# ---- design 1 ----
**config.mk**
```make
export PLATFORM = sky130hd
export DESIGN_NAME = pong_match_ctrl
export DESIGN_NICKNAME = d
export VERILOG_FILES = /design/src/rtl/pong_match_ctrl.sv
export SDC_FILE = /design/constraint.sdc
export NUM_CORES = 1
export LEC_CHECK = 0
export CORE_ASPECT_RATIO = 0.7
export CORE_UTILIZATION = 54
export DETAILED_ROUTE_END_ITERATION = 6
export GPL_ROUTABILITY_DRIVEN = 0
export GPL_TIMING_DRIVEN = 0
export PLACE_DENSITY_LB_ADDON = 0.2
export SYNTH_ARGS = -nofsm -noshare
export SYNTH_HDL_FRONTEND = slang
export SYNTH_SLANG_ARGS = --single-unit
```
**constraint.sdc**
```tcl
create_clock -name i_clk -period 6.1 [get_ports i_clk]
set_input_delay 0.915 -clock i_clk [delete_from_list [all_inputs] [get_ports i_clk]]
set_output_delay 0.915 -clock i_clk [all_outputs]
set_load 0.005 [all_outputs]
```
**src/rtl/pong_match_ctrl.sv**
```systemverilog
// Match controller for the ping-pong game.
// Tracks the serve/play/end state, both scores, the frame timer, serve timing and win detection.
// It emits registered one-clock pulses for serve launch and for each point scored.
module pong_match_ctrl #(
  parameter int unsigned X_W           = 10,
  parameter int unsigned LEFT_GOAL     = 150,
  parameter int unsigned RIGHT_GOAL    = 490,
  parameter int unsigned SCORE_W       = 4,
  parameter int unsigned WIN_SCORE     = 11,
  parameter int unsigned WIN_BY_TWO    = 1,
  parameter int unsigned TMR_W         = 8,
  parameter int unsigned SERVE_TIMEOUT = 60,
  parameter int unsigned END_HOLD      = 120
) (
  input  logic               i_clk,
  input  logic               i_reset,
  input  logic               i_frame_tick,
  input  logic               i_p1l,
  input  logic               i_p1r,
  input  logic               i_p2l,
  input  logic               i_p2r,
  input  logic [X_W-1:0]     i_ball_x,
  output logic [1:0]         o_game_state,
  output logic [SCORE_W-1:0] o_p1_score,
  output logic [SCORE_W-1:0] o_p2_score,
  output logic               o_serve_launch,
  output logic               o_point_p1,
  output logic               o_point_p2,
  output logic [1:0]         o_winner,
  output logic [TMR_W-1:0]   o_frame_timer
);

  typedef enum logic [1:0] {
    StP1Serve = 2'd0,
    StP2Serve = 2'd1,
    StPlay    = 2'd2,
    StEnd     = 2'd3
  } state_e;

  localparam logic [X_W-1:0]     LeftGoal  = X_W'(LEFT_GOAL);
  localparam logic [X_W-1:0]     RightGoal = X_W'(RIGHT_GOAL);
  localparam logic [SCORE_W-1:0] ScoreMax  = {SCORE_W{1'b1}};
  localparam logic [SCORE_W-1:0] ScoreOne  = SCORE_W'(1);
  localparam logic [SCORE_W:0]   ScoreTwo  = (SCORE_W + 1)'(2);
  localparam logic [SCORE_W:0]   WinScore  = (SCORE_W + 1)'(WIN_SCORE);
  localparam logic [TMR_W-1:0]   TmrMax    = {TMR_W{1'b1}};
  localparam logic [TMR_W-1:0]   TmrOne    = TMR_W'(1);
  localparam logic [TMR_W-1:0]   ServeLast = TMR_W'(SERVE_TIMEOUT - 1);
  localparam logic [TMR_W-1:0]   EndHold   = TMR_W'(END_HOLD);
  localparam bit                 ServeEn   = (SERVE_TIMEOUT != 0);
  localparam bit                 NeedTwo   = (WIN_BY_TWO != 0);

  state_e             r_state, w_state_nxt;
  logic [SCORE_W-1:0] r_p1_score, w_p1_score_nxt;
  logic [SCORE_W-1:0] r_p2_score, w_p2_score_nxt;
  logic [1:0]         r_winner, w_winner_nxt;
  logic [TMR_W-1:0]   r_timer, w_timer_nxt;
  logic               r_launch, w_launch_nxt;
  logic               r_point_p1, w_point_p1_nxt;
  logic               r_point_p2, w_point_p2_nxt;

  logic               w_p1_btn, w_p2_btn, w_server_btn, w_timeout;
  logic [TMR_W-1:0]   w_timer_inc;
  logic [SCORE_W-1:0] w_p1_inc, w_p2_inc;
  logic               w_p1_win, w_p2_win;

  assign w_p1_btn     = i_p1l | i_p1r;
  assign w_p2_btn     = i_p2l | i_p2r;
  assign w_server_btn = (r_state == StP1Serve) ? w_p1_btn : w_p2_btn;
  assign w_timeout    = ServeEn && (r_timer == ServeLast);
  assign w_timer_inc  = (r_timer == TmrMax) ? r_timer : r_timer + TmrOne;
  assign w_p1_inc     = (r_p1_score == ScoreMax) ? r_p1_score : r_p1_score + ScoreOne;
  assign w_p2_inc     = (r_p2_score == ScoreMax) ? r_p2_score : r_p2_score + ScoreOne;

  // The saturated score can no longer progress, so reaching it ends the match regardless of margin
  assign w_p1_win = (({1'b0, w_p1_inc} >= WinScore) &&
                     (!NeedTwo || ({1'b0, w_p1_inc} >= {1'b0, r_p2_score} + ScoreTwo))) ||
                    (w_p1_inc == ScoreMax);
  assign w_p2_win = (({1'b0, w_p2_inc} >= WinScore) &&
                     (!NeedTwo || ({1'b0, w_p2_inc} >= {1'b0, r_p1_score} + ScoreTwo))) ||
                    (w_p2_inc == ScoreMax);

  // Next-state, score, timer and pulse decisions, taken only on frame ticks
  always_comb begin
    w_state_nxt    = r_state;
    w_p1_score_nxt = r_p1_score;
    w_p2_score_nxt = r_p2_score;
    w_winner_nxt   = r_winner;
    w_timer_nxt    = r_timer;
    w_launch_nxt   = 1'b0;
    w_point_p1_nxt = 1'b0;
    w_point_p2_nxt = 1'b0;
    if (i_frame_tick) begin
      unique case (r_state)
        StP1Serve, StP2Serve: begin
          if (w_server_btn || w_timeout) begin
            w_state_nxt  = StPlay;
            w_launch_nxt = 1'b1;
            w_timer_nxt  = '0;
          end else begin
            w_timer_nxt = w_timer_inc;
          end
        end
        StPlay: begin
          if (i_ball_x > RightGoal) begin
            w_p1_score_nxt = w_p1_inc;
            w_point_p1_nxt = 1'b1;
            w_timer_nxt    = '0;
            if (w_p1_win) begin
              w_state_nxt  = StEnd;
              w_winner_nxt = 2'd1;
            end else begin
              w_state_nxt = StP2Serve;
            end
          end else if (i_ball_x < LeftGoal) begin
            w_p2_score_nxt = w_p2_inc;
            w_point_p2_nxt = 1'b1;
            w_timer_nxt    = '0;
            if (w_p2_win) begin
              w_state_nxt  = StEnd;
              w_winner_nxt = 2'd2;
            end else begin
              w_state_nxt = StP1Serve;
            end
          end
        end
        StEnd: begin
          w_timer_nxt = w_timer_inc;
          if ((r_timer >= EndHold) && (w_p1_btn || w_p2_btn)) begin
            w_p1_score_nxt = '0;
            w_p2_score_nxt = '0;
            w_winner_nxt   = 2'd0;
            w_timer_nxt    = '0;
            // Loser serves the next match
            w_state_nxt    = (r_winner == 2'd1) ? StP2Serve : StP1Serve;
          end
        end
      endcase
    end
  end

  // State and output registers
  always_ff @(posedge i_clk or negedge i_reset) begin
    if (!i_reset) begin
      r_state    <= StP1Serve;
      r_p1_score <= '0;
      r_p2_score <= '0;
      r_winner   <= 2'd0;
      r_timer    <= '0;
      r_launch   <= 1'b0;
      r_point_p1 <= 1'b0;
      r_point_p2 <= 1'b0;
    end else begin
      r_state    <= w_state_nxt;
      r_p1_score <= w_p1_score_nxt;
      r_p2_score <= w_p2_score_nxt;
      r_winner   <= w_winner_nxt;
      r_timer    <= w_timer_nxt;
      r_launch   <= w_launch_nxt;
      r_point_p1 <= w_point_p1_nxt;
      r_point_p2 <= w_point_p2_nxt;
    end
  end

  assign o_game_state   = r_state;
  assign o_p1_score     = r_p1_score;
  assign o_p2_score     = r_p2_score;
  assign o_winner       = r_winner;
  assign o_frame_timer  = r_timer;
  assign o_serve_launch = r_launch;
  assign o_point_p1     = r_point_p1;
  assign o_point_p2     = r_point_p2;

endmodule

```
# ---- design 2 ----
===== src/rtl/instruction_fetch_unit_pkg.sv =====
// Shared types and constants for the instruction fetch stage.
package instruction_fetch_unit_pkg;

    typedef enum logic [0:0] {
        ST_RUN  = 1'b0,
        ST_HALT = 1'b1
    } fetch_state_t;

    localparam logic [31:0] NOP_INSTR_DEFAULT = 32'h0000_0000;
    localparam logic [31:0] RESET_PC_DEFAULT  = 32'h0040_0000;
    localparam logic [31:0] PC_INC            = 32'h0000_0004;

    function automatic logic is_misaligned(input logic [1:0] low_bits);
        return (low_bits != 2'b00);
    endfunction

endpackage


===== src/rtl/instruction_fetch_unit_if_id_register.sv =====
// IF/ID pipeline register: bubble beats hold, hold beats load, otherwise a bubble is inserted.
module if_id_register
    import instruction_fetch_unit_pkg::*;
#(
    parameter int               DATA_WIDTH = 32,
    parameter logic [DATA_WIDTH-1:0] NOP_INSTR = NOP_INSTR_DEFAULT
) (
    input  logic                  clk,
    input  logic                  rst_n,
    input  logic                  bubble,
    input  logic                  hold,
    input  logic                  load,
    input  logic [DATA_WIDTH-1:0] instr_d,
    input  logic [DATA_WIDTH-1:0] pc_d,
    input  logic [DATA_WIDTH-1:0] pc_plus4_d,
    output logic [DATA_WIDTH-1:0] instr_q,
    output logic [DATA_WIDTH-1:0] pc_q,
    output logic [DATA_WIDTH-1:0] pc_plus4_q,
    output logic                  valid_q
);

    // Pipeline register update; PC fields are left untouched on a bubble.
    always_ff @(posedge clk or negedge rst_n) begin
        if (!rst_n) begin
            instr_q    <= NOP_INSTR;
            pc_q       <= {DATA_WIDTH{1'b0}};
            pc_plus4_q <= {DATA_WIDTH{1'b0}};
            valid_q    <= 1'b0;
        end else if (bubble) begin
            instr_q <= NOP_INSTR;
            valid_q <= 1'b0;
        end else if (hold) begin
            instr_q <= instr_q;
            valid_q <= valid_q;
        end else if (load) begin
            instr_q    <= instr_d;
            pc_q       <= pc_d;
            pc_plus4_q <= pc_plus4_d;
            valid_q    <= 1'b1;
        end else begin
            instr_q <= NOP_INSTR;
            valid_q <= 1'b0;
        end
    end

endmodule


===== src/rtl/instruction_fetch_unit.sv =====
// Fetch stage: owns the PC, drives the memory address, fills IF/ID, and halts outside the image.
module instruction_fetch_unit
    import instruction_fetch_unit_pkg::*;
#(
    parameter int                    DATA_WIDTH   = 32,
    parameter int                    MEMORY_DEPTH = 32,
    parameter logic [DATA_WIDTH-1:0] RESET_PC     = RESET_PC_DEFAULT,
    parameter logic [DATA_WIDTH-1:0] NOP_INSTR    = NOP_INSTR_DEFAULT
) (
    input  logic                  clk,
    input  logic                  rst_n,
    input  logic                  stall_i,
    input  logic                  redirect_i,
    input  logic [DATA_WIDTH-1:0] redirect_pc_i,
    input  logic [DATA_WIDTH-1:0] instr_data_i,
    output logic [DATA_WIDTH-1:0] instr_addr_o,
    output logic [DATA_WIDTH-1:0] if_id_instr_o,
    output logic [DATA_WIDTH-1:0] if_id_pc_o,
    output logic [DATA_WIDTH-1:0] if_id_pc_plus4_o,
    output logic                  if_id_valid_o,
    output logic                  fault_o,
    output logic                  misalign_o,
    output logic [DATA_WIDTH-1:0] fetch_count_o
);

    // One extra bit keeps the upper bound from wrapping near the top of the address space.
    localparam logic [DATA_WIDTH:0] RANGE_LO = {1'b0, RESET_PC};
    localparam logic [DATA_WIDTH:0] RANGE_HI = RANGE_LO + ({1'b0, DATA_WIDTH'(MEMORY_DEPTH)} << 2'd2);
    localparam logic [DATA_WIDTH-1:0] COUNT_ONE = {{(DATA_WIDTH-1){1'b0}}, 1'b1};

    fetch_state_t          state_r, state_next_s;
    logic [DATA_WIDTH-1:0] pc_r, pc_next_s, pc_plus4_s, fetch_count_r;
    logic                  in_range_s, load_s, hold_s, bubble_s;
    logic                  fault_r, misalign_r;

    // Address range check and incremented PC.
    always_comb begin
        in_range_s = ({1'b0, pc_r} >= RANGE_LO) && ({1'b0, pc_r} < RANGE_HI);
        pc_plus4_s = pc_r + DATA_WIDTH'(PC_INC);
    end

    // Next PC, next state and IF/ID controls; the PC only advances on a real load, so it parks on the first out-of-range address.
    always_comb begin
        state_next_s = state_r;
        pc_next_s    = pc_r;
        load_s       = 1'b0;
        hold_s       = 1'b0;
        bubble_s     = 1'b0;
        if (redirect_i) begin
            pc_next_s    = {redirect_pc_i[DATA_WIDTH-1:2], 2'b00};
            bubble_s     = 1'b1;
            state_next_s = ST_RUN;
        end else if (stall_i) begin
            hold_s = 1'b1;
        end else begin
            case (state_r)
                ST_RUN: begin
                    if (in_range_s) begin
                        pc_next_s = pc_plus4_s;
                        load_s    = 1'b1;
                    end else begin
                        bubble_s     = 1'b1;
                        state_next_s = ST_HALT;
                    end
                end
                ST_HALT: begin
                    bubble_s = 1'b1;
                end
                default: begin
                    bubble_s     = 1'b1;
                    state_next_s = ST_HALT;
                end
            endcase
        end
    end

    // Architectural state, fetch counter and status flags.
    always_ff @(posedge clk or negedge rst_n) begin
        if (!rst_n) begin
            state_r       <= ST_RUN;
            pc_r          <= RESET_PC;
            fetch_count_r <= {DATA_WIDTH{1'b0}};
            fault_r       <= 1'b0;
            misalign_r    <= 1'b0;
        end else begin
            state_r <= state_next_s;
            pc_r    <= pc_next_s;
            if (load_s) begin
                fetch_count_r <= fetch_count_r + COUNT_ONE;
            end else begin
                fetch_count_r <= fetch_count_r;
            end
            fault_r    <= (state_next_s == ST_HALT);
            misalign_r <= redirect_i && is_misaligned(redirect_pc_i[1:0]);
        end
    end

    if_id_register #(
        .DATA_WIDTH (DATA_WIDTH),
        .NOP_INSTR  (NOP_INSTR)
    ) u_if_id (
        .clk        (clk),
        .rst_n      (rst_n),
        .bubble     (bubble_s),
        .hold       (hold_s),
        .load       (load_s),
        .instr_d    (instr_data_i),
        .pc_d       (pc_r),
        .pc_plus4_d (pc_plus4_s),
        .instr_q    (if_id_instr_o),
        .pc_q       (if_id_pc_o),
        .pc_plus4_q (if_id_pc_plus4_o),
        .valid_q    (if_id_valid_o)
    );

    assign instr_addr_o  = pc_r;
    assign fault_o       = fault_r;
    assign misalign_o    = misalign_r;
    assign fetch_count_o = fetch_count_r;

endmodule


===== config.mk =====
export PLATFORM = sky130hd
export DESIGN_NAME = instruction_fetch_unit
export DESIGN_NICKNAME = d
export VERILOG_FILES = /design/src/rtl/instruction_fetch_unit_pkg.sv /design/src/rtl/instruction_fetch_unit_if_id_register.sv /design/src/rtl/instruction_fetch_unit.sv
export SDC_FILE = /design/constraint.sdc
export NUM_CORES = 1
export LEC_CHECK = 0
export ABC_AREA = 1
export CAP_MARGIN = 20
export CORE_AREA = 2 2 121 123
export DETAILED_ROUTE_END_ITERATION = 8
export DIE_AREA = 0 0 123 125
export PLACE_DENSITY = 0.89
export SLEW_MARGIN = 20
export SYNTH_ARGS = -nofsm -noshare
export SYNTH_HDL_FRONTEND = slang
export SYNTH_SLANG_ARGS = --single-unit

===== constraint.sdc =====
create_clock -name clk -period 3.6 [get_ports clk]
set_input_delay 0.36 -clock clk [delete_from_list [all_inputs] [get_ports clk]]
set_output_delay 0.36 -clock clk [all_outputs]
set_load 0.01 [all_outputs]

design_2/placement_by_type.png
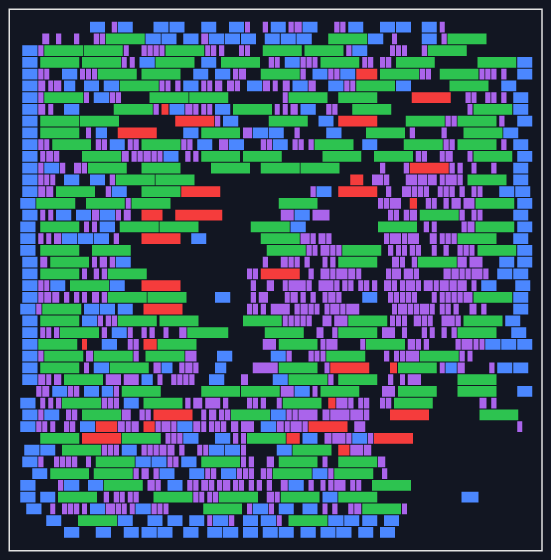
legend:
  clock drivers and dummy loads:
    color: red
    cells: 31
    share_of_their_area: 5.9%
  combinational and other logic:
    color: purple
    cells: 612
    share_of_their_area: 28%
  sequential cells:
    color: green
    cells: 157
    share_of_their_area: 42%
  remaining buffers and delay cells:
    color: blue
    cells: 231
    share_of_their_area: 24%
Seq/total area: 0.405
final instance area: 9690 um2
Post-Route Utilization: 0.682

==> Changelog: implementation, design 2 <==
### Metrics

- Commonest cells post-synth: nand2_1 (297), dfrtp_1 (156), inv_1 (109), nor2_1 (53), nand3_1 (49)
- Most crowded layer after global routing: met2
- Worst R2R Path Depth: 10
- Hold Vio Cnt, Final: 11
- Number of global-route vias before repair: a little under 6000
- Drt first pass iters: 5
- Core ar.: approximately 14000 um2
- Min Hold Slack: -19.3 ps
- Status: complete, but fails checks
- Failing checks: negative hold slack
- Log Warnings: 28
- HPWL Detailed: 12800 um
- Post-synth top area share: 0.574
- Crit path capture: instr_addr_o[7]
- Routed length on met3: between 1000 and 1500 um
- Initial antenna violation count: 0
- Pin count of the biggest net entering global routing: 82
- DIE WIDTH: between 100 and 150 um
==> design 2: per-stage QoR <==
| step | area, um2 | std cells | power (mW) | utilization | worst slack [ps] |
|---|---|---|---|---|---|
| after floorplan | 6810 | 805 | 1.96 | - | 2050 |
| after global placement | 9130 | 1184 | 2.16 | 0.643 | 1290 |
| after detailed placement | 9130 | 1184 | 2.17 | 0.643 | 1200 |
| after CTS | 9690 | 1215 | 3.86 | 0.682 | 1330 |
| after global routing | 9690 | 1215 | 3.96 | 0.682 | 1090 |
| final | 9690 | 1215 | 3.82 | 0.682 | 1300 |
==> design 2: power groups by stage <==
| stage | Clock [mW] | Combinational, mW | Sequential, mW |
|---|---|---|---|
| after CTS | 1.72 | 0.305 | 1.83 |
| after global placement | 0 | 0.296 | 1.86 |
| after global routing | 1.80 | 0.330 | 1.84 |
| after floorplan | 0 | 0.0898 | 1.87 |
| after detailed placement | 0 | 0.302 | 1.86 |
| final | 1.69 | 0.302 | 1.83 |
==> design 2: kinds of logic after synthesis <==
family	Yosys count
DFF	157
adders and majority gates	3
other	1
buffers and inverters	147
AOI/OAI and AO/OA	27
and+or+nand+nor	450
xor gates and xnor gates	15
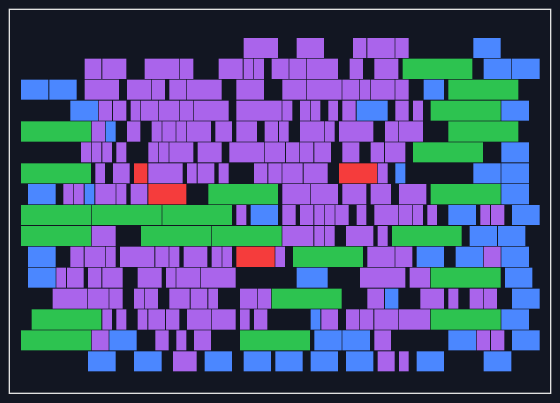
design_1/placement_by_type.png
legend:
  remaining buffers and delay cells:
    color: blue
    cells: 47
    share_of_their_area: 20%
  clock drivers and dummy loads:
    color: red
    cells: 4
    share_of_their_area: 2.1%
  combinational and other logic:
    color: purple
    cells: 177
    share_of_their_area: 52%
  sequential cells:
    color: green
    cells: 23
    share_of_their_area: 26%
Post-Route Utilization: 0.763
final instance area: 2250 um2
Seq/total area: 0.256
num rows: 16
Core ar.: 2940 um2

==> Changelog: implementation, design 1 <==
### Metrics

- Yosys reg bits: 23
- Clock power frac: 0.104
- Final Worst Setup Slack: 3060 ps
- EDFF count, synth: 0
- I/O Pins: around 40
- CP delay by family, top: AND-OR/OR-AND gates
- Placed instance count: approximately 280
- Synthesized netlist cell count: about 210
- Synth Seq Share: 0.326
- Sequential share of power: 0.294
- Status: completed
- Met3 Usage GRT: 0.0573
- Hold endpoint: o_winner[0]
- Layout cells sized above 1: 0.0677
- HPWL Detailed: about 3400 um
- Global-route wire length before repair: around 7600 um
- Unique cell types: about 55
- Setup Buffers After CTS: 0
- Logic pwr share: 0.602
- Worst Hold Depth: 2
- Layout Cells excl Fill: about 290
- ANT nets after route: 0
- Clock Sinks: 23
==> design 1: cell usage after synthesis (all sizes together) (3+ instances only) <==
cell | n | area share
buf | 4 | 0.020
o21ai | 15 | 0.043
a211oi | 4 | 0.017
and3 | 6 | 0.021
nand3 | 12 | 0.037
nor2 | 19 | 0.040
dfrtp | 23 | 0.33
inv | 10 | 0.021
a21oi | 14 | 0.040
ha | 12 | 0.085
clkbuf | 4 | 0.0085
and2 | 3 | 0.011
nand2 | 23 | 0.049
xnor2 | 7 | 0.035
nand2b | 3 | 0.011
xor2 | 3 | 0.015
==> design 1: cell type report <==
type                            count  area, um2  share of cell area
Inverter                           10       37.5              0.0167
Tap cell                           36       45.0              0.0201
Multi-Input combinational cell    167       1100               0.490
Buffer                              8       50.0              0.0223
Sequential cell                    23        576               0.256
Timing Repair Buffer               39        390               0.174
Clock inverter                      1       5.00             0.00223
Clock buffer                        3       41.3              0.0184
==> design 1: logic make-up after synthesis <==
kind of cell / count (synthesis) / synth area share
and+or+nand+nor: 84 / 0.241
xor gates and xnor gates: 10 / 0.0496
DFF: 23 / 0.326
AOI/OAI and AO/OA: 60 / 0.243
adders and majority gates: 13 / 0.0908
buffers and inverters: 18 / 0.0496

==> screenshots <==
Clock routing.
shot_01.png
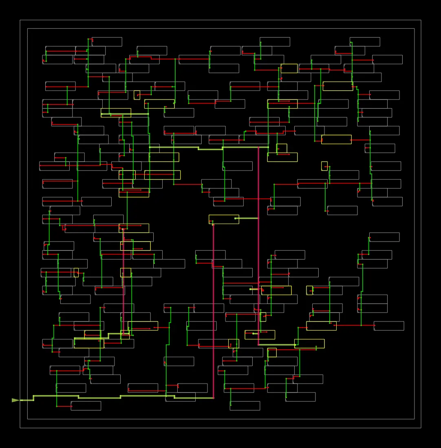
shot_02.png
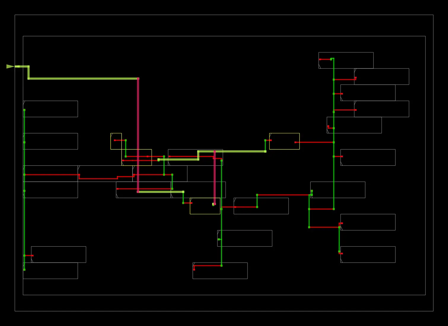
| from | picture |
|---|---|
| design 2 | shot_01.png |
| design 1 | shot_02.png |
- most sequential cells: shot_01.png
- most clock buffers: shot_01.png


# ---- design 3 ----
design_3/wires.png
The bar under the picture is 20 um long.
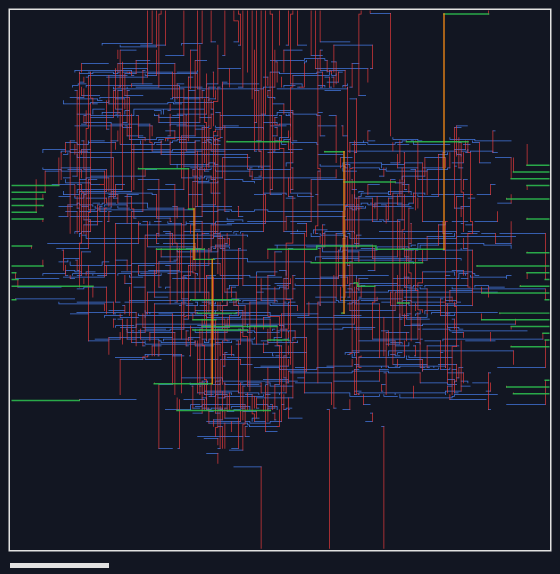

**src/rtl/xosera_bus_bridge.sv**
```systemverilog
// Turns one 16-bit CPU register access into two timed byte cycles on the 8-bit Xosera bus.
// The high byte goes first. Setup, strobe and hold widths are set by parameters.
module xosera_bus_bridge #(
    parameter int SETUP_CYC  = 1,
    parameter int STROBE_CYC = 2,
    parameter int HOLD_CYC   = 1
) (
    input  logic        clk,
    input  logic        reset,
    input  logic        cpu_req,
    input  logic        cpu_write,
    input  logic        cpu_byte,
    input  logic [3:0]  cpu_reg,
    input  logic [15:0] cpu_wdata,
    output logic [15:0] cpu_rdata,
    output logic        cpu_busy,
    output logic        cpu_done,
    output logic        cpu_overrun,
    output logic        bus_cs_n_o,
    output logic        bus_rd_nwr_o,
    output logic [3:0]  bus_reg_num_o,
    output logic        bus_bytesel_o,
    output logic [7:0]  bus_data_o,
    input  logic [7:0]  bus_data_i
);

    typedef enum logic [1:0] {IDLE, SETUP, STROBE, HOLD} state_t;

    localparam logic [7:0] SETUP_LOAD  = 8'(SETUP_CYC - 1);
    localparam logic [7:0] STROBE_LOAD = 8'(STROBE_CYC - 1);
    localparam logic [7:0] HOLD_LOAD   = 8'(HOLD_CYC - 1);

    state_t     state;
    logic [7:0] phase_cnt;
    logic       write_q;
    logic       byte_q;
    logic [7:0] lo_wdata_q;
    logic [7:0] rd_hi_q;
    logic [7:0] rd_lo_q;

    // bus_bytesel_o doubles as the byte index: 0 means a second (low) byte is still pending
    always_ff @(posedge clk) begin
        if (!reset) begin
            state         <= IDLE;
            phase_cnt     <= '0;
            write_q       <= 1'b0;
            byte_q        <= 1'b0;
            lo_wdata_q    <= '0;
            rd_hi_q       <= '0;
            rd_lo_q       <= '0;
            cpu_rdata     <= '0;
            cpu_busy      <= 1'b0;
            cpu_done      <= 1'b0;
            cpu_overrun   <= 1'b0;
            bus_cs_n_o    <= 1'b1;
            bus_rd_nwr_o  <= 1'b1;
            bus_reg_num_o <= '0;
            bus_bytesel_o <= 1'b0;
            bus_data_o    <= '0;
        end else begin
            cpu_done <= 1'b0;
            if (cpu_req && state != IDLE)
                cpu_overrun <= 1'b1;

            case (state)
                IDLE: begin
                    if (cpu_req) begin
                        write_q       <= cpu_write;
                        byte_q        <= cpu_byte;
                        lo_wdata_q    <= cpu_wdata[7:0];
                        bus_reg_num_o <= cpu_reg;
                        bus_bytesel_o <= cpu_byte;
                        bus_data_o    <= cpu_byte ? cpu_wdata[7:0] : cpu_wdata[15:8];
                        bus_rd_nwr_o  <= ~cpu_write;
                        cpu_busy      <= 1'b1;
                        phase_cnt     <= SETUP_LOAD;
                        state         <= SETUP;
                    end
                end
                SETUP: begin
                    if (phase_cnt == '0) begin
                        bus_cs_n_o <= 1'b0;
                        phase_cnt  <= STROBE_LOAD;
                        state      <= STROBE;
                    end else begin
                        phase_cnt <= phase_cnt - 8'd1;
                    end
                end
                STROBE: begin
                    if (phase_cnt == '0) begin
                        bus_cs_n_o <= 1'b1;
                        if (!write_q) begin
                            if (bus_bytesel_o)
                                rd_lo_q <= bus_data_i;
                            else
                                rd_hi_q <= bus_data_i;
                        end
                        phase_cnt <= HOLD_LOAD;
                        state     <= HOLD;
                    end else begin
                        phase_cnt <= phase_cnt - 8'd1;
                    end
                end
                HOLD: begin
                    if (phase_cnt == '0) begin
                        if (!bus_bytesel_o) begin
                            bus_bytesel_o <= 1'b1;
                            bus_data_o    <= lo_wdata_q;
                            phase_cnt     <= SETUP_LOAD;
                            state         <= SETUP;
                        end else begin
                            if (!write_q)
                                cpu_rdata <= byte_q ? {8'h00, rd_lo_q} : {rd_hi_q, rd_lo_q};
                            bus_rd_nwr_o <= 1'b1;
                            cpu_busy     <= 1'b0;
                            cpu_done     <= 1'b1;
                            state        <= IDLE;
                        end
                    end else begin
                        phase_cnt <= phase_cnt - 8'd1;
                    end
                end
                default: state <= IDLE;
            endcase
        end
    end

endmodule

```
**config.mk**
```make
export PLATFORM = sky130hd
export DESIGN_NAME = xosera_bus_bridge
export DESIGN_NICKNAME = d
export VERILOG_FILES = /design/src/rtl/xosera_bus_bridge.sv
export SDC_FILE = /design/constraint.sdc
export NUM_CORES = 1
export LEC_CHECK = 0
export CORE_MARGIN = 4
export CORE_UTILIZATION = 30
export CTS_CLUSTER_DIAMETER = 200
export DETAILED_ROUTE_END_ITERATION = 16
export GPL_TIMING_DRIVEN = 0
export PLACE_DENSITY = 0.6
export SYNTH_ARGS = -nofsm -noshare
export SYNTH_HDL_FRONTEND = slang
export SYNTH_SLANG_ARGS = --single-unit
export TNS_END_PERCENT = 20
```
**constraint.sdc**
```tcl
create_clock -name clk -period 2.8 [get_ports clk]
set_clock_uncertainty 0.2 [all_clocks]
set_input_delay 0.28 -clock clk [delete_from_list [all_inputs] [get_ports clk]]
set_output_delay 0.28 -clock clk [all_outputs]
set_load 0.01 [all_outputs]
```
# ---- design 4 ----
===== src/rtl/kiemtra_sched.sv =====
// Round-robin owner of a shared flag-check path: grants one requester, samples the
// reference flag for WIN cycles and reports a registered pass/fail verdict.
module kiemtra_sched #(
  parameter int N_REQ  = 4,
  parameter int WIN    = 8,
  parameter int THRESH = 6
) (
  input  logic             clk_i,
  input  logic             rst_i,
  input  logic [N_REQ-1:0] req_i,
  input  logic             fl_ref_i,
  output logic [N_REQ-1:0] gnt_o,
  output logic             check_en_o,
  output logic             done_o,
  output logic             pass_o,
  output logic             abort_o,
  output logic             busy_o
);

  localparam int CW = $clog2(WIN + 1);
  localparam int PW = (N_REQ > 1) ? $clog2(N_REQ) : 1;

  typedef enum logic [1:0] {IDLE, SAMPLE, DONE} state_e;

  state_e        state_q, state_d;
  logic [PW-1:0] ptr_q, ptr_d;
  logic [PW-1:0] win_q, win_d;
  logic [CW-1:0] hi_q, hi_d;
  logic [CW-1:0] cnt_q, cnt_d;
  logic          pass_q, pass_d;
  logic          abort_q, abort_d;

  logic [PW-1:0] pick;
  logic [PW-1:0] idxP;
  logic          found;
  int            idx;
  logic [PW-1:0] winPlus1;
  logic [CW-1:0] hiInc;

  // First pending requester at or after the pointer, wrapping around.
  always_comb begin
    pick  = '0;
    found = 1'b0;
    idx   = 0;
    idxP  = '0;
    for (int i = 0; i < N_REQ; i++) begin
      idx = int'(ptr_q) + i;
      if (idx >= N_REQ) idx = idx - N_REQ;
      idxP = PW'(idx);
      if (!found && req_i[idxP]) begin
        found = 1'b1;
        pick  = idxP;
      end
    end
  end

  assign winPlus1 = (win_q == PW'(N_REQ - 1)) ? '0 : win_q + PW'(1);
  assign hiInc    = hi_q + CW'(fl_ref_i);

  always_comb begin
    state_d = state_q;
    ptr_d   = ptr_q;
    win_d   = win_q;
    hi_d    = hi_q;
    cnt_d   = cnt_q;
    pass_d  = pass_q;
    abort_d = 1'b0;
    case (state_q)
      IDLE: begin
        if (found) begin
          state_d = SAMPLE;
          win_d   = pick;
          hi_d    = '0;
          cnt_d   = '0;
        end
      end
      SAMPLE: begin
        // A withdrawn owner wins over a window that would complete on this edge.
        if (!req_i[win_q]) begin
          state_d = IDLE;
          abort_d = 1'b1;
          ptr_d   = winPlus1;
        end else begin
          hi_d  = hiInc;
          cnt_d = cnt_q + CW'(1);
          if (cnt_q == CW'(WIN - 1)) begin
            state_d = DONE;
            pass_d  = (hiInc >= CW'(THRESH));
          end
        end
      end
      DONE: begin
        state_d = IDLE;
        ptr_d   = winPlus1;
      end
      default: state_d = IDLE;
    endcase
  end

  always_ff @(posedge clk_i or negedge rst_i) begin
    if (!rst_i) begin
      state_q <= IDLE;
      ptr_q   <= '0;
      win_q   <= '0;
      hi_q    <= '0;
      cnt_q   <= '0;
      pass_q  <= 1'b0;
      abort_q <= 1'b0;
    end else begin
      state_q <= state_d;
      ptr_q   <= ptr_d;
      win_q   <= win_d;
      hi_q    <= hi_d;
      cnt_q   <= cnt_d;
      pass_q  <= pass_d;
      abort_q <= abort_d;
    end
  end

  assign gnt_o      = (state_q != IDLE) ? ({{(N_REQ-1){1'b0}}, 1'b1} << win_q) : '0;
  assign check_en_o = (state_q == SAMPLE);
  assign done_o     = (state_q == DONE);
  assign busy_o     = (state_q != IDLE);
  assign pass_o     = pass_q;
  assign abort_o    = abort_q;

endmodule


===== config.mk =====
export PLATFORM = sky130hd
export DESIGN_NAME = kiemtra_sched
export DESIGN_NICKNAME = d
export VERILOG_FILES = /design/src/rtl/kiemtra_sched.sv
export SDC_FILE = /design/constraint.sdc
export NUM_CORES = 1
export LEC_CHECK = 0
export CORE_MARGIN = 2
export CORE_UTILIZATION = 56
export CTS_CLUSTER_DIAMETER = 120
export DETAILED_ROUTE_END_ITERATION = 6
export GPL_TIMING_DRIVEN = 0
export PLACE_DENSITY = 0.83
export SLEW_MARGIN = 10
export SYNTH_ARGS = -nofsm -noshare
export SYNTH_HDL_FRONTEND = slang
export SYNTH_SLANG_ARGS = --single-unit

===== constraint.sdc =====
create_clock -name clk_i -period 4 [get_ports clk_i]
set_clock_uncertainty 0.15 [all_clocks]
set_input_delay 0.4 -clock clk_i [delete_from_list [all_inputs] [get_ports clk_i]]
set_output_delay 0.4 -clock clk_i [all_outputs]
set_load 0.02 [all_outputs]

design_3/clocks.png
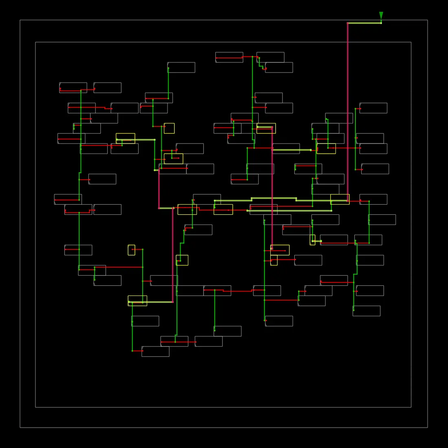
CLK BUF: 10
clock group power: 0.679 mW
Clock Sinks: 70
clock latency (worst-skew pair): 340 ps
Flops: 70

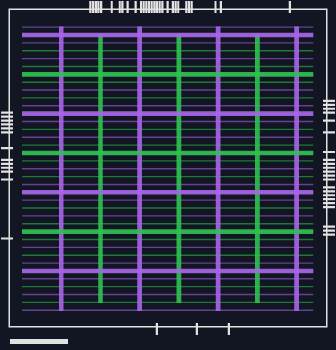
design_3/power_grid.png
The bar under the picture is 20 um long. Pins as bars on the die edge.
legend:
  VDD:
    color: green
  VSS:
    color: purple
signal pins: 67
met4 straps: 7
rows: 36
DIE HEIGHT: 109 um
Core ar.: 9860 um2
VDD IR max: 0.504 mV
DIE WIDTH: 109 um

About design_3/wires.png:
legend:
  metal 4:
    color: orange
    wire_length: 116 um
  metal 3:
    color: green
    wire_length: 442 um
  metal 2:
    color: red
    wire_length: 3830 um
  metal 1:
    color: blue
    wire_length: 3960 um

==> Changelog: implementation, design 3 <==
### Metrics

- Status: completed
- Worst R2R End: bus_data_o[4]
- Largest class: logic gates
- Slew Limit Headroom: 0.514
- Placed instance count: approximately 560
- WL/cell: approximately 14 um
- Worst endpoint required time: around 2800 ps
- Final instance area: 4040 um2
- Fin nets: about 480
- Sw frac: 0.369
- Power Internal: approximately 2 mW
- MI comb cells: roughly 260
- Routability cong.: 0.843
- Vias per inst: a little under 5
- # DRC: 0
- Pre-CTS WS: 422 ps
- Logic share of the area: 0.371
- Hold endpoint: cpu_rdata[1]
- Post-route minimum period: between 2000 and 2500 ps
- Setup Buffers After CTS: 0
- HP Start: reset
- EDFF count, synth: 0
- H-tree depth: 3
- Startpoint types: register
- Fill count: 999
- Final wirelength: 8340 um
- CP Launch Point: state[0]
-- design 3: per-layer routing --
layer / vias to the layer above / wire length, um / track usage / part of all wire
li1: 1456 / - / - / -
met4: 0 / 115 / 0.0499 / 0.014
met1: 1335 / 3960 / 0.200 / 0.47
met3: 10 / 442 / 0.0388 / 0.053
met2: 73 / 3830 / 0.223 / 0.46
met5: - / 0 / 0 / 0
-- design 3: cell families after synthesis --
kind of cell    share of synthesized area
simple gates                        0.252
compound gates                      0.185
flops                               0.455
buf+inv                            0.0577
mux                                0.0293
fa+ha+maj                          0.0203
-- design 3: critical path: cells and delay by family, from the launching register on --
| family | cells | cell delay [ps] |
|---|---|---|
| adders and majority gates | 1 | 190 |
| and+or+nand+nor | 2 | 240 |
| buffers and inverters | 4 | 790 |
| AOI/OAI and AO/OA | 2 | 480 |
| DFF | 1 | 380 |
-- design 3: per-stage QoR --
| stage | hold WS [ps] | utilization | total power [mW] |
|---|---|---|---|
| after floorplan | 216 | - | 2.02 |
| after global placement | 241 | 0.394 | 2.48 |
| after detailed placement | 245 | 0.394 | 2.49 |
| after CTS | 129 | 0.409 | 3.17 |
| after global routing | 141 | 0.409 | 3.37 |
| final | 135 | 0.409 | 3.15 |
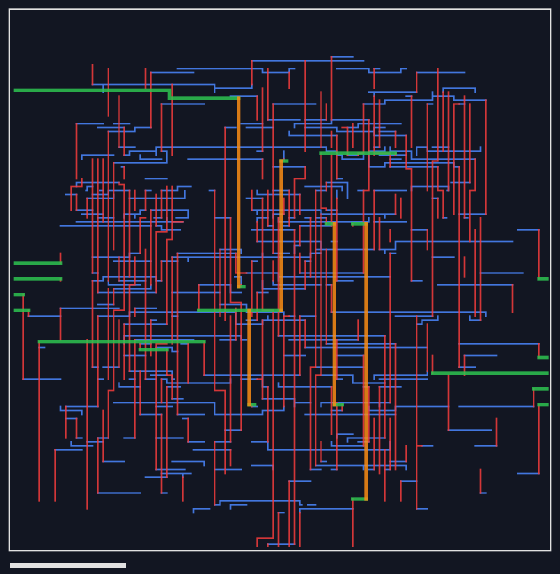
design_4/wires.png
The bar under the picture is 10 um long.
legend:
  metal 2:
    color: red
    wire_length: 1070 um
  metal 3:
    color: green
    wire_length: 77.3 um
  metal 4:
    color: orange
    wire_length: 76.8 um
  metal 1:
    color: blue
    wire_length: 842 um

==> Changelog: implementation, design 4 <==
### Metrics

- Slew Limit Headroom: 0.520
- EDFF count, synth: 0
- # DRC: 0
- Syn. warnings: 0
- Log Warnings: 29
- DIE HEIGHT: 46.7 um
- Synth Seq Share: 0.392
- Most frequent logic cell in the layout: nand2_1
- Logic share of the area: 0.473
- Routed length on met3: 77 um
- Synthesized netlist cell count: about 110
- Status: completed
- Most frequent cells in the layout: nand2_1 (19), dfrtp_1 (16), clkdlybuf4s50_1 (15), nor2b_1 (8), ha_1 (7)
- Fill count: around 140
- Fin crit share: 0.628
- Synth async-reset ratio: 1.00
- Post-synthesis average cell area: around 9.5 um2
- H-tree depth: 1
- TAP cells: 25
- PortBufs: 15
- Instance count on the critical path: 3
- Hold endpoint: cnt_q[3]
- VDD IR max: 0.419 mV
- Syn nets: between 100 and 150
==> design 4: report_power, final <==
group | switching (mW) | total (mW) | internal, mW
Sequential | 0.0665 | 0.275 | 0.209
Combinational | 0.206 | 0.399 | 0.193
Clock | 0.0527 | 0.108 | 0.0555
Total | 0.325 | 0.782 | 0.457
==> design 4: kinds of logic (layout without fill, tap and decap cells) <==
kind of cell,count (synthesis),in the layout,synth area share
multiplexers,9,9,0.106
AND-OR/OR-AND,21,21,0.141
buffers and inverters,9,28,0.0343
adder cells (fa/ha/maj),7,7,0.0857
flip-flops,16,16,0.392
AND/OR/NAND/NOR,46,46,0.241
==> design 4: registers in the layout, summed over array words and instances (netlist names) <==
| name | flops |
|---|---|
| cnt_q | 4 |
| pass_o | 1 |
| state_q | 2 |
| hi_q | 4 |
| win_q | 2 |
| ptr_q | 2 |
| abort_o | 1 |
==> design 4: per-stage QoR <==
stage               setup WS [ps]  hold WS (ps)  instance area (um2)   util  cells
CTS                          1490           338                 1240  0.718    152
floorplan                    2030         -45.6                 1020      -    108
global placement             1670           307                 1200  0.697    148
detailed placement           1630           312                 1200  0.697    148
finish                       1490           332                 1240  0.718    152
global route                 1370           373                 1240  0.718    152

# ---- design 5 ----
--- src/rtl/keyboard_pkg.sv ---
// ============================================================================
// Module   : keyboard_pkg
// Purpose  : Shared scan-code constants, prefix FSM state type and the
//            scan-code to hex digit lookup tables for the hex-entry block.
// Revision : 1.0 - initial release
// ============================================================================
`default_nettype none

package keyboard_pkg;

  // Prefix and editing scan codes (PS/2 set 2)
  localparam logic [7:0] KC_BREAK = 8'hF0;
  localparam logic [7:0] KC_EXT   = 8'hE0;
  localparam logic [7:0] KC_BKSP  = 8'h66;
  localparam logic [7:0] KC_ESC   = 8'h76;
  localparam logic [7:0] KC_ENTER = 8'h5A;

  // Prefix tracking states
  typedef enum logic [1:0] {
    ST_IDLE      = 2'd0,
    ST_BREAK     = 2'd1,
    ST_EXT       = 2'd2,
    ST_EXT_BREAK = 2'd3
  } state_t;

  // Index in the table is the hex value produced: main-row 0..9, then A..F
  localparam logic [7:0] C_HEX_CODES [0:15] = '{
    8'h45, 8'h16, 8'h1E, 8'h26, 8'h25, 8'h2E, 8'h36, 8'h3D,
    8'h3E, 8'h46, 8'h1C, 8'h32, 8'h21, 8'h23, 8'h24, 8'h2B
  };

  // Numeric keypad 0..9
  localparam logic [7:0] C_KP_CODES [0:9] = '{
    8'h70, 8'h69, 8'h72, 8'h7A, 8'h6B, 8'h73, 8'h74, 8'h6C,
    8'h75, 8'h7D
  };

endpackage

`default_nettype wire

--- src/rtl/keyboard_hex_lookup.sv ---
// ============================================================================
// Module   : keyboard_hex_lookup
// Purpose  : Combinational scan-code to hex digit decoder.
// Ports    : code      - scan-code byte
//            keypad_en - also accept numeric-keypad digit codes
//            is_digit  - code maps to a hex digit
//            digit     - decoded value (0 when is_digit is low)
// Revision : 1.0 - initial release
// ============================================================================
`default_nettype none

module keyboard_hex_lookup
  import keyboard_pkg::*;
(
  input  logic [7:0] code,
  input  logic       keypad_en,
  output logic       is_digit,
  output logic [3:0] digit
);

  always_comb begin
    is_digit = 1'b0;
    digit    = 4'h0;
    for (int i = 0; i < 16; i++) begin
      if (code == C_HEX_CODES[i]) begin
        is_digit = 1'b1;
        digit    = 4'(i);
      end
    end
    if (keypad_en) begin
      for (int i = 0; i < 10; i++) begin
        if (code == C_KP_CODES[i]) begin
          is_digit = 1'b1;
          digit    = 4'(i);
        end
      end
    end
  end

endmodule

`default_nettype wire

--- src/rtl/keyboard_hex_entry.sv ---
// ============================================================================
// Module   : keyboard_hex_entry
// Purpose  : PS/2 scan-code hex entry accumulator with break/extended prefix
//            tracking, backspace, escape-clear and enter-commit.
// Ports    : clk, rst          - clock, synchronous active-high reset
//            code, code_valid  - scan-code byte and its one-cycle strobe
//            entry, count, full- current entry (newest digit in [3:0]),
//                                digit count, entry full flag
//            result            - value captured at the last commit
//            result_valid      - one-cycle pulse when result updates
// Revision : 1.0 - initial release
// ============================================================================
`default_nettype none

module keyboard_hex_entry
  import keyboard_pkg::*;
#(
  parameter int NDIGITS   = 4,
  parameter bit KEYPAD_EN = 1'b1,
  localparam int CW       = $clog2(NDIGITS + 1)
) (
  input  logic                 clk,
  input  logic                 rst,
  input  logic [7:0]           code,
  input  logic                 code_valid,
  output logic [4*NDIGITS-1:0] entry,
  output logic [CW-1:0]        count,
  output logic                 full,
  output logic [4*NDIGITS-1:0] result,
  output logic                 result_valid
);

  state_t               r_state;
  state_t               w_state_nxt;
  logic                 w_act_normal;
  logic                 w_act_ext;
  logic                 w_is_digit;
  logic [3:0]           w_digit;
  logic [4*NDIGITS-1:0] w_shifted;
  logic                 w_full;
  logic                 w_do_digit;
  logic                 w_do_bksp;
  logic                 w_do_esc;
  logic                 w_do_enter;

  logic [4*NDIGITS-1:0] r_entry;
  logic [CW-1:0]        r_count;
  logic [4*NDIGITS-1:0] r_result;
  logic                 r_result_valid;

  keyboard_hex_lookup u_lookup (
    .code      (code),
    .keypad_en (KEYPAD_EN),
    .is_digit  (w_is_digit),
    .digit     (w_digit)
  );

  // Prefix FSM state register; only moves on a strobe
  always_ff @(posedge clk) begin
    if (rst) begin
      r_state <= ST_IDLE;
    end else if (code_valid) begin
      r_state <= w_state_nxt;
    end
  end

  // Next state plus "this byte is a make code to act on" decode
  always_comb begin
    w_state_nxt  = r_state;
    w_act_normal = 1'b0;
    w_act_ext    = 1'b0;
    case (r_state)
      ST_IDLE: begin
        if (code == KC_BREAK)    w_state_nxt = ST_BREAK;
        else if (code == KC_EXT) w_state_nxt = ST_EXT;
        else                     w_act_normal = code_valid;
      end
      ST_BREAK: begin
        // Repeated F0 keeps waiting for the released key's code
        if (code != KC_BREAK) w_state_nxt = ST_IDLE;
      end
      ST_EXT: begin
        if (code == KC_BREAK)     w_state_nxt = ST_EXT_BREAK;
        else if (code != KC_EXT) begin
          w_state_nxt = ST_IDLE;
          w_act_ext   = code_valid;
        end
      end
      ST_EXT_BREAK: w_state_nxt = ST_IDLE;
      default:      w_state_nxt = ST_IDLE;
    endcase
  end

  // New digit enters at the bottom; the oldest digit falls off the top
  generate
    if (NDIGITS == 1) begin : g_shift_single
      assign w_shifted = w_digit;
    end else begin : g_shift_multi
      assign w_shifted = {r_entry[4*NDIGITS-5:0], w_digit};
    end
  endgenerate

  assign w_full     = (r_count == CW'(NDIGITS));
  assign w_do_digit = w_act_normal && w_is_digit;
  assign w_do_bksp  = w_act_normal && (code == KC_BKSP);
  assign w_do_esc   = w_act_normal && (code == KC_ESC);
  // Only extended code honoured is keypad enter
  assign w_do_enter = (w_act_normal || w_act_ext) && (code == KC_ENTER);

  always_ff @(posedge clk) begin
    if (rst) begin
      r_entry        <= '0;
      r_count        <= '0;
      r_result       <= '0;
      r_result_valid <= 1'b0;
    end else begin
      r_result_valid <= 1'b0;
      if (w_do_enter) begin
        r_result       <= r_entry;
        r_result_valid <= 1'b1;
        r_entry        <= '0;
        r_count        <= '0;
      end else if (w_do_esc) begin
        r_entry <= '0;
        r_count <= '0;
      end else if (w_do_digit && !w_full) begin
        r_entry <= w_shifted;
        r_count <= r_count + CW'(1);
      end else if (w_do_bksp && (r_count != '0)) begin
        r_entry <= r_entry >> 4;
        r_count <= r_count - CW'(1);
      end
    end
  end

  assign entry        = r_entry;
  assign count        = r_count;
  assign full         = w_full;
  assign result       = r_result;
  assign result_valid = r_result_valid;

endmodule

`default_nettype wire

--- config.mk ---
export PLATFORM = sky130hd
export DESIGN_NAME = keyboard_hex_entry
export DESIGN_NICKNAME = d
export VERILOG_FILES = /design/src/rtl/keyboard_pkg.sv /design/src/rtl/keyboard_hex_lookup.sv /design/src/rtl/keyboard_hex_entry.sv
export SDC_FILE = /design/constraint.sdc
export NUM_CORES = 1
export LEC_CHECK = 0
export CORE_UTILIZATION = 47
export DETAILED_ROUTE_END_ITERATION = 10
export PLACE_DENSITY = 0.74
export SLEW_MARGIN = 15
export SYNTH_ARGS = -nofsm -noshare
export SYNTH_HDL_FRONTEND = slang
export SYNTH_SLANG_ARGS = --single-unit
--- constraint.sdc ---
create_clock -name clk -period 3.5 [get_ports clk]
set_input_delay 0.875 -clock clk [delete_from_list [all_inputs] [get_ports clk]]
set_output_delay 0.875 -clock clk [all_outputs]
set_load 0.05 [all_outputs]
# ---- design 6 ----
===== src/rtl/seq_chunk_adder.sv =====
// Multi-cycle adder/subtractor: CHUNK bits per cycle with ripple carry, valid/ready on both sides.
// Latency NCHUNK cycles from accept to o_valid; upstream is held off (o_ready=0) until the result is taken.
module seq_chunk_adder #(
   parameter int WIDTH = 32,
   parameter int CHUNK = 8
) (
   input  logic             i_clk,
   input  logic             i_rst,
   input  logic             i_valid,
   output logic             o_ready,
   input  logic [WIDTH-1:0] i_data_a,
   input  logic [WIDTH-1:0] i_data_b,
   input  logic             i_carry,
   input  logic             i_sub,
   output logic             o_valid,
   input  logic             i_ready,
   output logic [WIDTH-1:0] o_data,
   output logic             o_carry,
   output logic             o_overflow,
   output logic             o_zero
);

   localparam int NCHUNK = WIDTH / CHUNK;
   localparam int CW     = (NCHUNK > 1) ? $clog2(NCHUNK) : 1;

   if (WIDTH % CHUNK != 0) begin : g_bad_chunk
      $error("seq_chunk_adder: WIDTH must be a multiple of CHUNK");
   end

   typedef enum logic [1:0] {IDLE, CALC, DONE} state_t;

   state_t            state_q, state_d;
   logic [CW-1:0]     cnt_q, cnt_d;
   logic [WIDTH-1:0]  opa_q, opa_d;
   logic [WIDTH-1:0]  opb_q, opb_d;
   logic [WIDTH-1:0]  res_q, res_d;
   logic              cry_q, cry_d;
   logic              carry_q, carry_d;
   logic              ovf_q, ovf_d;
   logic              zero_q, zero_d;

   int                base;
   logic [CHUNK-1:0]  sa, sb;
   logic [CHUNK:0]    slice;
   logic              msb_cin;

   always_ff @(posedge i_clk or posedge i_rst) begin
      if (i_rst) begin
         state_q <= IDLE;
         cnt_q   <= '0;
         opa_q   <= '0;
         opb_q   <= '0;
         res_q   <= '0;
         cry_q   <= 1'b0;
         carry_q <= 1'b0;
         ovf_q   <= 1'b0;
         zero_q  <= 1'b0;
      end else begin
         state_q <= state_d;
         cnt_q   <= cnt_d;
         opa_q   <= opa_d;
         opb_q   <= opb_d;
         res_q   <= res_d;
         cry_q   <= cry_d;
         carry_q <= carry_d;
         ovf_q   <= ovf_d;
         zero_q  <= zero_d;
      end
   end

   always_comb begin
      state_d = state_q;
      cnt_d   = cnt_q;
      opa_d   = opa_q;
      opb_d   = opb_q;
      res_d   = res_q;
      cry_d   = cry_q;
      carry_d = carry_q;
      ovf_d   = ovf_q;
      zero_d  = zero_q;

      base    = int'(cnt_q) * CHUNK;
      sa      = opa_q[base +: CHUNK];
      sb      = opb_q[base +: CHUNK];
      slice   = {1'b0, sa} + {1'b0, sb} + {{CHUNK{1'b0}}, cry_q};
      // Carry into the MSB recovered from the MSB's own sum bit.
      msb_cin = sa[CHUNK-1] ^ sb[CHUNK-1] ^ slice[CHUNK-1];

      case (state_q)
         IDLE: begin
            if (i_valid) begin
               opa_d   = i_data_a;
               opb_d   = i_data_b ^ {WIDTH{i_sub}};
               cry_d   = i_carry ^ i_sub;
               cnt_d   = '0;
               state_d = CALC;
            end
         end
         CALC: begin
            res_d[base +: CHUNK] = slice[CHUNK-1:0];
            cry_d = slice[CHUNK];
            cnt_d = cnt_q + CW'(1);
            if (cnt_q == CW'(NCHUNK - 1)) begin
               state_d = DONE;
               carry_d = slice[CHUNK];
               ovf_d   = msb_cin ^ slice[CHUNK];
               zero_d  = (res_d == '0);
            end
         end
         DONE: begin
            if (i_ready) state_d = IDLE;
         end
         default: state_d = IDLE;
      endcase
   end

   assign o_ready    = (state_q == IDLE);
   assign o_valid    = (state_q == DONE);
   assign o_data     = res_q;
   assign o_carry    = carry_q;
   assign o_overflow = ovf_q;
   assign o_zero     = zero_q;

endmodule


===== config.mk =====
export PLATFORM = sky130hd
export DESIGN_NAME = seq_chunk_adder
export DESIGN_NICKNAME = d
export VERILOG_FILES = /design/src/rtl/seq_chunk_adder.sv
export SDC_FILE = /design/constraint.sdc
export NUM_CORES = 1
export LEC_CHECK = 0
export CAP_MARGIN = 10
export CORE_ASPECT_RATIO = 1.25
export CORE_MARGIN = 2
export CORE_UTILIZATION = 45
export CTS_CLUSTER_SIZE = 40
export DETAILED_ROUTE_END_ITERATION = 6
export DONT_BUFFER_PORTS = 1
export GPL_ROUTABILITY_DRIVEN = 0
export HOLD_SLACK_MARGIN = 0.05
export PLACE_DENSITY = 0.66
export SLEW_MARGIN = 20
export SYNTH_ARGS = -nofsm -noshare
export SYNTH_HDL_FRONTEND = slang
export SYNTH_SLANG_ARGS = --single-unit

===== constraint.sdc =====
create_clock -name i_clk -period 8.02 [get_ports i_clk]
set_input_delay 1.604 -clock i_clk [delete_from_list [all_inputs] [get_ports i_clk]]
set_output_delay 1.604 -clock i_clk [all_outputs]
set_load 0.02 [all_outputs]

# ---- design 7 ----
`src/rtl/demux_pkg.sv`:
```
// Shared constants and FSM encoding for the demux feeder and its helpers.
package demux_pkg;

    localparam int NCH   = 8;
    localparam int SEL_W = 3;

    typedef enum logic {
        IDLE = 1'b0,
        HOLD = 1'b1
    } state_t;

endpackage

```
`src/rtl/rr_next_enabled.sv`:
```
// Combinational round-robin search: first enabled channel at or after start,
// wrapping past the top, plus a flag when no enabled channel lies above it.
module rr_next_enabled
    import demux_pkg::*;
(
    input  logic [NCH-1:0]   mask,
    input  logic [SEL_W-1:0] start,
    output logic [SEL_W-1:0] target,
    output logic             found,
    output logic             is_last
);

    always_comb begin
        logic [SEL_W-1:0] idx;
        target  = '0;
        found   = 1'b0;
        is_last = 1'b0;
        idx     = '0;
        for (int i = 0; i < NCH; i++) begin
            // Index arithmetic is SEL_W wide, so the 7 -> 0 wrap is free.
            idx = start + SEL_W'(i);
            if (!found && mask[idx]) begin
                found  = 1'b1;
                target = idx;
            end
        end
        is_last = found;
        for (int j = 0; j < NCH; j++) begin
            if ((j > int'(target)) && mask[j]) begin
                is_last = 1'b0;
            end
        end
    end

endmodule

```
`src/rtl/demux_rr_feeder.sv`:
```
// Serial-to-demux feeder: accepts bits over valid/ready and holds each one on
// the next enabled channel (round-robin) for a programmable dwell time.
module demux_rr_feeder
    import demux_pkg::state_t, demux_pkg::IDLE, demux_pkg::HOLD;
#(
    parameter int NCH     = 8,
    parameter int SEL_W   = 3,
    parameter int DWELL_W = 4
) (
    input  logic               clk,
    input  logic               rst,
    input  logic [NCH-1:0]     ch_en,
    input  logic [DWELL_W-1:0] dwell,
    input  logic               data_in,
    input  logic               data_valid,
    output logic               data_ready,
    output logic               in,
    output logic [SEL_W-1:0]   sel,
    output logic               busy,
    output logic               frame_done
);

    state_t             state;
    state_t             state_next;
    logic [SEL_W-1:0]   ptr;
    logic [SEL_W-1:0]   target;
    logic [DWELL_W-1:0] cnt;
    logic [DWELL_W-1:0] dwell_m1;
    logic               found;
    logic               is_last;
    logic               accept;

    rr_next_enabled u_next (
        .mask    (ch_en),
        .start   (ptr),
        .target  (target),
        .found   (found),
        .is_last (is_last)
    );

    // found is equivalent to ch_en != 0; a pending bit simply waits while no channel is enabled.
    assign data_ready = ((state == IDLE) || ((state == HOLD) && (cnt == '0))) && found;
    assign accept     = data_valid && data_ready;
    assign dwell_m1   = (dwell == '0) ? '0 : dwell - DWELL_W'(1);
    assign busy       = (state == HOLD);

    always_comb begin
        state_next = state;
        if (accept) begin
            state_next = HOLD;
        end else if ((state == HOLD) && (cnt == '0)) begin
            state_next = IDLE;
        end
    end

    always_ff @(posedge clk) begin
        if (rst) begin
            state <= IDLE;
        end else begin
            state <= state_next;
        end
    end

    always_ff @(posedge clk) begin
        if (rst) begin
            ptr        <= '0;
            cnt        <= '0;
            in         <= 1'b0;
            sel        <= '0;
            frame_done <= 1'b0;
        end else begin
            frame_done <= accept && is_last;
            if (accept) begin
                in  <= data_in;
                sel <= target;
                cnt <= dwell_m1;
                ptr <= target + SEL_W'(1);
            end else if (state == HOLD) begin
                // Last hold cycle without a follow-on bit: drop data, keep sel.
                if (cnt != '0) begin
                    cnt <= cnt - DWELL_W'(1);
                end else begin
                    in <= 1'b0;
                end
            end
        end
    end

endmodule

```
`config.mk`:
```
export PLATFORM = sky130hd
export DESIGN_NAME = demux_rr_feeder
export DESIGN_NICKNAME = d
export VERILOG_FILES = /design/src/rtl/demux_pkg.sv /design/src/rtl/rr_next_enabled.sv /design/src/rtl/demux_rr_feeder.sv
export SDC_FILE = /design/constraint.sdc
export NUM_CORES = 1
export LEC_CHECK = 0
export ABC_AREA = 1
export CAP_MARGIN = 15
export CORE_MARGIN = 5
export CORE_UTILIZATION = 52
export CTS_BUF_LIST = sky130_fd_sc_hd__clkbuf_4
export CTS_CLUSTER_DIAMETER = 200
export DETAILED_ROUTE_END_ITERATION = 12
export PLACE_DENSITY = 0.77
export SETUP_SLACK_MARGIN = 0.1
export SLEW_MARGIN = 10
export SYNTH_ARGS = -nofsm -noshare
export SYNTH_HDL_FRONTEND = slang
export SYNTH_SLANG_ARGS = --single-unit
```
`constraint.sdc`:
```
create_clock -name clk -period 3.7 [get_ports clk]
set_clock_uncertainty 0.1 [all_clocks]
set_input_delay 0.555 -clock clk [delete_from_list [all_inputs] [get_ports clk]]
set_output_delay 0.555 -clock clk [all_outputs]
set_load 0.03 [all_outputs]
```
# ---- design 8 ----
### src/rtl/uart_rx_frontend.sv
// uart_rx_frontend
//   8N1 serial receive front end with 16x oversampling. The rx pin is
//   synchronised through two flops. Each bit is decided by a 3-sample majority
//   vote taken at oversample ticks 7, 8 and 9 of the bit period. One received
//   byte is held, together with its status flags, until the CPU acknowledges it.
//
//   Parameters:
//     BAUD_DIV   clk cycles per oversample tick
//     DATA_BITS  data bits per frame (LSB first, no parity, 1 stop bit)
//   Ports:
//     clk        system clock, rising edge
//     reset      synchronous, active-high
//     rx         asynchronous serial input, idle high
//     rd_ack     1-cycle pulse: CPU has read rx_data; clears the flags
//     rx_data    last received byte
//     rx_valid   rx_data holds an unread byte
//     frame_err  stop bit of the last stored frame was sampled low
//     overrun    a byte was stored while an unread byte was pending
//     rx_irq     1-cycle pulse when a frame is stored
module uart_rx_frontend #(
    parameter int unsigned BAUD_DIV  = 325,
    parameter int unsigned DATA_BITS = 8
) (
    input  logic                 clk,
    input  logic                 reset,
    input  logic                 rx,
    input  logic                 rd_ack,
    output logic [DATA_BITS-1:0] rx_data,
    output logic                 rx_valid,
    output logic                 frame_err,
    output logic                 overrun,
    output logic                 rx_irq
);

    localparam int unsigned DIV_W = (BAUD_DIV > 1) ? $clog2(BAUD_DIV) : 1;
    localparam int unsigned CNT_W = $clog2(DATA_BITS + 1);

    typedef enum logic [2:0] {
        S_IDLE,
        S_START,
        S_DATA,
        S_STOP,
        S_BREAK
    } state_t;

    state_t state, state_n;

    logic                 rx_meta, rx_s;
    logic [DIV_W-1:0]     div_cnt;
    logic [3:0]           tick_idx;
    logic                 tick, mid, end_bit;
    logic                 samp7, samp8, majority;
    logic [DATA_BITS-1:0] shreg;
    logic [CNT_W-1:0]     bit_cnt;

    // FSM outputs
    logic align, bit_clr, bit_inc, shift_en, store;

    assign tick     = (div_cnt == DIV_W'(BAUD_DIV - 1));
    assign mid      = tick && (tick_idx == 4'd9);
    assign end_bit  = tick && (tick_idx == 4'd15);
    // Third vote is the live sample at tick 9
    assign majority = (samp7 & samp8) | (samp7 & rx_s) | (samp8 & rx_s);

    always_ff @(posedge clk) begin
        if (reset) begin
            state <= S_IDLE;
        end else begin
            state <= state_n;
        end
    end

    always_comb begin
        state_n  = state;
        align    = 1'b0;
        bit_clr  = 1'b0;
        bit_inc  = 1'b0;
        shift_en = 1'b0;
        store    = 1'b0;
        case (state)
            S_IDLE: begin
                if (!rx_s) begin
                    state_n = S_START;
                    align   = 1'b1;
                end
            end
            S_START: begin
                if (mid) begin
                    if (majority) begin
                        state_n = S_IDLE;
                    end else begin
                        state_n = S_DATA;
                        bit_clr = 1'b1;
                    end
                end
            end
            S_DATA: begin
                if (mid) begin
                    shift_en = 1'b1;
                end
                // DATA is entered mid start bit, so the first tick 15 seen here
                // closes the start bit; bit_cnt therefore reaches DATA_BITS at
                // the end of the second-to-last data bit.
                if (end_bit) begin
                    if (bit_cnt == CNT_W'(DATA_BITS)) begin
                        state_n = S_STOP;
                    end else begin
                        bit_inc = 1'b1;
                    end
                end
            end
            S_STOP: begin
                if (mid) begin
                    store   = 1'b1;
                    state_n = majority ? S_IDLE : S_BREAK;
                end
            end
            S_BREAK: begin
                if (rx_s) begin
                    state_n = S_IDLE;
                end
            end
            default: state_n = S_IDLE;
        endcase
    end

    always_ff @(posedge clk) begin
        if (reset) begin
            rx_meta   <= 1'b1;
            rx_s      <= 1'b1;
            div_cnt   <= '0;
            tick_idx  <= '0;
            samp7     <= 1'b1;
            samp8     <= 1'b1;
            shreg     <= '0;
            bit_cnt   <= '0;
            rx_data   <= '0;
            rx_valid  <= 1'b0;
            frame_err <= 1'b0;
            overrun   <= 1'b0;
            rx_irq    <= 1'b0;
        end else begin
            rx_meta <= rx;
            rx_s    <= rx_meta;

            // Realign the oversample grid to the detected start edge
            if (align) begin
                div_cnt  <= '0;
                tick_idx <= '0;
            end else if (tick) begin
                div_cnt  <= '0;
                tick_idx <= tick_idx + 4'd1;
            end else begin
                div_cnt  <= div_cnt + 1'b1;
            end

            if (tick && (tick_idx == 4'd7)) begin
                samp7 <= rx_s;
            end
            if (tick && (tick_idx == 4'd8)) begin
                samp8 <= rx_s;
            end

            if (shift_en) begin
                shreg <= {majority, shreg[DATA_BITS-1:1]};
            end

            if (bit_clr) begin
                bit_cnt <= '0;
            end else if (bit_inc) begin
                bit_cnt <= bit_cnt + 1'b1;
            end

            rx_irq <= store;
            if (store) begin
                rx_data   <= shreg;
                rx_valid  <= 1'b1;
                frame_err <= ~majority;
                // A simultaneous ack consumed the old byte, so no overrun
                if (rx_valid && !rd_ack) begin
                    overrun <= 1'b1;
                end
            end else if (rd_ack) begin
                rx_valid  <= 1'b0;
                frame_err <= 1'b0;
                overrun   <= 1'b0;
            end
        end
    end

endmodule

### config.mk
export PLATFORM = sky130hd
export DESIGN_NAME = uart_rx_frontend
export DESIGN_NICKNAME = d
export VERILOG_FILES = /design/src/rtl/uart_rx_frontend.sv
export SDC_FILE = /design/constraint.sdc
export NUM_CORES = 1
export LEC_CHECK = 0
export ABC_AREA = 0
export CORE_ASPECT_RATIO = 0.75
export CORE_MARGIN = 2
export CORE_UTILIZATION = 45
export CTS_CLUSTER_DIAMETER = 50
export CTS_CLUSTER_SIZE = 25
export DETAILED_ROUTE_END_ITERATION = 10
export GPL_TIMING_DRIVEN = 0
export SETUP_SLACK_MARGIN = 0.15
export SYNTH_ARGS = -nofsm -noshare
export SYNTH_HDL_FRONTEND = slang
export SYNTH_SLANG_ARGS = --single-unit
### constraint.sdc
create_clock -name clk -period 2.89 [get_ports clk]
set_clock_uncertainty 0.1 [all_clocks]
set_input_delay 0.578 -clock clk [delete_from_list [all_inputs] [get_ports clk]]
set_output_delay 0.578 -clock clk [all_outputs]
set_load 0.005 [all_outputs]
# ---- design 9 ----
<file path="config.mk">
export PLATFORM = sky130hd
export DESIGN_NAME = seq_player
export DESIGN_NICKNAME = d
export VERILOG_FILES = /design/src/rtl/seq_player.sv
export SDC_FILE = /design/constraint.sdc
export NUM_CORES = 1
export LEC_CHECK = 0
export CAP_MARGIN = 20
export CORE_MARGIN = 4
export CORE_UTILIZATION = 41
export DETAILED_ROUTE_END_ITERATION = 7
export DONT_BUFFER_PORTS = 1
export HOLD_SLACK_MARGIN = 0.03
export PLACE_DENSITY = 0.55
export SYNTH_ARGS = -nofsm -noshare
export SYNTH_HDL_FRONTEND = slang
export SYNTH_SLANG_ARGS = --single-unit
</file>
<file path="constraint.sdc">
create_clock -name clock -period 2.49 [get_ports clock]
set_input_delay 0.747 -clock clock [delete_from_list [all_inputs] [get_ports clock]]
set_output_delay 0.747 -clock clock [all_outputs]
set_load 0.01 [all_outputs]
</file>
<file path="src/rtl/seq_player.sv">
// Sequence playback controller: reads colors from the sequence memory and shows each on a one-hot LED bus.
// Optional macro SEQ_PLAYER_LEVEL_SPEED_EN shortens the LED on-time as the game level rises.
module seq_player #(
    parameter int ADDR_W     = 4,
    parameter int COLOR_W    = 2,
    parameter int ON_CYCLES  = 8,
    parameter int OFF_CYCLES = 2
) (
    input  logic                      clock,
    input  logic                      reset,
    input  logic                      play,
    input  logic                      abort,
    input  logic [ADDR_W:0]           length,
    input  logic [2:0]                level,
    output logic [ADDR_W-1:0]         mem_addr,
    output logic                      mem_rd,
    input  logic [COLOR_W-1:0]        mem_data,
    output logic [(1<<COLOR_W)-1:0]   led,
    output logic                      edisplay,
    output logic                      busy,
    output logic                      done,
    output logic [2:0]                dbg_state,
    output logic [2:0]                dbg_level
);

    localparam int LED_W   = 1 << COLOR_W;
    localparam int MAX_CYC = (ON_CYCLES > OFF_CYCLES) ? ON_CYCLES : OFF_CYCLES;
    localparam int TIMER_W = (MAX_CYC > 1) ? $clog2(MAX_CYC) : 1;

    typedef enum logic [2:0] {
        IDLE  = 3'd0,
        READ  = 3'd1,
        LATCH = 3'd2,
        SHOW  = 3'd3,
        GAP   = 3'd4,
        DONE  = 3'd5
    } state_t;

    state_t              state_q;
    logic [ADDR_W:0]     idx_q;
    logic [ADDR_W:0]     len_q;
    logic [2:0]          level_q;
    logic [TIMER_W-1:0]  timer_q;
    logic [COLOR_W-1:0]  color_q;
    logic [ADDR_W-1:0]   mem_addr_q;
    logic                mem_rd_q;
    logic [LED_W-1:0]    led_q;
    logic                edisplay_q;
    logic                busy_q;
    logic                done_q;

    logic [ADDR_W:0]     idx_inc_d;
    logic [ADDR_W:0]     len_m1_d;
    logic [TIMER_W-1:0]  on_m1_d;
    int                  on_cycles_d;

    assign idx_inc_d = idx_q + (ADDR_W+1)'(1);
    assign len_m1_d  = len_q - (ADDR_W+1)'(1);

    // On-time uses the level captured when play was accepted, never the live input.
    always_comb begin
        on_cycles_d = ON_CYCLES;
`ifdef SEQ_PLAYER_LEVEL_SPEED_EN
        on_cycles_d = ON_CYCLES >> level_q;
        if (on_cycles_d < 1) begin
            on_cycles_d = 1;
        end
`endif
    end

    assign on_m1_d = TIMER_W'(on_cycles_d - 1);

    always_ff @(posedge clock) begin
        if (reset) begin
            state_q    <= IDLE;
            idx_q      <= '0;
            len_q      <= '0;
            level_q    <= '0;
            timer_q    <= '0;
            color_q    <= '0;
            mem_addr_q <= '0;
            mem_rd_q   <= 1'b0;
            led_q      <= '0;
            edisplay_q <= 1'b0;
            busy_q     <= 1'b0;
            done_q     <= 1'b0;
        end else if (abort && (state_q != IDLE)) begin
            state_q    <= IDLE;
            idx_q      <= '0;
            timer_q    <= '0;
            mem_addr_q <= '0;
            mem_rd_q   <= 1'b0;
            led_q      <= '0;
            edisplay_q <= 1'b0;
            busy_q     <= 1'b0;
            done_q     <= 1'b0;
        end else begin
            case (state_q)
                IDLE: begin
                    done_q <= 1'b0;
                    if (play) begin
                        len_q   <= length;
                        level_q <= level;
                        idx_q   <= '0;
                        busy_q  <= 1'b1;
                        if (length != '0) begin
                            state_q    <= READ;
                            mem_rd_q   <= 1'b1;
                            mem_addr_q <= '0;
                        end else begin
                            state_q <= DONE;
                            done_q  <= 1'b1;
                        end
                    end
                end
                READ: begin
                    mem_rd_q <= 1'b0;
                    state_q  <= LATCH;
                end
                LATCH: begin
                    color_q    <= mem_data;
                    timer_q    <= on_m1_d;
                    led_q      <= LED_W'(1) << mem_data;
                    edisplay_q <= 1'b1;
                    state_q    <= SHOW;
                end
                SHOW: begin
                    if (timer_q == '0) begin
                        timer_q    <= TIMER_W'(OFF_CYCLES - 1);
                        led_q      <= '0;
                        edisplay_q <= 1'b0;
                        state_q    <= GAP;
                    end else begin
                        timer_q <= timer_q - TIMER_W'(1);
                        led_q   <= LED_W'(1) << color_q;
                    end
                end
                GAP: begin
                    if (timer_q == '0) begin
                        // idx is one bit wider than the address so a full-depth sequence ends without wrapping.
                        if (idx_q == len_m1_d) begin
                            state_q <= DONE;
                            done_q  <= 1'b1;
                        end else begin
                            idx_q      <= idx_inc_d;
                            mem_addr_q <= idx_inc_d[ADDR_W-1:0];
                            mem_rd_q   <= 1'b1;
                            state_q    <= READ;
                        end
                    end else begin
                        timer_q <= timer_q - TIMER_W'(1);
                    end
                end
                DONE: begin
                    done_q  <= 1'b0;
                    busy_q  <= 1'b0;
                    state_q <= IDLE;
                end
                default: begin
                    state_q    <= IDLE;
                    mem_rd_q   <= 1'b0;
                    led_q      <= '0;
                    edisplay_q <= 1'b0;
                    busy_q     <= 1'b0;
                    done_q     <= 1'b0;
                end
            endcase
        end
    end

    assign mem_addr  = mem_addr_q;
    assign mem_rd    = mem_rd_q;
    assign led       = led_q;
    assign edisplay  = edisplay_q;
    assign busy      = busy_q;
    assign done      = done_q;
    assign dbg_state = state_q;
    assign dbg_level = level_q;

endmodule

</file>

==> notes/layouts.md <==
Pictures saved along the way, in no particular order.

Clock routing.
picture 1
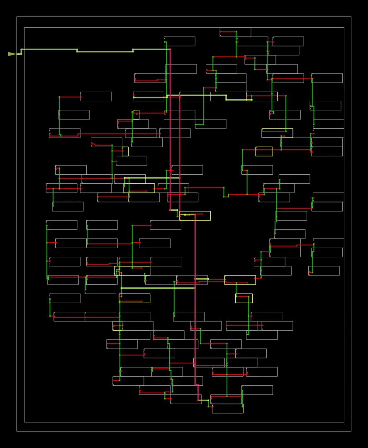
picture 2
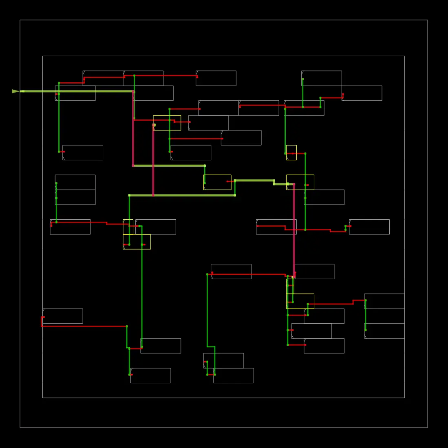
picture 3
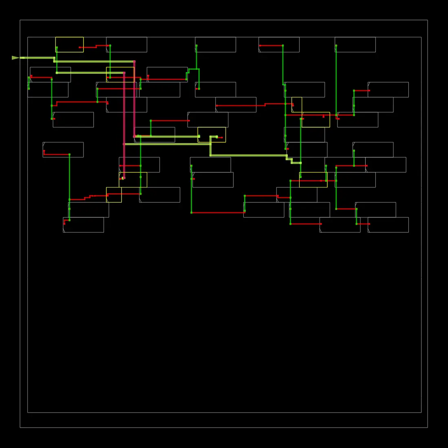
picture 4
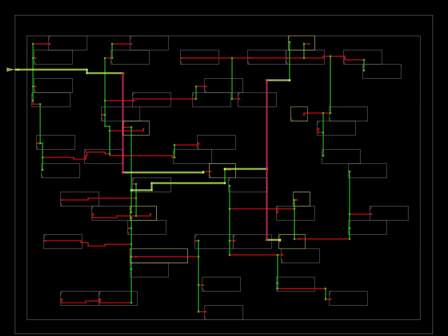
- design 6 = picture 1
- design 8 = picture 4
- design 5 = picture 3
- design 9 = picture 2
Of these, most sequential cells: picture 1

design_8/power_grid.png
The bar under the picture is 20 um long. Pins as bars on the die edge.
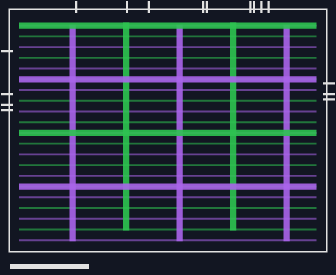
legend:
  VDD:
    color: green
  VSS:
    color: purple
rows: 20
met4 straps: 5
met5 straps: 4
signal pins: 16

==> Changelog: implementation, design 8 <==
### Metrics

- Status: completed
- Simple-Gate Area Share: 0.246
- Clock power frac: 0.364
- Slowest CP cell: nor4_4
- DIE WIDTH: roughly 80 um
- Final Worst Setup Slack: 444 ps
- Largest Register: div_cnt
- CP Capture Type: register
- Synthesized netlist cell count: slightly above 200
- EDFF count, synth: 0
- Fin nets: approximately 240
- CP max FO: 8
- # hold bufs at CTS: 0
- Via count: 1489
- FP Core Util: 0.477
- Clock latency (worst-skew pair): about 300 ps
- Slew Limit Headroom: 0.442
- Clk slew on worst S/H paths: roughly 90 ps
- Core ar.: slightly above 4000 um2
- Drt first-iter violations: 60
- XOR Share, Synth: 0.0493
- Synthesized area: 1960 um2
- Pins Over Slew Limit: 0
- Global-route wire length before repair: between 6000 and 7000 um
- Unique cell types: about 40
- Layout cells sized above 1: 0.0793
[design 8: worst paths after layout]
| kind | startpoint | cells past startpoint | slack, ps | endpoint |
|---|---|---|---|---|
| max | div_cnt[0] | 6 | 440 | shreg[3] |
| min | rx_meta | 1 | 370 | rx_s |
| max reg2reg | div_cnt[0] | 6 | 440 | shreg[3] |
| min reg2reg | rx_meta | 1 | 370 | rx_s |
[design 8: routing by layer]
metal | GRT usage | share of wire
met1 | 0.213 | 0.52
met2 | 0.254 | 0.43
met3 | 0.0396 | 0.032
met4 | 0.0799 | 0.018
met5 | 0 | 0
[design 8: metrics by stage]
stage               hold WS [ps]  power (mW)   util  cell area, um2  std cells
CTS                          368        1.34  0.556            2280        282
detailed placement           333       0.854  0.527            2160        274
global placement             303       0.846  0.527            2160        274
finish                       370        1.32  0.556            2280        282
floorplan                    289       0.811      -            1960        205
global route                 378        1.39  0.556            2280        282
[design 8: cell type report]
type | instances | area (um2)
plain buffers | 7 | 35.0
clock buffers | 5 | 68.8
clock inverters | 3 | 47.5
fillers | 359 | 1820
inverters | 11 | 41.3
multi-input cells | 143 | 998
flip-flops and latches | 44 | 881
well taps | 55 | 68.8
repair buffers | 14 | 140
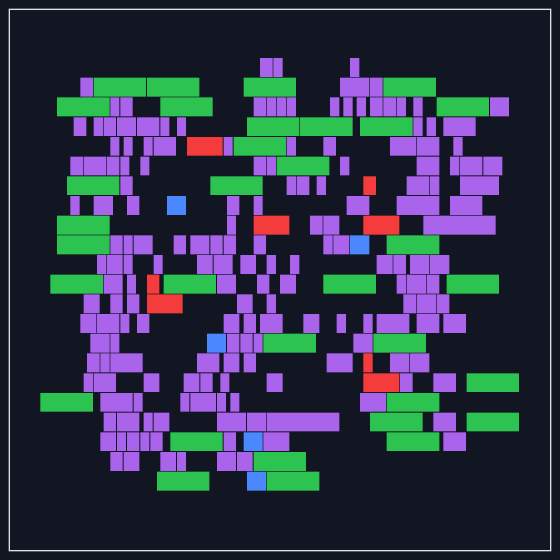
design_9/placement_by_type.png
legend:
  remaining buffers and delay cells:
    color: blue
    cells: 5
    share_of_their_area: 2.0%
  clock drivers and dummy loads:
    color: red
    cells: 8
    share_of_their_area: 4.4%
  combinational and other logic:
    color: purple
    cells: 176
    share_of_their_area: 58%
  sequential cells:
    color: green
    cells: 33
    share_of_their_area: 35%

==> Changelog: implementation, design 9 <==
### Metrics

- FP Core Util: 0.439
- CP delay by family, top: AND-OR/OR-AND gates
- Clock power frac: 0.189
- Yosys reg bits: 33
- Syn. warnings: 0
- Chip area: 5560 um2
- Pin count of the biggest net entering global routing: 19
- Main synth FF type: dfxtp_1
- Fin crit share: 0.908
- Vias per inst: between 5 and 6
- Power Internal: between 1 and 1.5 mW
- WP data arrival: between 2000 and 2500 ps
- Post-synth top area share: 0.363
- Clock latency (worst-skew pair): about 280 ps
- Status: completed
- YS chip area: roughly 1800 um2
- Most frequent cells in the layout: nand2_1 (33), dfxtp_1 (33), a21oi_1 (19), nor2_1 (19), o21ai_0 (13)
- Diodes inserted: 0
- Buf/Inv on CP: 2
- # hold bufs at CTS: 0
- CTS tree: done
- Crit path cell chain: inv_1, ha_1, xnor2_1, o2bb2ai_2, a2111oi_4, buf_4, nand3_1, a31oi_1
- GR Util met2: 0.280
- WL met1: approximately 1900 um
- Number of global-route vias before repair: approximately 1600
- Resized cells post-CTS: 0
- Dominant kind of combinational cell: simple AND/OR/NAND/NOR gates
- P&R area growth vs syn: 6.33%
- Post-route minimum period: 2260 ps
[design 9: power by group through the flow]
stage / Sequential, mW / Clock (mW) / Combinational, mW
2_1_floorplan: 0.776 / 0 / 0.719
3_3_place_gp: 0.792 / 0 / 0.858
3_5_place_dp: 0.795 / 0 / 0.886
4_1_cts: 0.784 / 0.398 / 0.890
5_1_grt: 0.800 / 0.432 / 1.00
6_report: 0.782 / 0.389 / 0.888
[design 9: registers in the layout (all words and copies together) (netlist names)]
signal / cells
idx_q: 5
len_q: 5
led: 4
mem_addr: 4
dbg_level: 3
dbg_state: 3
timer_q: 3
color_q: 2
busy: 1
done: 1
edisplay: 1
mem_rd: 1
[design 9: final timing paths]
check / from / to / slack, ps / cells after the start
worst max register to register: len_q[0] / idx_q[4] / 230 / 8
worst max-delay path: len_q[0] / idx_q[4] / 230 / 8
worst min register to register: len_q[4] / len_q[4] / 470 / 2
worst min-delay path: len_q[4] / len_q[4] / 470 / 2
[design 9: layout make-up]
cell class                      instances  area share
Multi-Input combinational cell        169       0.550
Sequential cell                        33       0.342
Tap cell                               50      0.0324
Timing Repair Buffer                    5      0.0194
Clock buffer                            6      0.0375
Clock inverter                          2     0.00518
Inverter                                7      0.0136
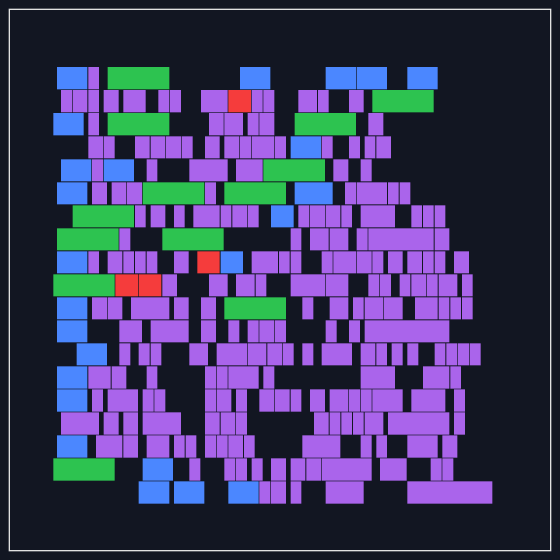
design_7/placement_by_type.png
legend:
  remaining buffers and delay cells:
    color: blue
    cells: 24
    share_of_their_area: 14%
  sequential cells:
    color: green
    cells: 13
    share_of_their_area: 15%
  clock drivers and dummy loads:
    color: red
    cells: 4
    share_of_their_area: 1.7%
  combinational and other logic:
    color: purple
    cells: 215
    share_of_their_area: 70%

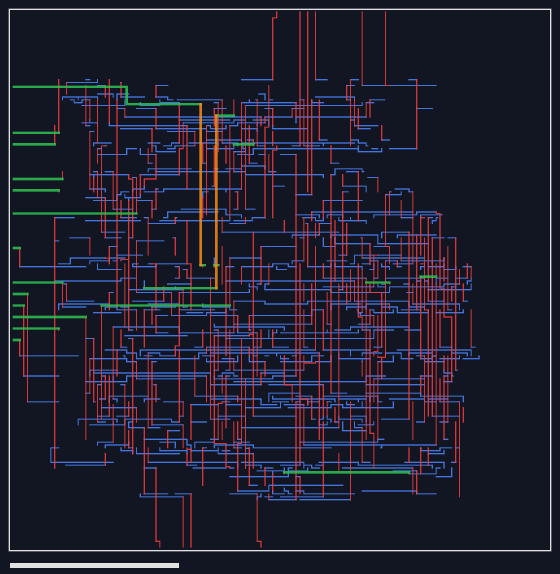
design_7/wires.png
The bar under the picture is 20 um long.
legend:
  metal 3:
    color: green
    wire_length: 131 um
  metal 2:
    color: red
    wire_length: 1550 um
  metal 4:
    color: orange
    wire_length: 39.4 um
  metal 1:
    color: blue
    wire_length: 1690 um

==> Changelog: implementation, design 7 <==
### Metrics

- # DRC: 0
- HPWL Detailed: 2830 um
- Post-synthesis average cell area: approximately 6.5 um2
- Dpl cell area: 1740 um2
- CP delay by family, top: simple AND/OR/NAND/NOR gates
- Fin crit share: 0.867
- CP Capture Type: primary output
- Top pwr grp: combinational cells
- Max Used Layer: met4
- Buf/Inv on CP: 4
- YS chip area: around 1500 um2
- # Max-Cap Violations: 0
- Setup CP Type: register to primary output
- DIE HEIGHT: 63.8 um
- Main synth FF type: dfxtp_1
- Status: completed
- Bufs w/o clock: 24
- Power Internal: between 0.7 and 0.8 mW
design 7: Yosys cell counts, types with 2 or more instances:
cell type  instances  area (um2)
xor2_1             2        17.5
dfxtp_1           13         260
o211ai_1           2        15.0
o21ai_2            2        17.5
nand2_4            2        22.5
nand3_2            7        70.1
nor2_4             2        22.5
xnor2_1            2        17.5
buf_6              3        33.8
a21oi_1            8        40.0
nand2_2            8        50.1
inv_1             26        97.6
xor2_4             2        55.1
o21ai_0           14        70.1
nor2_1            26        97.6
nand3_1           31         155
nand4_1            3        18.8
nor3_1             2        10.0
ha_1               7        87.6
o21bai_1           3        22.5
nand2_1           52         195
inv_2              4        15.0
design 7: registers in the layout (all words and copies together), names as in the netlist:
register    count
cnt             4
ptr             3
sel             3
busy            1
frame_done      1
in              1
design 7: stage by stage:
stage / setup slack (ps) / instances
2_1_floorplan: 899 / 232
3_3_place_gp: 419 / 283
3_5_place_dp: 398 / 283
4_1_cts: 126 / 287
5_1_grt: 325 / 287
6_report: 493 / 287
design 7: path summary, 6_finish.rpt:
kind | startpoint | to | depth (start not counted)
setup / recovery | ptr[0] | data_ready | 13
hold / removal | in | in | 2
setup reg to reg | ptr[0] | ptr[2] | 18
hold reg to reg | in | in | 2
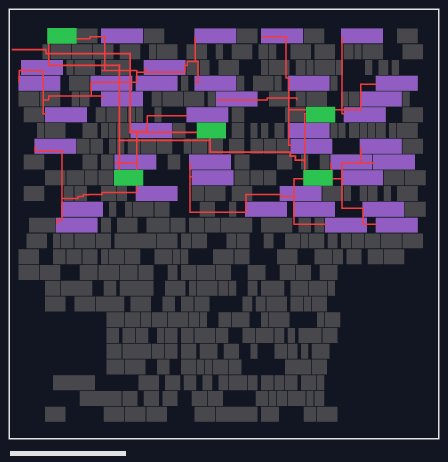
design_5/clk_routes.png
The bar under the picture is 20 um long.
legend:
  clock wires:
    color: red
    length: 421 um
  flip-flops:
    color: purple
    count: 38
  clock drivers:
    color: green
    count: 5
routed clock nets: 6

==> Changelog: implementation, design 5 <==
### Metrics

- Status: completed
- Main synth FF type: dfxtp_1
- Pins Over Slew Limit: 0
- CTS tree: done
- Global-route wire length before repair: approximately 10000 um
- P&R area growth vs syn: 32.2%
- Clock group power: 0.310 mW
- Unique cell types: around 59
- Final Worst Setup Slack: 276 ps
- Pre-CTS WS: between 3 and 4 ps
- Setup violators final: 0
- Number of global-route vias before repair: roughly 2200
- Worst R2R Setup Slack: ~1200 ps
- Min Hold Slack: approximately 460 ps
- Final Power: between 0.9 and 1 mW
- # Cells Yosys: between 200 and 300
- XOR Share, Synth: 0.0139
[design 5: layout make-up]
class                      instances  area [um2]
clock inverter                     2        12.5
multi-input combinational        225        1490
clock buffer                       6        82.6
sequential                        38         761
tap                               67        83.8
inverter                           5        18.8
timing repair buffer              80         756
fill                             398        1640
[design 5: sequential cells by signal, summed over array words and instances, names as in the netlist]
register      flops
entry            16
result           16
count             3
r_state           2
result_valid      1
[design 5: synth_stat cells (2+ instances only)]
master,instances
a211oi_1,2
a21oi_1,19
a22oi_1,2
a311oi_2,2
a31oi_1,9
a32oi_1,2
and2_1,4
buf_2,7
buf_4,6
buf_6,5
clkbuf_1,6
dfxtp_1,38
inv_1,5
mux2i_1,17
nand2_1,39
nand2b_1,8
nand3_1,11
nand3b_1,5
nand4_1,9
nand4b_1,2
nor2_1,19
nor2b_1,8
nor3b_1,3
nor4b_1,4
nor4bb_1,4
o211a_1,2
o211ai_1,9
o21ai_0,7
o31ai_1,2
or3_1,5
or3b_1,2
xor2_1,2
[design 5: layer usage]
metal  vias to the layer above  part of all wire  GRT usage
li1                       1203                 -          -
met1                      1122              0.48      0.376
met2                        84              0.44      0.364
met3                         9             0.074     0.0466
met4                         0             0.011     0.0684
met5                         -                 0          0
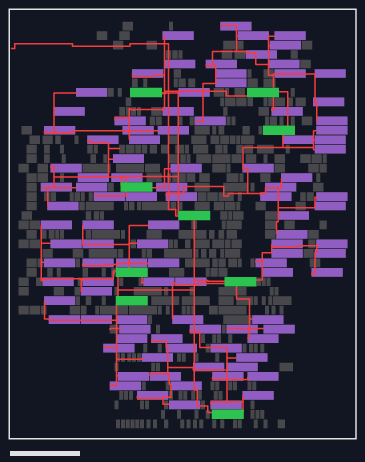
design_6/clk_routes.png
The bar under the picture is 20 um long.
legend:
  clock drivers:
    color: green
    count: 9
  clock wires:
    color: red
    length: 1190 um
  flip-flops:
    color: purple
    count: 104
routed clock nets: 10

==> Changelog: implementation, design 6 <==
### Metrics

- Status: completed
- Remaining Overflow, GRT: 0
- Highest clock rate: between 0.2 and 0.3 GHz
- Fin nets: ~570
- Final Power: ~2.8 mW
- Synthesized netlist cell count: about 490
- Post-synth top area share: 0.511
- Power Internal: 1.54 mW
- Adder share: 0.0398
- Most frequent cell after synthesis: nand2_1
- Most frequent logic cell in the layout: nand2_1
- Slowest CP cell: dfrtp_1
- FP Core Util: 0.460
- Drt first pass iters: 4
- Resized cells post-CTS: 0
- Worst R2R Setup Slack: between 4000 and 5000 ps
-- design 6: state kept, by name, indices dropped and copies added, names as in the netlist --
signal / cells
o_zero: 1
o_overflow: 1
state_q: 2
o_data: 32
o_carry: 1
cnt_q: 2
cry_q: 1
opa_q: 32
opb_q: 32
-- design 6: power by group through the flow --
stage	registers, mW	logic (mW)	clock network [mW]
floorplan	0.926	1.09	0
global placement	0.999	1.36	0
detailed placement	0.999	1.40	0
CTS	0.992	1.42	0.416
global route	1.02	1.58	0.434
finish	0.990	1.42	0.408
-- design 6: layout make-up --
class	instances	area, um2	share of cell area
well taps	135	169	0.0308
clock buffers	12	256	0.0467
repair buffers	4	41.3	0.00752
flip-flops and latches	104	2600	0.474
clock inverters	3	17.5	0.00319
multi-input cells	353	2360	0.430
inverters	10	40.0	0.00729
-- design 6: final timing paths --
check / cells past startpoint / from / to
worst max-delay path: 10 / cnt_q[1] / o_zero
min in group asynchronous: 1 / i_rst / opa_q[28]
worst max register to register: 10 / cnt_q[1] / o_zero
max in group asynchronous: 2 / i_rst / opa_q[21]
worst min register to register: 2 / opb_q[12] / opb_q[12]
worst min-delay path: 2 / opb_q[12] / opb_q[12]

# ---- design 10 ----
design_10/power_grid.png
The bar under the picture is 20 um long. Pins as bars on the die edge.
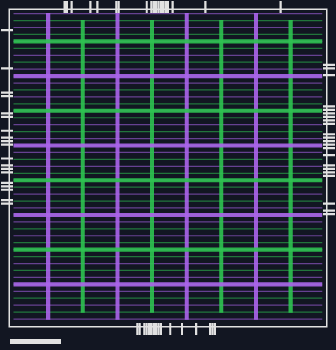

File: config.mk
export PLATFORM = sky130hd
export DESIGN_NAME = seg_scan_driver
export DESIGN_NICKNAME = d
export VERILOG_FILES = /design/src/rtl/seg_pkg.sv /design/src/rtl/seg_hex_decode.sv /design/src/rtl/seg_scan_driver.sv
export SDC_FILE = /design/constraint.sdc
export NUM_CORES = 1
export LEC_CHECK = 0
export ABC_AREA = 1
export ABC_CLOCK_PERIOD_IN_PS = 2000
export CAP_MARGIN = 25
export CORE_UTILIZATION = 42
export CTS_BUF_LIST = sky130_fd_sc_hd__clkbuf_8
export DETAILED_ROUTE_END_ITERATION = 8
export PLACE_DENSITY = 0.59
export SYNTH_ARGS = -nofsm -noshare
export SYNTH_HDL_FRONTEND = slang
export SYNTH_SLANG_ARGS = --single-unit
export TNS_END_PERCENT = 5
File: constraint.sdc
create_clock -name clk_pin -period 2 [get_ports clk_pin]
set_input_delay 0.4 -clock clk_pin [delete_from_list [all_inputs] [get_ports clk_pin]]
set_output_delay 0.4 -clock clk_pin [all_outputs]
set_load 0.01 [all_outputs]
File: src/rtl/seg_pkg.sv
// Shared constants and types for the seven-segment scan driver.
// Segment bit order is a..g in bits 0..6 with the decimal point in bit 7.
package seg_pkg;

  localparam int         SEG_DP_BIT = 7;
  localparam logic [7:0] SEG_OFF    = 8'h00;

  // Index is the nibble value; bit 7 is left clear so dp can be OR'ed in.
  localparam logic [7:0] SEG_HEX [16] = '{
    8'h3f, 8'h06, 8'h5b, 8'h4f, 8'h66, 8'h6d, 8'h7d, 8'h07,
    8'h7f, 8'h6f, 8'h77, 8'h7c, 8'h39, 8'h5e, 8'h79, 8'h71
  };

  typedef enum logic {
    GUARD = 1'b0,
    SHOW  = 1'b1
  } slot_state_e;

endpackage

File: src/rtl/seg_hex_decode.sv
// Combinational nibble-to-segment decoder with decimal point insertion.
// One instance per digit group.
module seg_hex_decode
  import seg_pkg::*;
(
  input  logic [3:0] nibble,
  input  logic       dp,
  output logic [7:0] seg
);

  always_comb begin
    seg             = SEG_HEX[nibble];
    seg[SEG_DP_BIT] = dp;
  end

endmodule

File: src/rtl/seg_scan_driver.sv
// Time-multiplexed driver for a two-group seven-segment display with
// frame-aligned double buffering and a dark guard interval per digit slot.
module seg_scan_driver
  import seg_pkg::*;
#(
  parameter int NUM_DIGITS   = 8,
  parameter int TICK_DIV     = 100000,
  parameter int BLANK_CYCLES = 4
) (
  input  logic                    clk_pin,
  input  logic                    rst_pin,
  input  logic [4*NUM_DIGITS-1:0] value_in,
  input  logic [NUM_DIGITS-1:0]   dp_in,
  input  logic [NUM_DIGITS-1:0]   blank_in,
  input  logic                    load_in,
  output logic                    frame_done,
  output logic [7:0]              seg_data_0_pin,
  output logic [7:0]              seg_data_1_pin,
  output logic [NUM_DIGITS-1:0]   seg_cs_pin
);

  localparam int HALF = NUM_DIGITS / 2;
  localparam int TW   = $clog2(TICK_DIV);
  localparam int IW   = (HALF > 1) ? $clog2(HALF) : 1;

  localparam logic [TW-1:0]         TICK_LAST  = TW'(TICK_DIV - 1);
  localparam logic [IW-1:0]         IDX_LAST   = IW'(HALF - 1);
  localparam logic [TW-1:0]         GUARD_LAST = TW'((BLANK_CYCLES > 0) ? BLANK_CYCLES - 1 : 0);
  localparam logic [NUM_DIGITS-1:0] CS_ONE     = NUM_DIGITS'(1);
  localparam slot_state_e           STATE_INIT = (BLANK_CYCLES > 0) ? GUARD : SHOW;

  logic [TW-1:0]           tick_cnt;
  logic [IW-1:0]           idx;
  slot_state_e             state;

  logic [4*NUM_DIGITS-1:0] stg_value, disp_value;
  logic [NUM_DIGITS-1:0]   stg_dp, disp_dp;
  logic [NUM_DIGITS-1:0]   stg_blank, disp_blank;
  logic                    pending;

  logic                    tick_last, slot_last, boundary;
  logic [3:0]              nib_0, nib_1;
  logic                    dp_0, dp_1, blank_0, blank_1;
  logic [7:0]              hex_0, hex_1;
  logic [7:0]              seg_0_next, seg_1_next;
  logic [NUM_DIGITS-1:0]   cs_next;

  assign tick_last = (tick_cnt == TICK_LAST);
  assign slot_last = (idx == IDX_LAST);
  assign boundary  = tick_last && slot_last;

  // Group 0 scans digit idx, group 1 scans digit HALF+idx in the same slot.
  assign nib_0   = 4'(disp_value >> (4 * idx));
  assign nib_1   = 4'(disp_value >> (4 * (HALF + idx)));
  assign dp_0    = 1'(disp_dp >> idx);
  assign dp_1    = 1'(disp_dp >> (HALF + idx));
  assign blank_0 = 1'(disp_blank >> idx);
  assign blank_1 = 1'(disp_blank >> (HALF + idx));

  seg_hex_decode u_dec_0 (.nibble(nib_0), .dp(dp_0), .seg(hex_0));
  seg_hex_decode u_dec_1 (.nibble(nib_1), .dp(dp_1), .seg(hex_1));

  always_comb begin
    seg_0_next = SEG_OFF;
    seg_1_next = SEG_OFF;
    cs_next    = '0;
    if (state == SHOW) begin
      if (!blank_0) begin
        seg_0_next = hex_0;
        cs_next    = cs_next | (CS_ONE << idx);
      end
      if (!blank_1) begin
        seg_1_next = hex_1;
        cs_next    = cs_next | (CS_ONE << (HALF + idx));
      end
    end
  end

  // Slot counters and the per-slot phase FSM; state stays aligned with tick_cnt.
  always_ff @(posedge clk_pin) begin
    if (rst_pin) begin
      tick_cnt <= '0;
      idx      <= '0;
      state    <= STATE_INIT;
    end else begin
      tick_cnt <= tick_last ? '0 : tick_cnt + 1'b1;
      if (tick_last) idx <= slot_last ? '0 : idx + 1'b1;
      case (state)
        GUARD:   if (tick_cnt == GUARD_LAST) state <= SHOW;
        SHOW:    if (tick_last && (BLANK_CYCLES > 0)) state <= GUARD;
        default: state <= STATE_INIT;
      endcase
    end
  end

  // load_in has no back-pressure: every strobe is taken, the last one in a
  // frame wins, and a strobe on the boundary cycle goes straight to display.
  always_ff @(posedge clk_pin) begin
    if (rst_pin) begin
      stg_value  <= '0;
      stg_dp     <= '0;
      stg_blank  <= '1;
      disp_value <= '0;
      disp_dp    <= '0;
      disp_blank <= '1;
      pending    <= 1'b0;
    end else begin
      if (load_in) begin
        stg_value <= value_in;
        stg_dp    <= dp_in;
        stg_blank <= blank_in;
        pending   <= 1'b1;
      end
      if (boundary) begin
        pending <= 1'b0;
        if (load_in) begin
          disp_value <= value_in;
          disp_dp    <= dp_in;
          disp_blank <= blank_in;
        end else if (pending) begin
          disp_value <= stg_value;
          disp_dp    <= stg_dp;
          disp_blank <= stg_blank;
        end
      end
    end
  end

  always_ff @(posedge clk_pin) begin
    if (rst_pin) begin
      frame_done     <= 1'b0;
      seg_data_0_pin <= SEG_OFF;
      seg_data_1_pin <= SEG_OFF;
      seg_cs_pin     <= '0;
    end else begin
      frame_done     <= boundary;
      seg_data_0_pin <= seg_0_next;
      seg_data_1_pin <= seg_1_next;
      seg_cs_pin     <= cs_next;
    end
  end

endmodule

# ---- design 11 ----
`config.mk`:
```
export PLATFORM = sky130hd
export DESIGN_NAME = level_sequencer
export DESIGN_NICKNAME = d
export VERILOG_FILES = /design/src/rtl/symcount_pkg.sv /design/src/rtl/level_sequencer_sec_tick.sv /design/src/rtl/level_sequencer.sv
export SDC_FILE = /design/constraint.sdc
export NUM_CORES = 1
export LEC_CHECK = 0
export CAP_MARGIN = 20
export CORE_ASPECT_RATIO = 0.9
export CORE_MARGIN = 1.5
export CORE_UTILIZATION = 45
export DETAILED_ROUTE_END_ITERATION = 8
export SYNTH_ARGS = -nofsm -noshare
export SYNTH_HDL_FRONTEND = slang
export SYNTH_SLANG_ARGS = --single-unit
```
`constraint.sdc`:
```
create_clock -name Clk100M -period 3.9 [get_ports Clk100M]
set_input_delay 0.78 -clock Clk100M [delete_from_list [all_inputs] [get_ports Clk100M]]
set_output_delay 0.78 -clock Clk100M [all_outputs]
set_load 0.1 [all_outputs]
```
`src/rtl/symcount_pkg.sv`:
```
// Shared types and constants for the symbol-counting game controller.
package symcount_pkg;
  localparam int COUNT_W = 5;
  localparam int LEVEL_W = 4;
  localparam int PASS_TOLERANCE = 2;
  localparam int unsigned COUNT_MAX = (1 << COUNT_W) - 1;

  typedef enum logic [2:0] {
    IDLE, ARM, COUNT, REPORT, VERDICT, NEXT, OVER, WIN
  } state_t;

  function automatic logic [COUNT_W-1:0] sat_count(input int unsigned v);
    return (v > COUNT_MAX) ? COUNT_W'(COUNT_MAX) : COUNT_W'(v);
  endfunction

  function automatic logic [COUNT_W-1:0] abs_diff(input logic [COUNT_W-1:0] a,
                                                   input logic [COUNT_W-1:0] b);
    return (a >= b) ? (a - b) : (b - a);
  endfunction
endpackage

```
`src/rtl/level_sequencer_sec_tick.sv`:
```
// One-second prescaler: one-cycle tick every TICKS_PER_SEC cycles, restarted by clr.
// Tick lands on the TICKS_PER_SEC-th cycle after clr drops; no backpressure.
module sec_tick #(
  parameter int TICKS_PER_SEC = 100_000_000
) (
  input  logic clk,
  input  logic rst,
  input  logic clr,
  output logic tick
);
  localparam int CW = (TICKS_PER_SEC > 1) ? $clog2(TICKS_PER_SEC) : 1;
  localparam logic [CW-1:0] LAST = CW'(TICKS_PER_SEC - 1);

  logic [CW-1:0] cnt_q, cnt_d;

  always_comb begin
    cnt_d = cnt_q + 1'b1;
    if (clr || cnt_q == LAST) cnt_d = '0;
  end

  assign tick = !clr && (cnt_q == LAST);

  always_ff @(posedge clk) begin
    if (rst) cnt_q <= '0;
    else     cnt_q <= cnt_d;
  end
endmodule

```
`src/rtl/level_sequencer.sv`:
```
// Game-flow controller: per-level target, timed counting window, press tally, judge handshake.
// Outputs registered or decoded from state; pulse inputs, no backpressure; RANDOM_TARGET_EN adds LFSR jitter to target.
module level_sequencer
  import symcount_pkg::*;
#(
  parameter int TICKS_PER_SEC = 100_000_000,
  parameter int WINDOW_SEC    = 5,
  parameter int BASE_SYMBOLS  = 4,
  parameter int MAX_LEVEL     = 15,
  parameter int VERDICT_WAIT  = 4
) (
  input  logic               Clk100M,
  input  logic               Rst,
  input  logic               start,
  input  logic               press,
  input  logic               incLevel,
  input  logic               lose,
  output logic [LEVEL_W-1:0] level,
  output logic [COUNT_W-1:0] target_count,
  output logic [2:0]         time_left,
  output logic               playing,
  output logic               levelComplete,
  output logic [COUNT_W-1:0] difference,
  output logic               game_over,
  output logic               win
);
  localparam int VW = (VERDICT_WAIT > 1) ? $clog2(VERDICT_WAIT) : 1;

  state_t             state_q, state_d;
  logic [LEVEL_W-1:0] level_q, level_d;
  logic [COUNT_W-1:0] target_q, target_d;
  logic [COUNT_W-1:0] press_q, press_d;
  logic [COUNT_W-1:0] diff_q, diff_d;
  logic [2:0]         time_q, time_d;
  logic [VW-1:0]      vwait_q, vwait_d;
  logic               tick_clr, tick;
  logic [1:0]         rand_add;

`ifdef RANDOM_TARGET_EN
  logic [7:0] lfsr_q, lfsr_d;
  // Galois form of x^8+x^6+x^5+x^4+1; maximal length, so a nonzero seed never hits zero
  always_comb lfsr_d = {1'b0, lfsr_q[7:1]} ^ (lfsr_q[0] ? 8'hB8 : 8'h00);
  always_ff @(posedge Clk100M) begin
    if (Rst) lfsr_q <= 8'hA5;
    else     lfsr_q <= lfsr_d;
  end
  assign rand_add = lfsr_q[1:0];
`else
  assign rand_add = 2'd0;
`endif

  sec_tick #(.TICKS_PER_SEC(TICKS_PER_SEC)) u_sec_tick (
    .clk  (Clk100M),
    .rst  (Rst),
    .clr  (tick_clr),
    .tick (tick)
  );

  always_comb begin
    state_d  = state_q;
    level_d  = level_q;
    target_d = target_q;
    press_d  = press_q;
    diff_d   = diff_q;
    time_d   = time_q;
    vwait_d  = vwait_q;
    tick_clr = 1'b0;
    case (state_q)
      IDLE, OVER, WIN: begin
        if (start) begin
          state_d = ARM;
          level_d = '0;
        end
      end
      ARM: begin
        target_d = sat_count(32'(BASE_SYMBOLS) + 32'(level_q) + 32'(rand_add));
        press_d  = '0;
        diff_d   = '0;
        time_d   = 3'(WINDOW_SEC);
        tick_clr = 1'b1;
        state_d  = COUNT;
      end
      COUNT: begin
        if (press && press_q != COUNT_W'(COUNT_MAX)) press_d = press_q + 1'b1;
        if (tick) begin
          time_d = time_q - 1'b1;
          // a press on the closing tick is already folded into press_d
          if (time_q == 3'd1) begin
            state_d = REPORT;
            diff_d  = abs_diff(press_d, target_q);
          end
        end
      end
      REPORT: begin
        state_d = VERDICT;
        vwait_d = '0;
      end
      VERDICT: begin
        if (lose)                                state_d = OVER;
        else if (incLevel)                       state_d = NEXT;
        else if (vwait_q == VW'(VERDICT_WAIT - 1))
          state_d = (diff_q <= COUNT_W'(PASS_TOLERANCE)) ? NEXT : OVER;
        else                                     vwait_d = vwait_q + 1'b1;
      end
      NEXT: begin
        if (level_q == LEVEL_W'(MAX_LEVEL)) begin
          state_d = WIN;
        end else begin
          level_d = level_q + 1'b1;
          state_d = ARM;
        end
      end
      default: state_d = IDLE;
    endcase
  end

  always_ff @(posedge Clk100M) begin
    if (Rst) begin
      state_q  <= IDLE;
      level_q  <= '0;
      target_q <= '0;
      press_q  <= '0;
      diff_q   <= '0;
      time_q   <= '0;
      vwait_q  <= '0;
    end else begin
      state_q  <= state_d;
      level_q  <= level_d;
      target_q <= target_d;
      press_q  <= press_d;
      diff_q   <= diff_d;
      time_q   <= time_d;
      vwait_q  <= vwait_d;
    end
  end

  assign level         = level_q;
  assign target_count  = target_q;
  assign time_left     = time_q;
  assign difference    = diff_q;
  assign playing       = (state_q == ARM) || (state_q == COUNT) ||
                         (state_q == REPORT) || (state_q == VERDICT);
  assign levelComplete = (state_q == REPORT);
  assign game_over     = (state_q == OVER);
  assign win           = (state_q == WIN);
endmodule

```
# ---- design 12 ----
**config.mk**
```make
export PLATFORM = sky130hd
export DESIGN_NAME = demux3_fifo
export DESIGN_NICKNAME = d
export VERILOG_FILES = /design/src/rtl/demux_pkg.sv /design/src/rtl/chan_fifo.sv /design/src/rtl/demux3_fifo.sv
export SDC_FILE = /design/constraint.sdc
export NUM_CORES = 1
export LEC_CHECK = 0
export CAP_MARGIN = 20
export CORE_UTILIZATION = 50
export CTS_BUF_LIST = sky130_fd_sc_hd__clkbuf_8
export DETAILED_ROUTE_END_ITERATION = 10
export HOLD_SLACK_MARGIN = 0.15
export PLACE_DENSITY_LB_ADDON = 0.15
export SYNTH_ARGS = -nofsm -noshare
export SYNTH_HDL_FRONTEND = slang
export SYNTH_HIERARCHICAL = 1
export SYNTH_SLANG_ARGS = --single-unit
export TNS_END_PERCENT = 5
```
**constraint.sdc**
```tcl
create_clock -name clk -period 2.2 [get_ports clk]
set_clock_uncertainty 0.15 [all_clocks]
set_input_delay 0.66 -clock clk [delete_from_list [all_inputs] [get_ports clk]]
set_output_delay 0.66 -clock clk [all_outputs]
set_load 0.02 [all_outputs]
```
**src/rtl/demux_pkg.sv**
```systemverilog
`default_nettype none
// ============================================================================
// Module   : demux_pkg
// Brief    : Shared constants and types for the buffered 1-to-3 demultiplexer.
// Revision : 1.0 - initial release
// ============================================================================
package demux_pkg;

   localparam int WIDTH_DEF = 16;
   localparam int NUM_CH    = 3;

   localparam logic [1:0] SEL_CH0  = 2'b00;
   localparam logic [1:0] SEL_CH1  = 2'b01;
   localparam logic [1:0] SEL_CH2  = 2'b10;
   localparam logic [1:0] SEL_DROP = 2'b11;

   typedef enum logic [1:0] {
      ST_EMPTY   = 2'd0,
      ST_PARTIAL = 2'd1,
      ST_FULL    = 2'd2
   } chan_state_e;

endpackage
`default_nettype wire

```
**src/rtl/chan_fifo.sv**
```systemverilog
`default_nettype none
// ============================================================================
// Module   : chan_fifo
// Brief    : Per-channel synchronous FIFO; head word is always on dout.
// Revision : 1.0 - initial release
// ============================================================================
module chan_fifo
   import demux_pkg::*;
#(
   parameter int WIDTH = WIDTH_DEF,
   parameter int DEPTH = 2
) (
   input  logic             clk,
   input  logic             rst_n,
   input  logic             push,
   input  logic             pop,
   input  logic [WIDTH-1:0] din,
   output logic [WIDTH-1:0] dout,
   output logic             empty,
   output logic             full
);

   localparam int c_PTR_W = $clog2(DEPTH);
   localparam int c_CNT_W = c_PTR_W + 1;

   logic [WIDTH-1:0]   r_mem [DEPTH];
   logic [c_PTR_W-1:0] r_wr_ptr;
   logic [c_PTR_W-1:0] r_rd_ptr;
   logic [c_CNT_W-1:0] r_count;
   chan_state_e        r_state;

   logic               w_push;
   logic               w_pop;
   logic [c_CNT_W-1:0] w_count_nxt;
   chan_state_e        w_state_nxt;

   // Guard against protocol misuse so pointers never run past one another.
   assign w_push = push && (r_state != ST_FULL);
   assign w_pop  = pop  && (r_state != ST_EMPTY);

   always_comb begin
      w_count_nxt = r_count;
      case ({w_push, w_pop})
         2'b10:   w_count_nxt = r_count + 1'b1;
         2'b01:   w_count_nxt = r_count - 1'b1;
         default: w_count_nxt = r_count;
      endcase

      w_state_nxt = ST_PARTIAL;
      if (w_count_nxt == '0)
         w_state_nxt = ST_EMPTY;
      else if (w_count_nxt == c_CNT_W'(DEPTH))
         w_state_nxt = ST_FULL;
   end

   always_ff @(posedge clk or negedge rst_n) begin
      if (!rst_n) begin
         r_wr_ptr <= '0;
         r_rd_ptr <= '0;
         r_count  <= '0;
         r_state  <= ST_EMPTY;
         for (int i = 0; i < DEPTH; i++)
            r_mem[i] <= '0;
      end else begin
         if (w_push) begin
            r_mem[r_wr_ptr] <= din;
            r_wr_ptr        <= r_wr_ptr + 1'b1;
         end
         if (w_pop)
            r_rd_ptr <= r_rd_ptr + 1'b1;
         r_count <= w_count_nxt;
         r_state <= w_state_nxt;
      end
   end

   assign dout  = r_mem[r_rd_ptr];
   assign empty = (r_state == ST_EMPTY);
   assign full  = (r_state == ST_FULL);

endmodule
`default_nettype wire

```
**src/rtl/demux3_fifo.sv**
```systemverilog
`default_nettype none
// ============================================================================
// Module   : demux3_fifo
// Brief    : Buffered 1-to-3 demultiplexer with per-channel FIFOs and a
//            saturating drop counter for the discard select.
// Revision : 1.0 - initial release
// ============================================================================
module demux3_fifo
   import demux_pkg::*;
#(
   parameter int WIDTH = WIDTH_DEF,
   parameter int DEPTH = 2,
   parameter int CNT_W = 8
) (
   input  logic              clk,
   input  logic              rst_n,
   input  logic [WIDTH-1:0]  in_data,
   input  logic [1:0]        in_sel,
   input  logic              in_valid,
   output logic              in_ready,
   output logic [WIDTH-1:0]  out_data0,
   output logic [WIDTH-1:0]  out_data1,
   output logic [WIDTH-1:0]  out_data2,
   output logic [NUM_CH-1:0] out_valid,
   input  logic [NUM_CH-1:0] out_ready,
   output logic [CNT_W-1:0]  drop_cnt
);

   localparam logic [CNT_W-1:0] c_DROP_MAX = {CNT_W{1'b1}};

   logic [NUM_CH-1:0] w_push;
   logic [NUM_CH-1:0] w_pop;
   logic [NUM_CH-1:0] w_empty;
   logic [NUM_CH-1:0] w_full;
   logic [WIDTH-1:0]  w_dout [NUM_CH];
   logic              w_drop;
   logic              w_in_ready;
   logic [CNT_W-1:0]  r_drop_cnt;

   // Ready depends only on the selected channel's fullness, never on in_valid.
   always_comb begin
      w_push     = '0;
      w_drop     = 1'b0;
      w_in_ready = 1'b1;
      case (in_sel)
         SEL_CH0: begin
            w_in_ready = !w_full[0];
            w_push[0]  = in_valid && !w_full[0];
         end
         SEL_CH1: begin
            w_in_ready = !w_full[1];
            w_push[1]  = in_valid && !w_full[1];
         end
         SEL_CH2: begin
            w_in_ready = !w_full[2];
            w_push[2]  = in_valid && !w_full[2];
         end
         SEL_DROP: begin
            w_in_ready = 1'b1;
            w_drop     = in_valid;
         end
         default: begin
            w_in_ready = 1'b1;
         end
      endcase
   end

   assign w_pop = ~w_empty & out_ready;

   for (genvar i = 0; i < NUM_CH; i++) begin : g_ch
      chan_fifo #(
         .WIDTH (WIDTH),
         .DEPTH (DEPTH)
      ) u_fifo (
         .clk   (clk),
         .rst_n (rst_n),
         .push  (w_push[i]),
         .pop   (w_pop[i]),
         .din   (in_data),
         .dout  (w_dout[i]),
         .empty (w_empty[i]),
         .full  (w_full[i])
      );
   end

   always_ff @(posedge clk or negedge rst_n) begin
      if (!rst_n)
         r_drop_cnt <= '0;
      else if (w_drop && (r_drop_cnt != c_DROP_MAX))
         r_drop_cnt <= r_drop_cnt + 1'b1;
   end

   assign in_ready  = w_in_ready;
   assign out_valid = ~w_empty;
   assign out_data0 = w_dout[0];
   assign out_data1 = w_dout[1];
   assign out_data2 = w_dout[2];
   assign drop_cnt  = r_drop_cnt;

endmodule
`default_nettype wire

```
design_12/clk_routes.png
The bar under the picture is 20 um long.
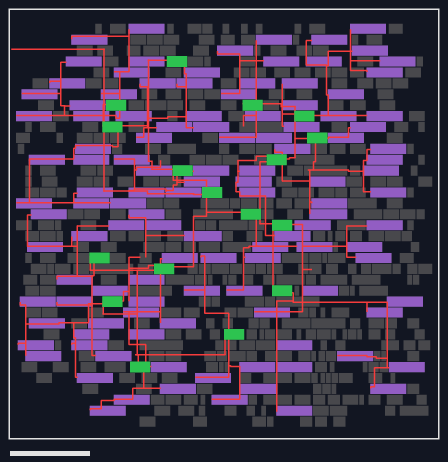
legend:
  clock wires:
    color: red
    length: 1460 um
  clock drivers:
    color: green
    count: 17
  flip-flops:
    color: purple
    count: 119
routed clock nets: 18
flops lie: all over the die

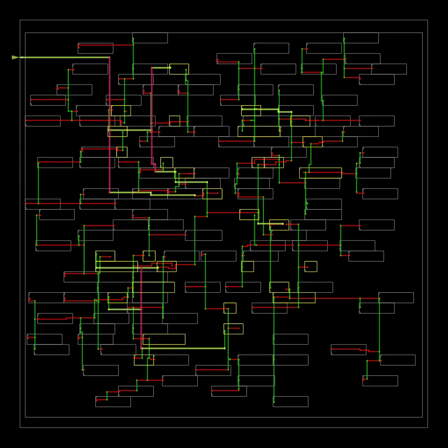
design_12/clocks.png
clock latency (worst-skew pair): 420 ps
Flops: 119
CLK BUF: 17
clock group power: 2.38 mW

==> Changelog: implementation, design 12 <==
### Metrics

- Fin crit share: 1.08
- Min Hold Slack: around 160 ps
- Leak pwr: between 3 and 4 nW
- Routed length on met3: between 400 and 500 um
- FP Core Util: 0.524
- Setup Buffers After CTS: 5
- Final Power: about 12 mW
- Failing checks: negative setup slack
- Most frequent logic cell in the layout: mux2_2
- Setup violators final: between 40 and 50
- Setup TNS: -6970 ps
- # Cells Yosys: 381
- Final Worst Setup Slack: -182 ps
- Resized cells post-CTS: roughly 270
- CP Capture Type: primary output
- Synthesized netlist cell count: roughly 380
- Worst endpoint required time: between 1000 and 1500 ps
- DIE HEIGHT: 107 um
- Post-synthesis average cell area: about 14 um2
- Worst R2R Setup Slack: 110 ps
- Remaining Overflow, GRT: 0
- Unique cell types: 37
- Status: complete, but fails checks
- RSZ-0062 raised after global routing: true
[design 12: cell type report]
cell class,count,area [um2]
Fill cell,753,3160
Tap cell,136,170
Clock buffer,17,234
Timing Repair Buffer,127,1250
Sequential cell,119,2980
Multi-Input combinational cell,237,2400
Clock inverter,14,248
Inverter,8,30.0
[design 12: power by group through the flow]
stage	combinational [mW]	sequential [mW]	clock [mW]
2_1_floorplan	3.39	3.79	0
3_3_place_gp	5.60	3.83	0
3_5_place_dp	5.70	3.91	0
4_1_cts	5.81	3.91	2.43
5_1_grt	6.22	4.05	2.54
6_report	5.86	3.92	2.38
[design 12: flip-flops by register name (all words and copies together) (netlist names)]
| signal | flops |
|---|---|
| g_ch.u_fifo/r_mem | 96 |
| drop_cnt | 8 |
| g_ch.u_fifo/r_count | 5 |
| g_ch.u_fifo/r_state | 4 |
| g_ch.u_fifo/r_rd_ptr | 3 |
| g_ch.u_fifo/r_wr_ptr | 3 |
[design 12: cells by family after synthesis]
family / share of synthesized area
AND-OR/OR-AND: 0.0114
multiplexers: 0.308
XOR/XNOR: 0.0320
adder cells (fa/ha/maj): 0.00913
buffers and inverters: 0.0301
AND/OR/NAND/NOR: 0.0660
flip-flops: 0.543
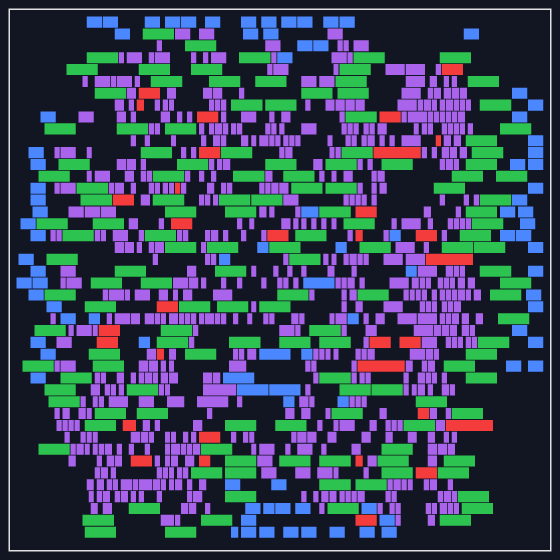
design_10/placement_by_type.png
legend:
  sequential cells:
    color: green
    cells: 142
    share_of_their_area: 39%
  clock drivers and dummy loads:
    color: red
    cells: 32
    share_of_their_area: 5.9%
  combinational and other logic:
    color: purple
    cells: 627
    share_of_their_area: 43%
  remaining buffers and delay cells:
    color: blue
    cells: 93
    share_of_their_area: 13%
final instance area: 7600 um2
Core ar.: 14500 um2
num rows: 44
Seq/total area: 0.374

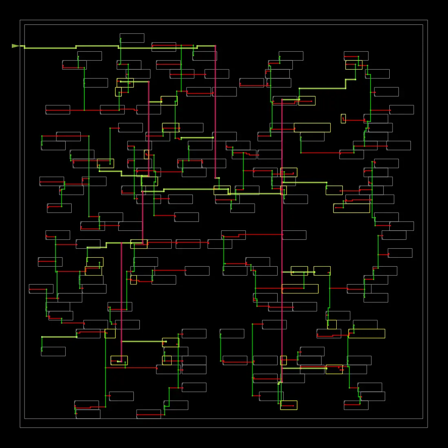
design_10/clocks.png
clock latency (worst-skew pair): 460 ps
CLK BUF: 19
Flops: 142
Clock Sinks: 142

Notes on design_10/power_grid.png above:
legend:
  VSS:
    color: purple
  VDD:
    color: green
met4 straps: 8
met1 rails: 45
signal pins: 76
met5 straps: 8
VDD IR max: 0.418 mV
DIE HEIGHT: 124 um

==> Changelog: implementation, design 10 <==
### Metrics

- HPWL Detailed: 9840 um
- Final Worst Setup Slack: slightly above 200 ps
- Via count: between 5000 and 6000
- Status: completed
- # Max-Cap Violations: 0
- Post-synth top area cell: dfxtp_1
- Main synth FF type: dfxtp_1
- Adder share: 0.0381
- Slowest CP cell: dfxtp_1
- Clock skew: roughly 15 ps
- Synth Seq Share: 0.456
- Setup TNS: 0 ps
- WP data arrival: around 2100 ps
- Top cells by area: dfxtp_1 (46%), nand2_1 (11%), nor2_1 (10%), mux2i_1 (6.4%), nand4_1 (5.1%)
- WL met1: 6760 um
- Drt first pass iters: 5
- Setup Buffers After CTS: 0
- Startpoint types: register
- Drt first-iter violations: 349
- Routability cong.: 0.813
[design 10: layout make-up]
| class | instances | area, um2 |
|---|---|---|
| clock buffer | 19 | 262 |
| clock inverter | 13 | 171 |
| fill | 1406 | 6880 |
| inverter | 46 | 173 |
| multi-input combinational | 581 | 2980 |
| sequential | 142 | 2840 |
| tap | 184 | 230 |
| timing repair buffer | 93 | 947 |
[design 10: worst register-to-register path, stage by stage, from the launching register on]
cell,delay [ps]
dfxtp_1,400
inv_2,100
buf_6,160
nand2_1,60
nand3_1,110
nand2_1,210
clkinv_1,240
nand2_1,150
nand2_1,80
a21oi_1,130
nor2_1,50
[design 10: registers in the layout, indices dropped and copies added (netlist names)]
register        cells
disp_blank          8
disp_dp             8
disp_value         32
frame_done          1
idx                 2
pending             1
seg_cs_pin          8
seg_data_0_pin      8
seg_data_1_pin      8
state               1
stg_blank           8
stg_dp              8
stg_value          32
tick_cnt           17
[design 10: stage by stage]
stage | hold slack [ps] | total power, mW | utilization
2_1_floorplan | 418 | 3.18 | -
3_3_place_gp | 427 | 3.33 | 0.495
3_5_place_dp | 438 | 3.34 | 0.495
4_1_cts | 280 | 5.82 | 0.524
5_1_grt | 283 | 6.01 | 0.525
6_report | 300 | 5.75 | 0.525
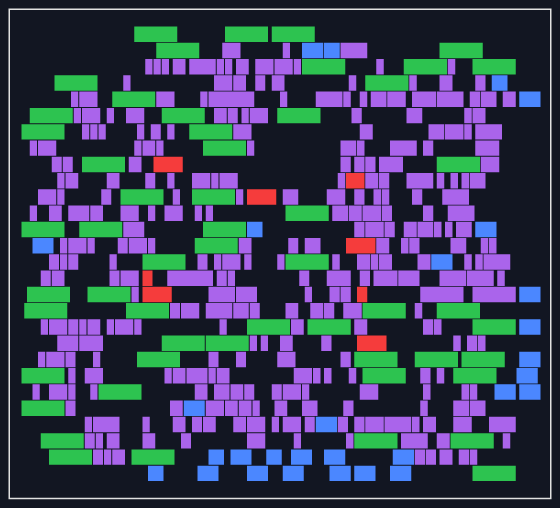
design_11/placement_by_type.png
legend:
  remaining buffers and delay cells:
    color: blue
    cells: 29
    share_of_their_area: 8.1%
  sequential cells:
    color: green
    cells: 54
    share_of_their_area: 32%
  clock drivers and dummy loads:
    color: red
    cells: 8
    share_of_their_area: 2.6%
  combinational and other logic:
    color: purple
    cells: 309
    share_of_their_area: 57%
Post-Route Utilization: 0.528
Core ar.: 6620 um2
final instance area: 3500 um2

==> Changelog: implementation, design 11 <==
### Metrics

- RSZ-0062 raised after global routing: false
- XOR Share, Synth: 0.0823
- Worst-Margin Slew: slightly below 1000 ps
- Post-synth top area share: 0.350
- Dpl cell area: between 3000 and 4000 um2
- Num rows: 28
- # hold bufs at CTS: 0
- HPWL Detailed: 4760 um
- # Max-Cap Violations: 0
- Met1 Use GR: 0.248
- DIE HEIGHT: approximately 82 um
- Post-synthesis average cell area: 8.13 um2
- Yosys reg bits: 54
- EDFF count, synth: 0
- Synth Seq Share: 0.350
- VDD IR max: 0.256 mV
- Clock skew: about 4.5 ps
- Max Used Layer: met4
- WL/cell: approximately 13 um
- Gr usage total: 0.187
- Status: completed
- Switch Pwr: 0.745 mW
- Syn nets: roughly 410
- Routability cong.: just over 0.8
- Buf/Inv on CP: 1
[design 11: power by group through the flow]
stage / sequential, mW / combinational [mW] / clock, mW
global route: 0.657 / 0.792 / 0.348
finish: 0.650 / 0.727 / 0.315
global placement: 0.662 / 0.725 / 0
CTS: 0.650 / 0.729 / 0.329
detailed placement: 0.663 / 0.726 / 0
floorplan: 0.738 / 0.497 / 0
[design 11: worst max-delay path by stage]
stage / from / to / slack [ps] / cells past startpoint
after detailed placement: press / difference[2] / 390 / 10
after global routing: press_q[0] / difference[4] / 380 / 12
after CTS: press_q[0] / difference[2] / 670 / 12
final: press_q[0] / difference[2] / 670 / 12
after global placement: press / difference[2] / 410 / 10
after floorplan: press_q[0] / difference[4] / 730 / 14
[design 11: state kept, by name, indices dropped and copies added, names as in the netlist]
name and flops:
state_q 3, u_sec_tick.cnt_q 27, time_left 3, press_q 5, target_count 5, difference 5
vwait_q 2, level 4
[design 11: cell type report]
| type | count | area (um2) |
|---|---|---|
| clock buffers | 5 | 68.8 |
| clock inverters | 3 | 18.8 |
| inverters | 26 | 97.6 |
| flip-flops and latches | 54 | 1080 |
| fillers | 630 | 3130 |
| multi-input cells | 283 | 1840 |
| well taps | 90 | 113 |
| repair buffers | 29 | 275 |


==> notes/layouts.md <==
Pictures saved along the way, in no particular order.

Clock distribution.
Plate I
The bar under the picture is 10 um long.
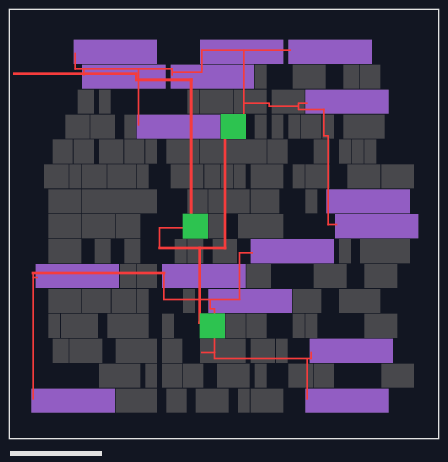
Plate II
The bar under the picture is 20 um long.
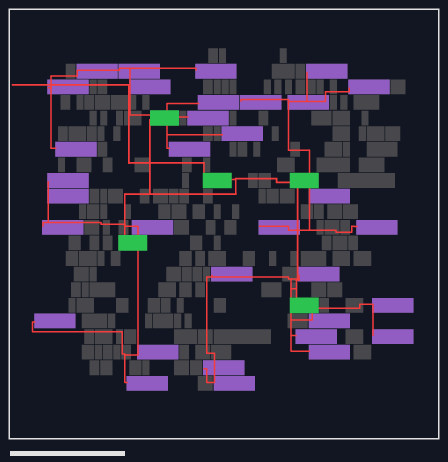
Plate III
The bar under the picture is 20 um long.
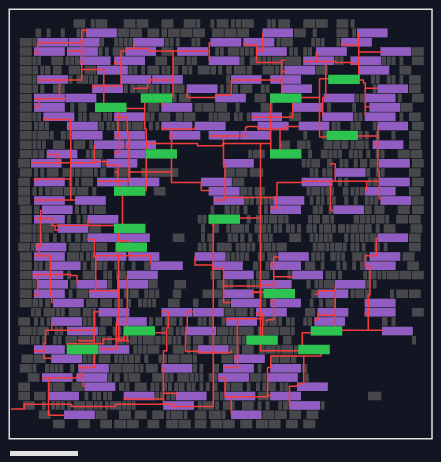
Plate IV
The bar under the picture is 20 um long.
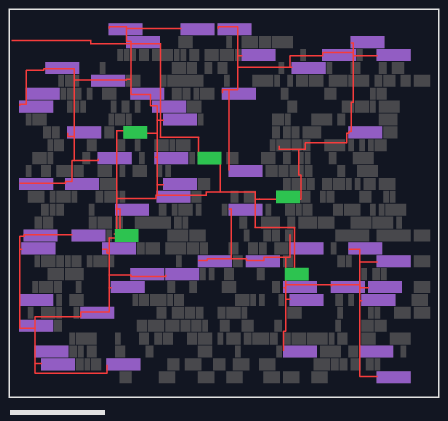
Plate V
The bar under the picture is 20 um long.
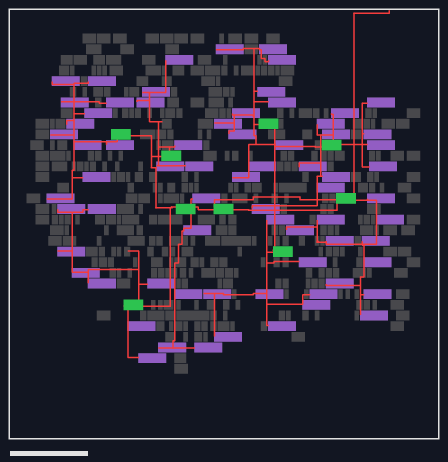
Plate VI
The bar under the picture is 20 um long.
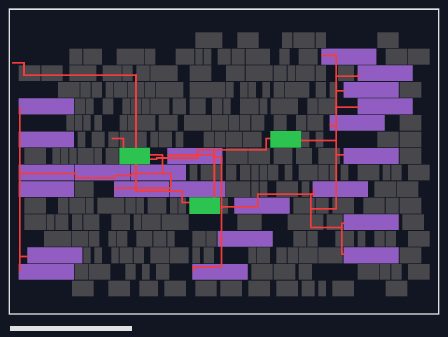
The one with the fewest sequential cells is Plate I.
The one with the most sequential cells is Plate III.
Plate VI comes from design 1.
Plate I comes from design 4.
Plate IV comes from design 11.
Plate III comes from design 2.
Plate V comes from design 3.
Plate II comes from design 9.

Key to Plate III:
legend:
  clock drivers:
    color: green
    count: 17
  flip-flops:
    color: purple
    count: 157
  clock wires:
    color: red
    length: 1800 um
routed clock nets: 18
flops lie: all over the die


## Gallery

Floorplan with the power grid.
The bar under the picture is 20 um long. Pins as bars on the die edge.
(a)
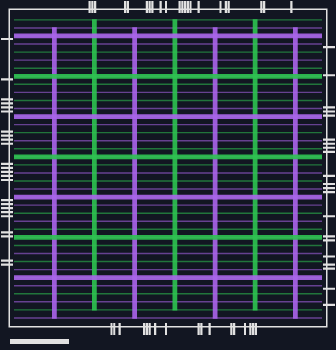
(b)
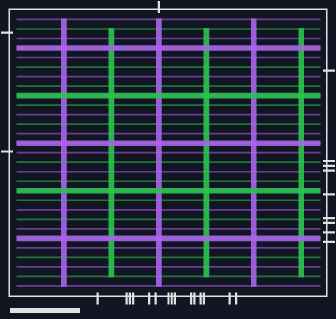
(c)
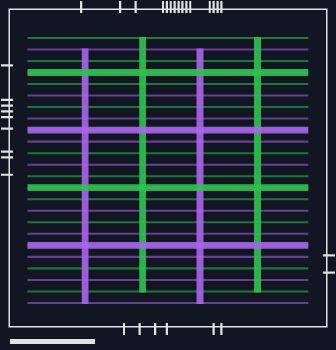
(d)
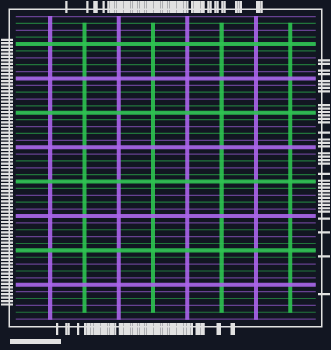
(e)
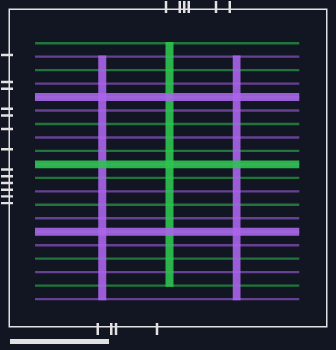
(f)
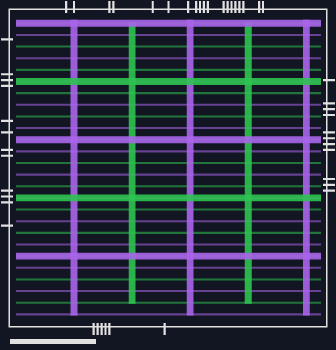
(b): design 11
(f): design 5
(d): design 2
(a): design 12
(e): design 7
(c): design 9
Of these, most pins: (d)
Of these, largest die: (d)

Power and IR drop assume default switching activity.
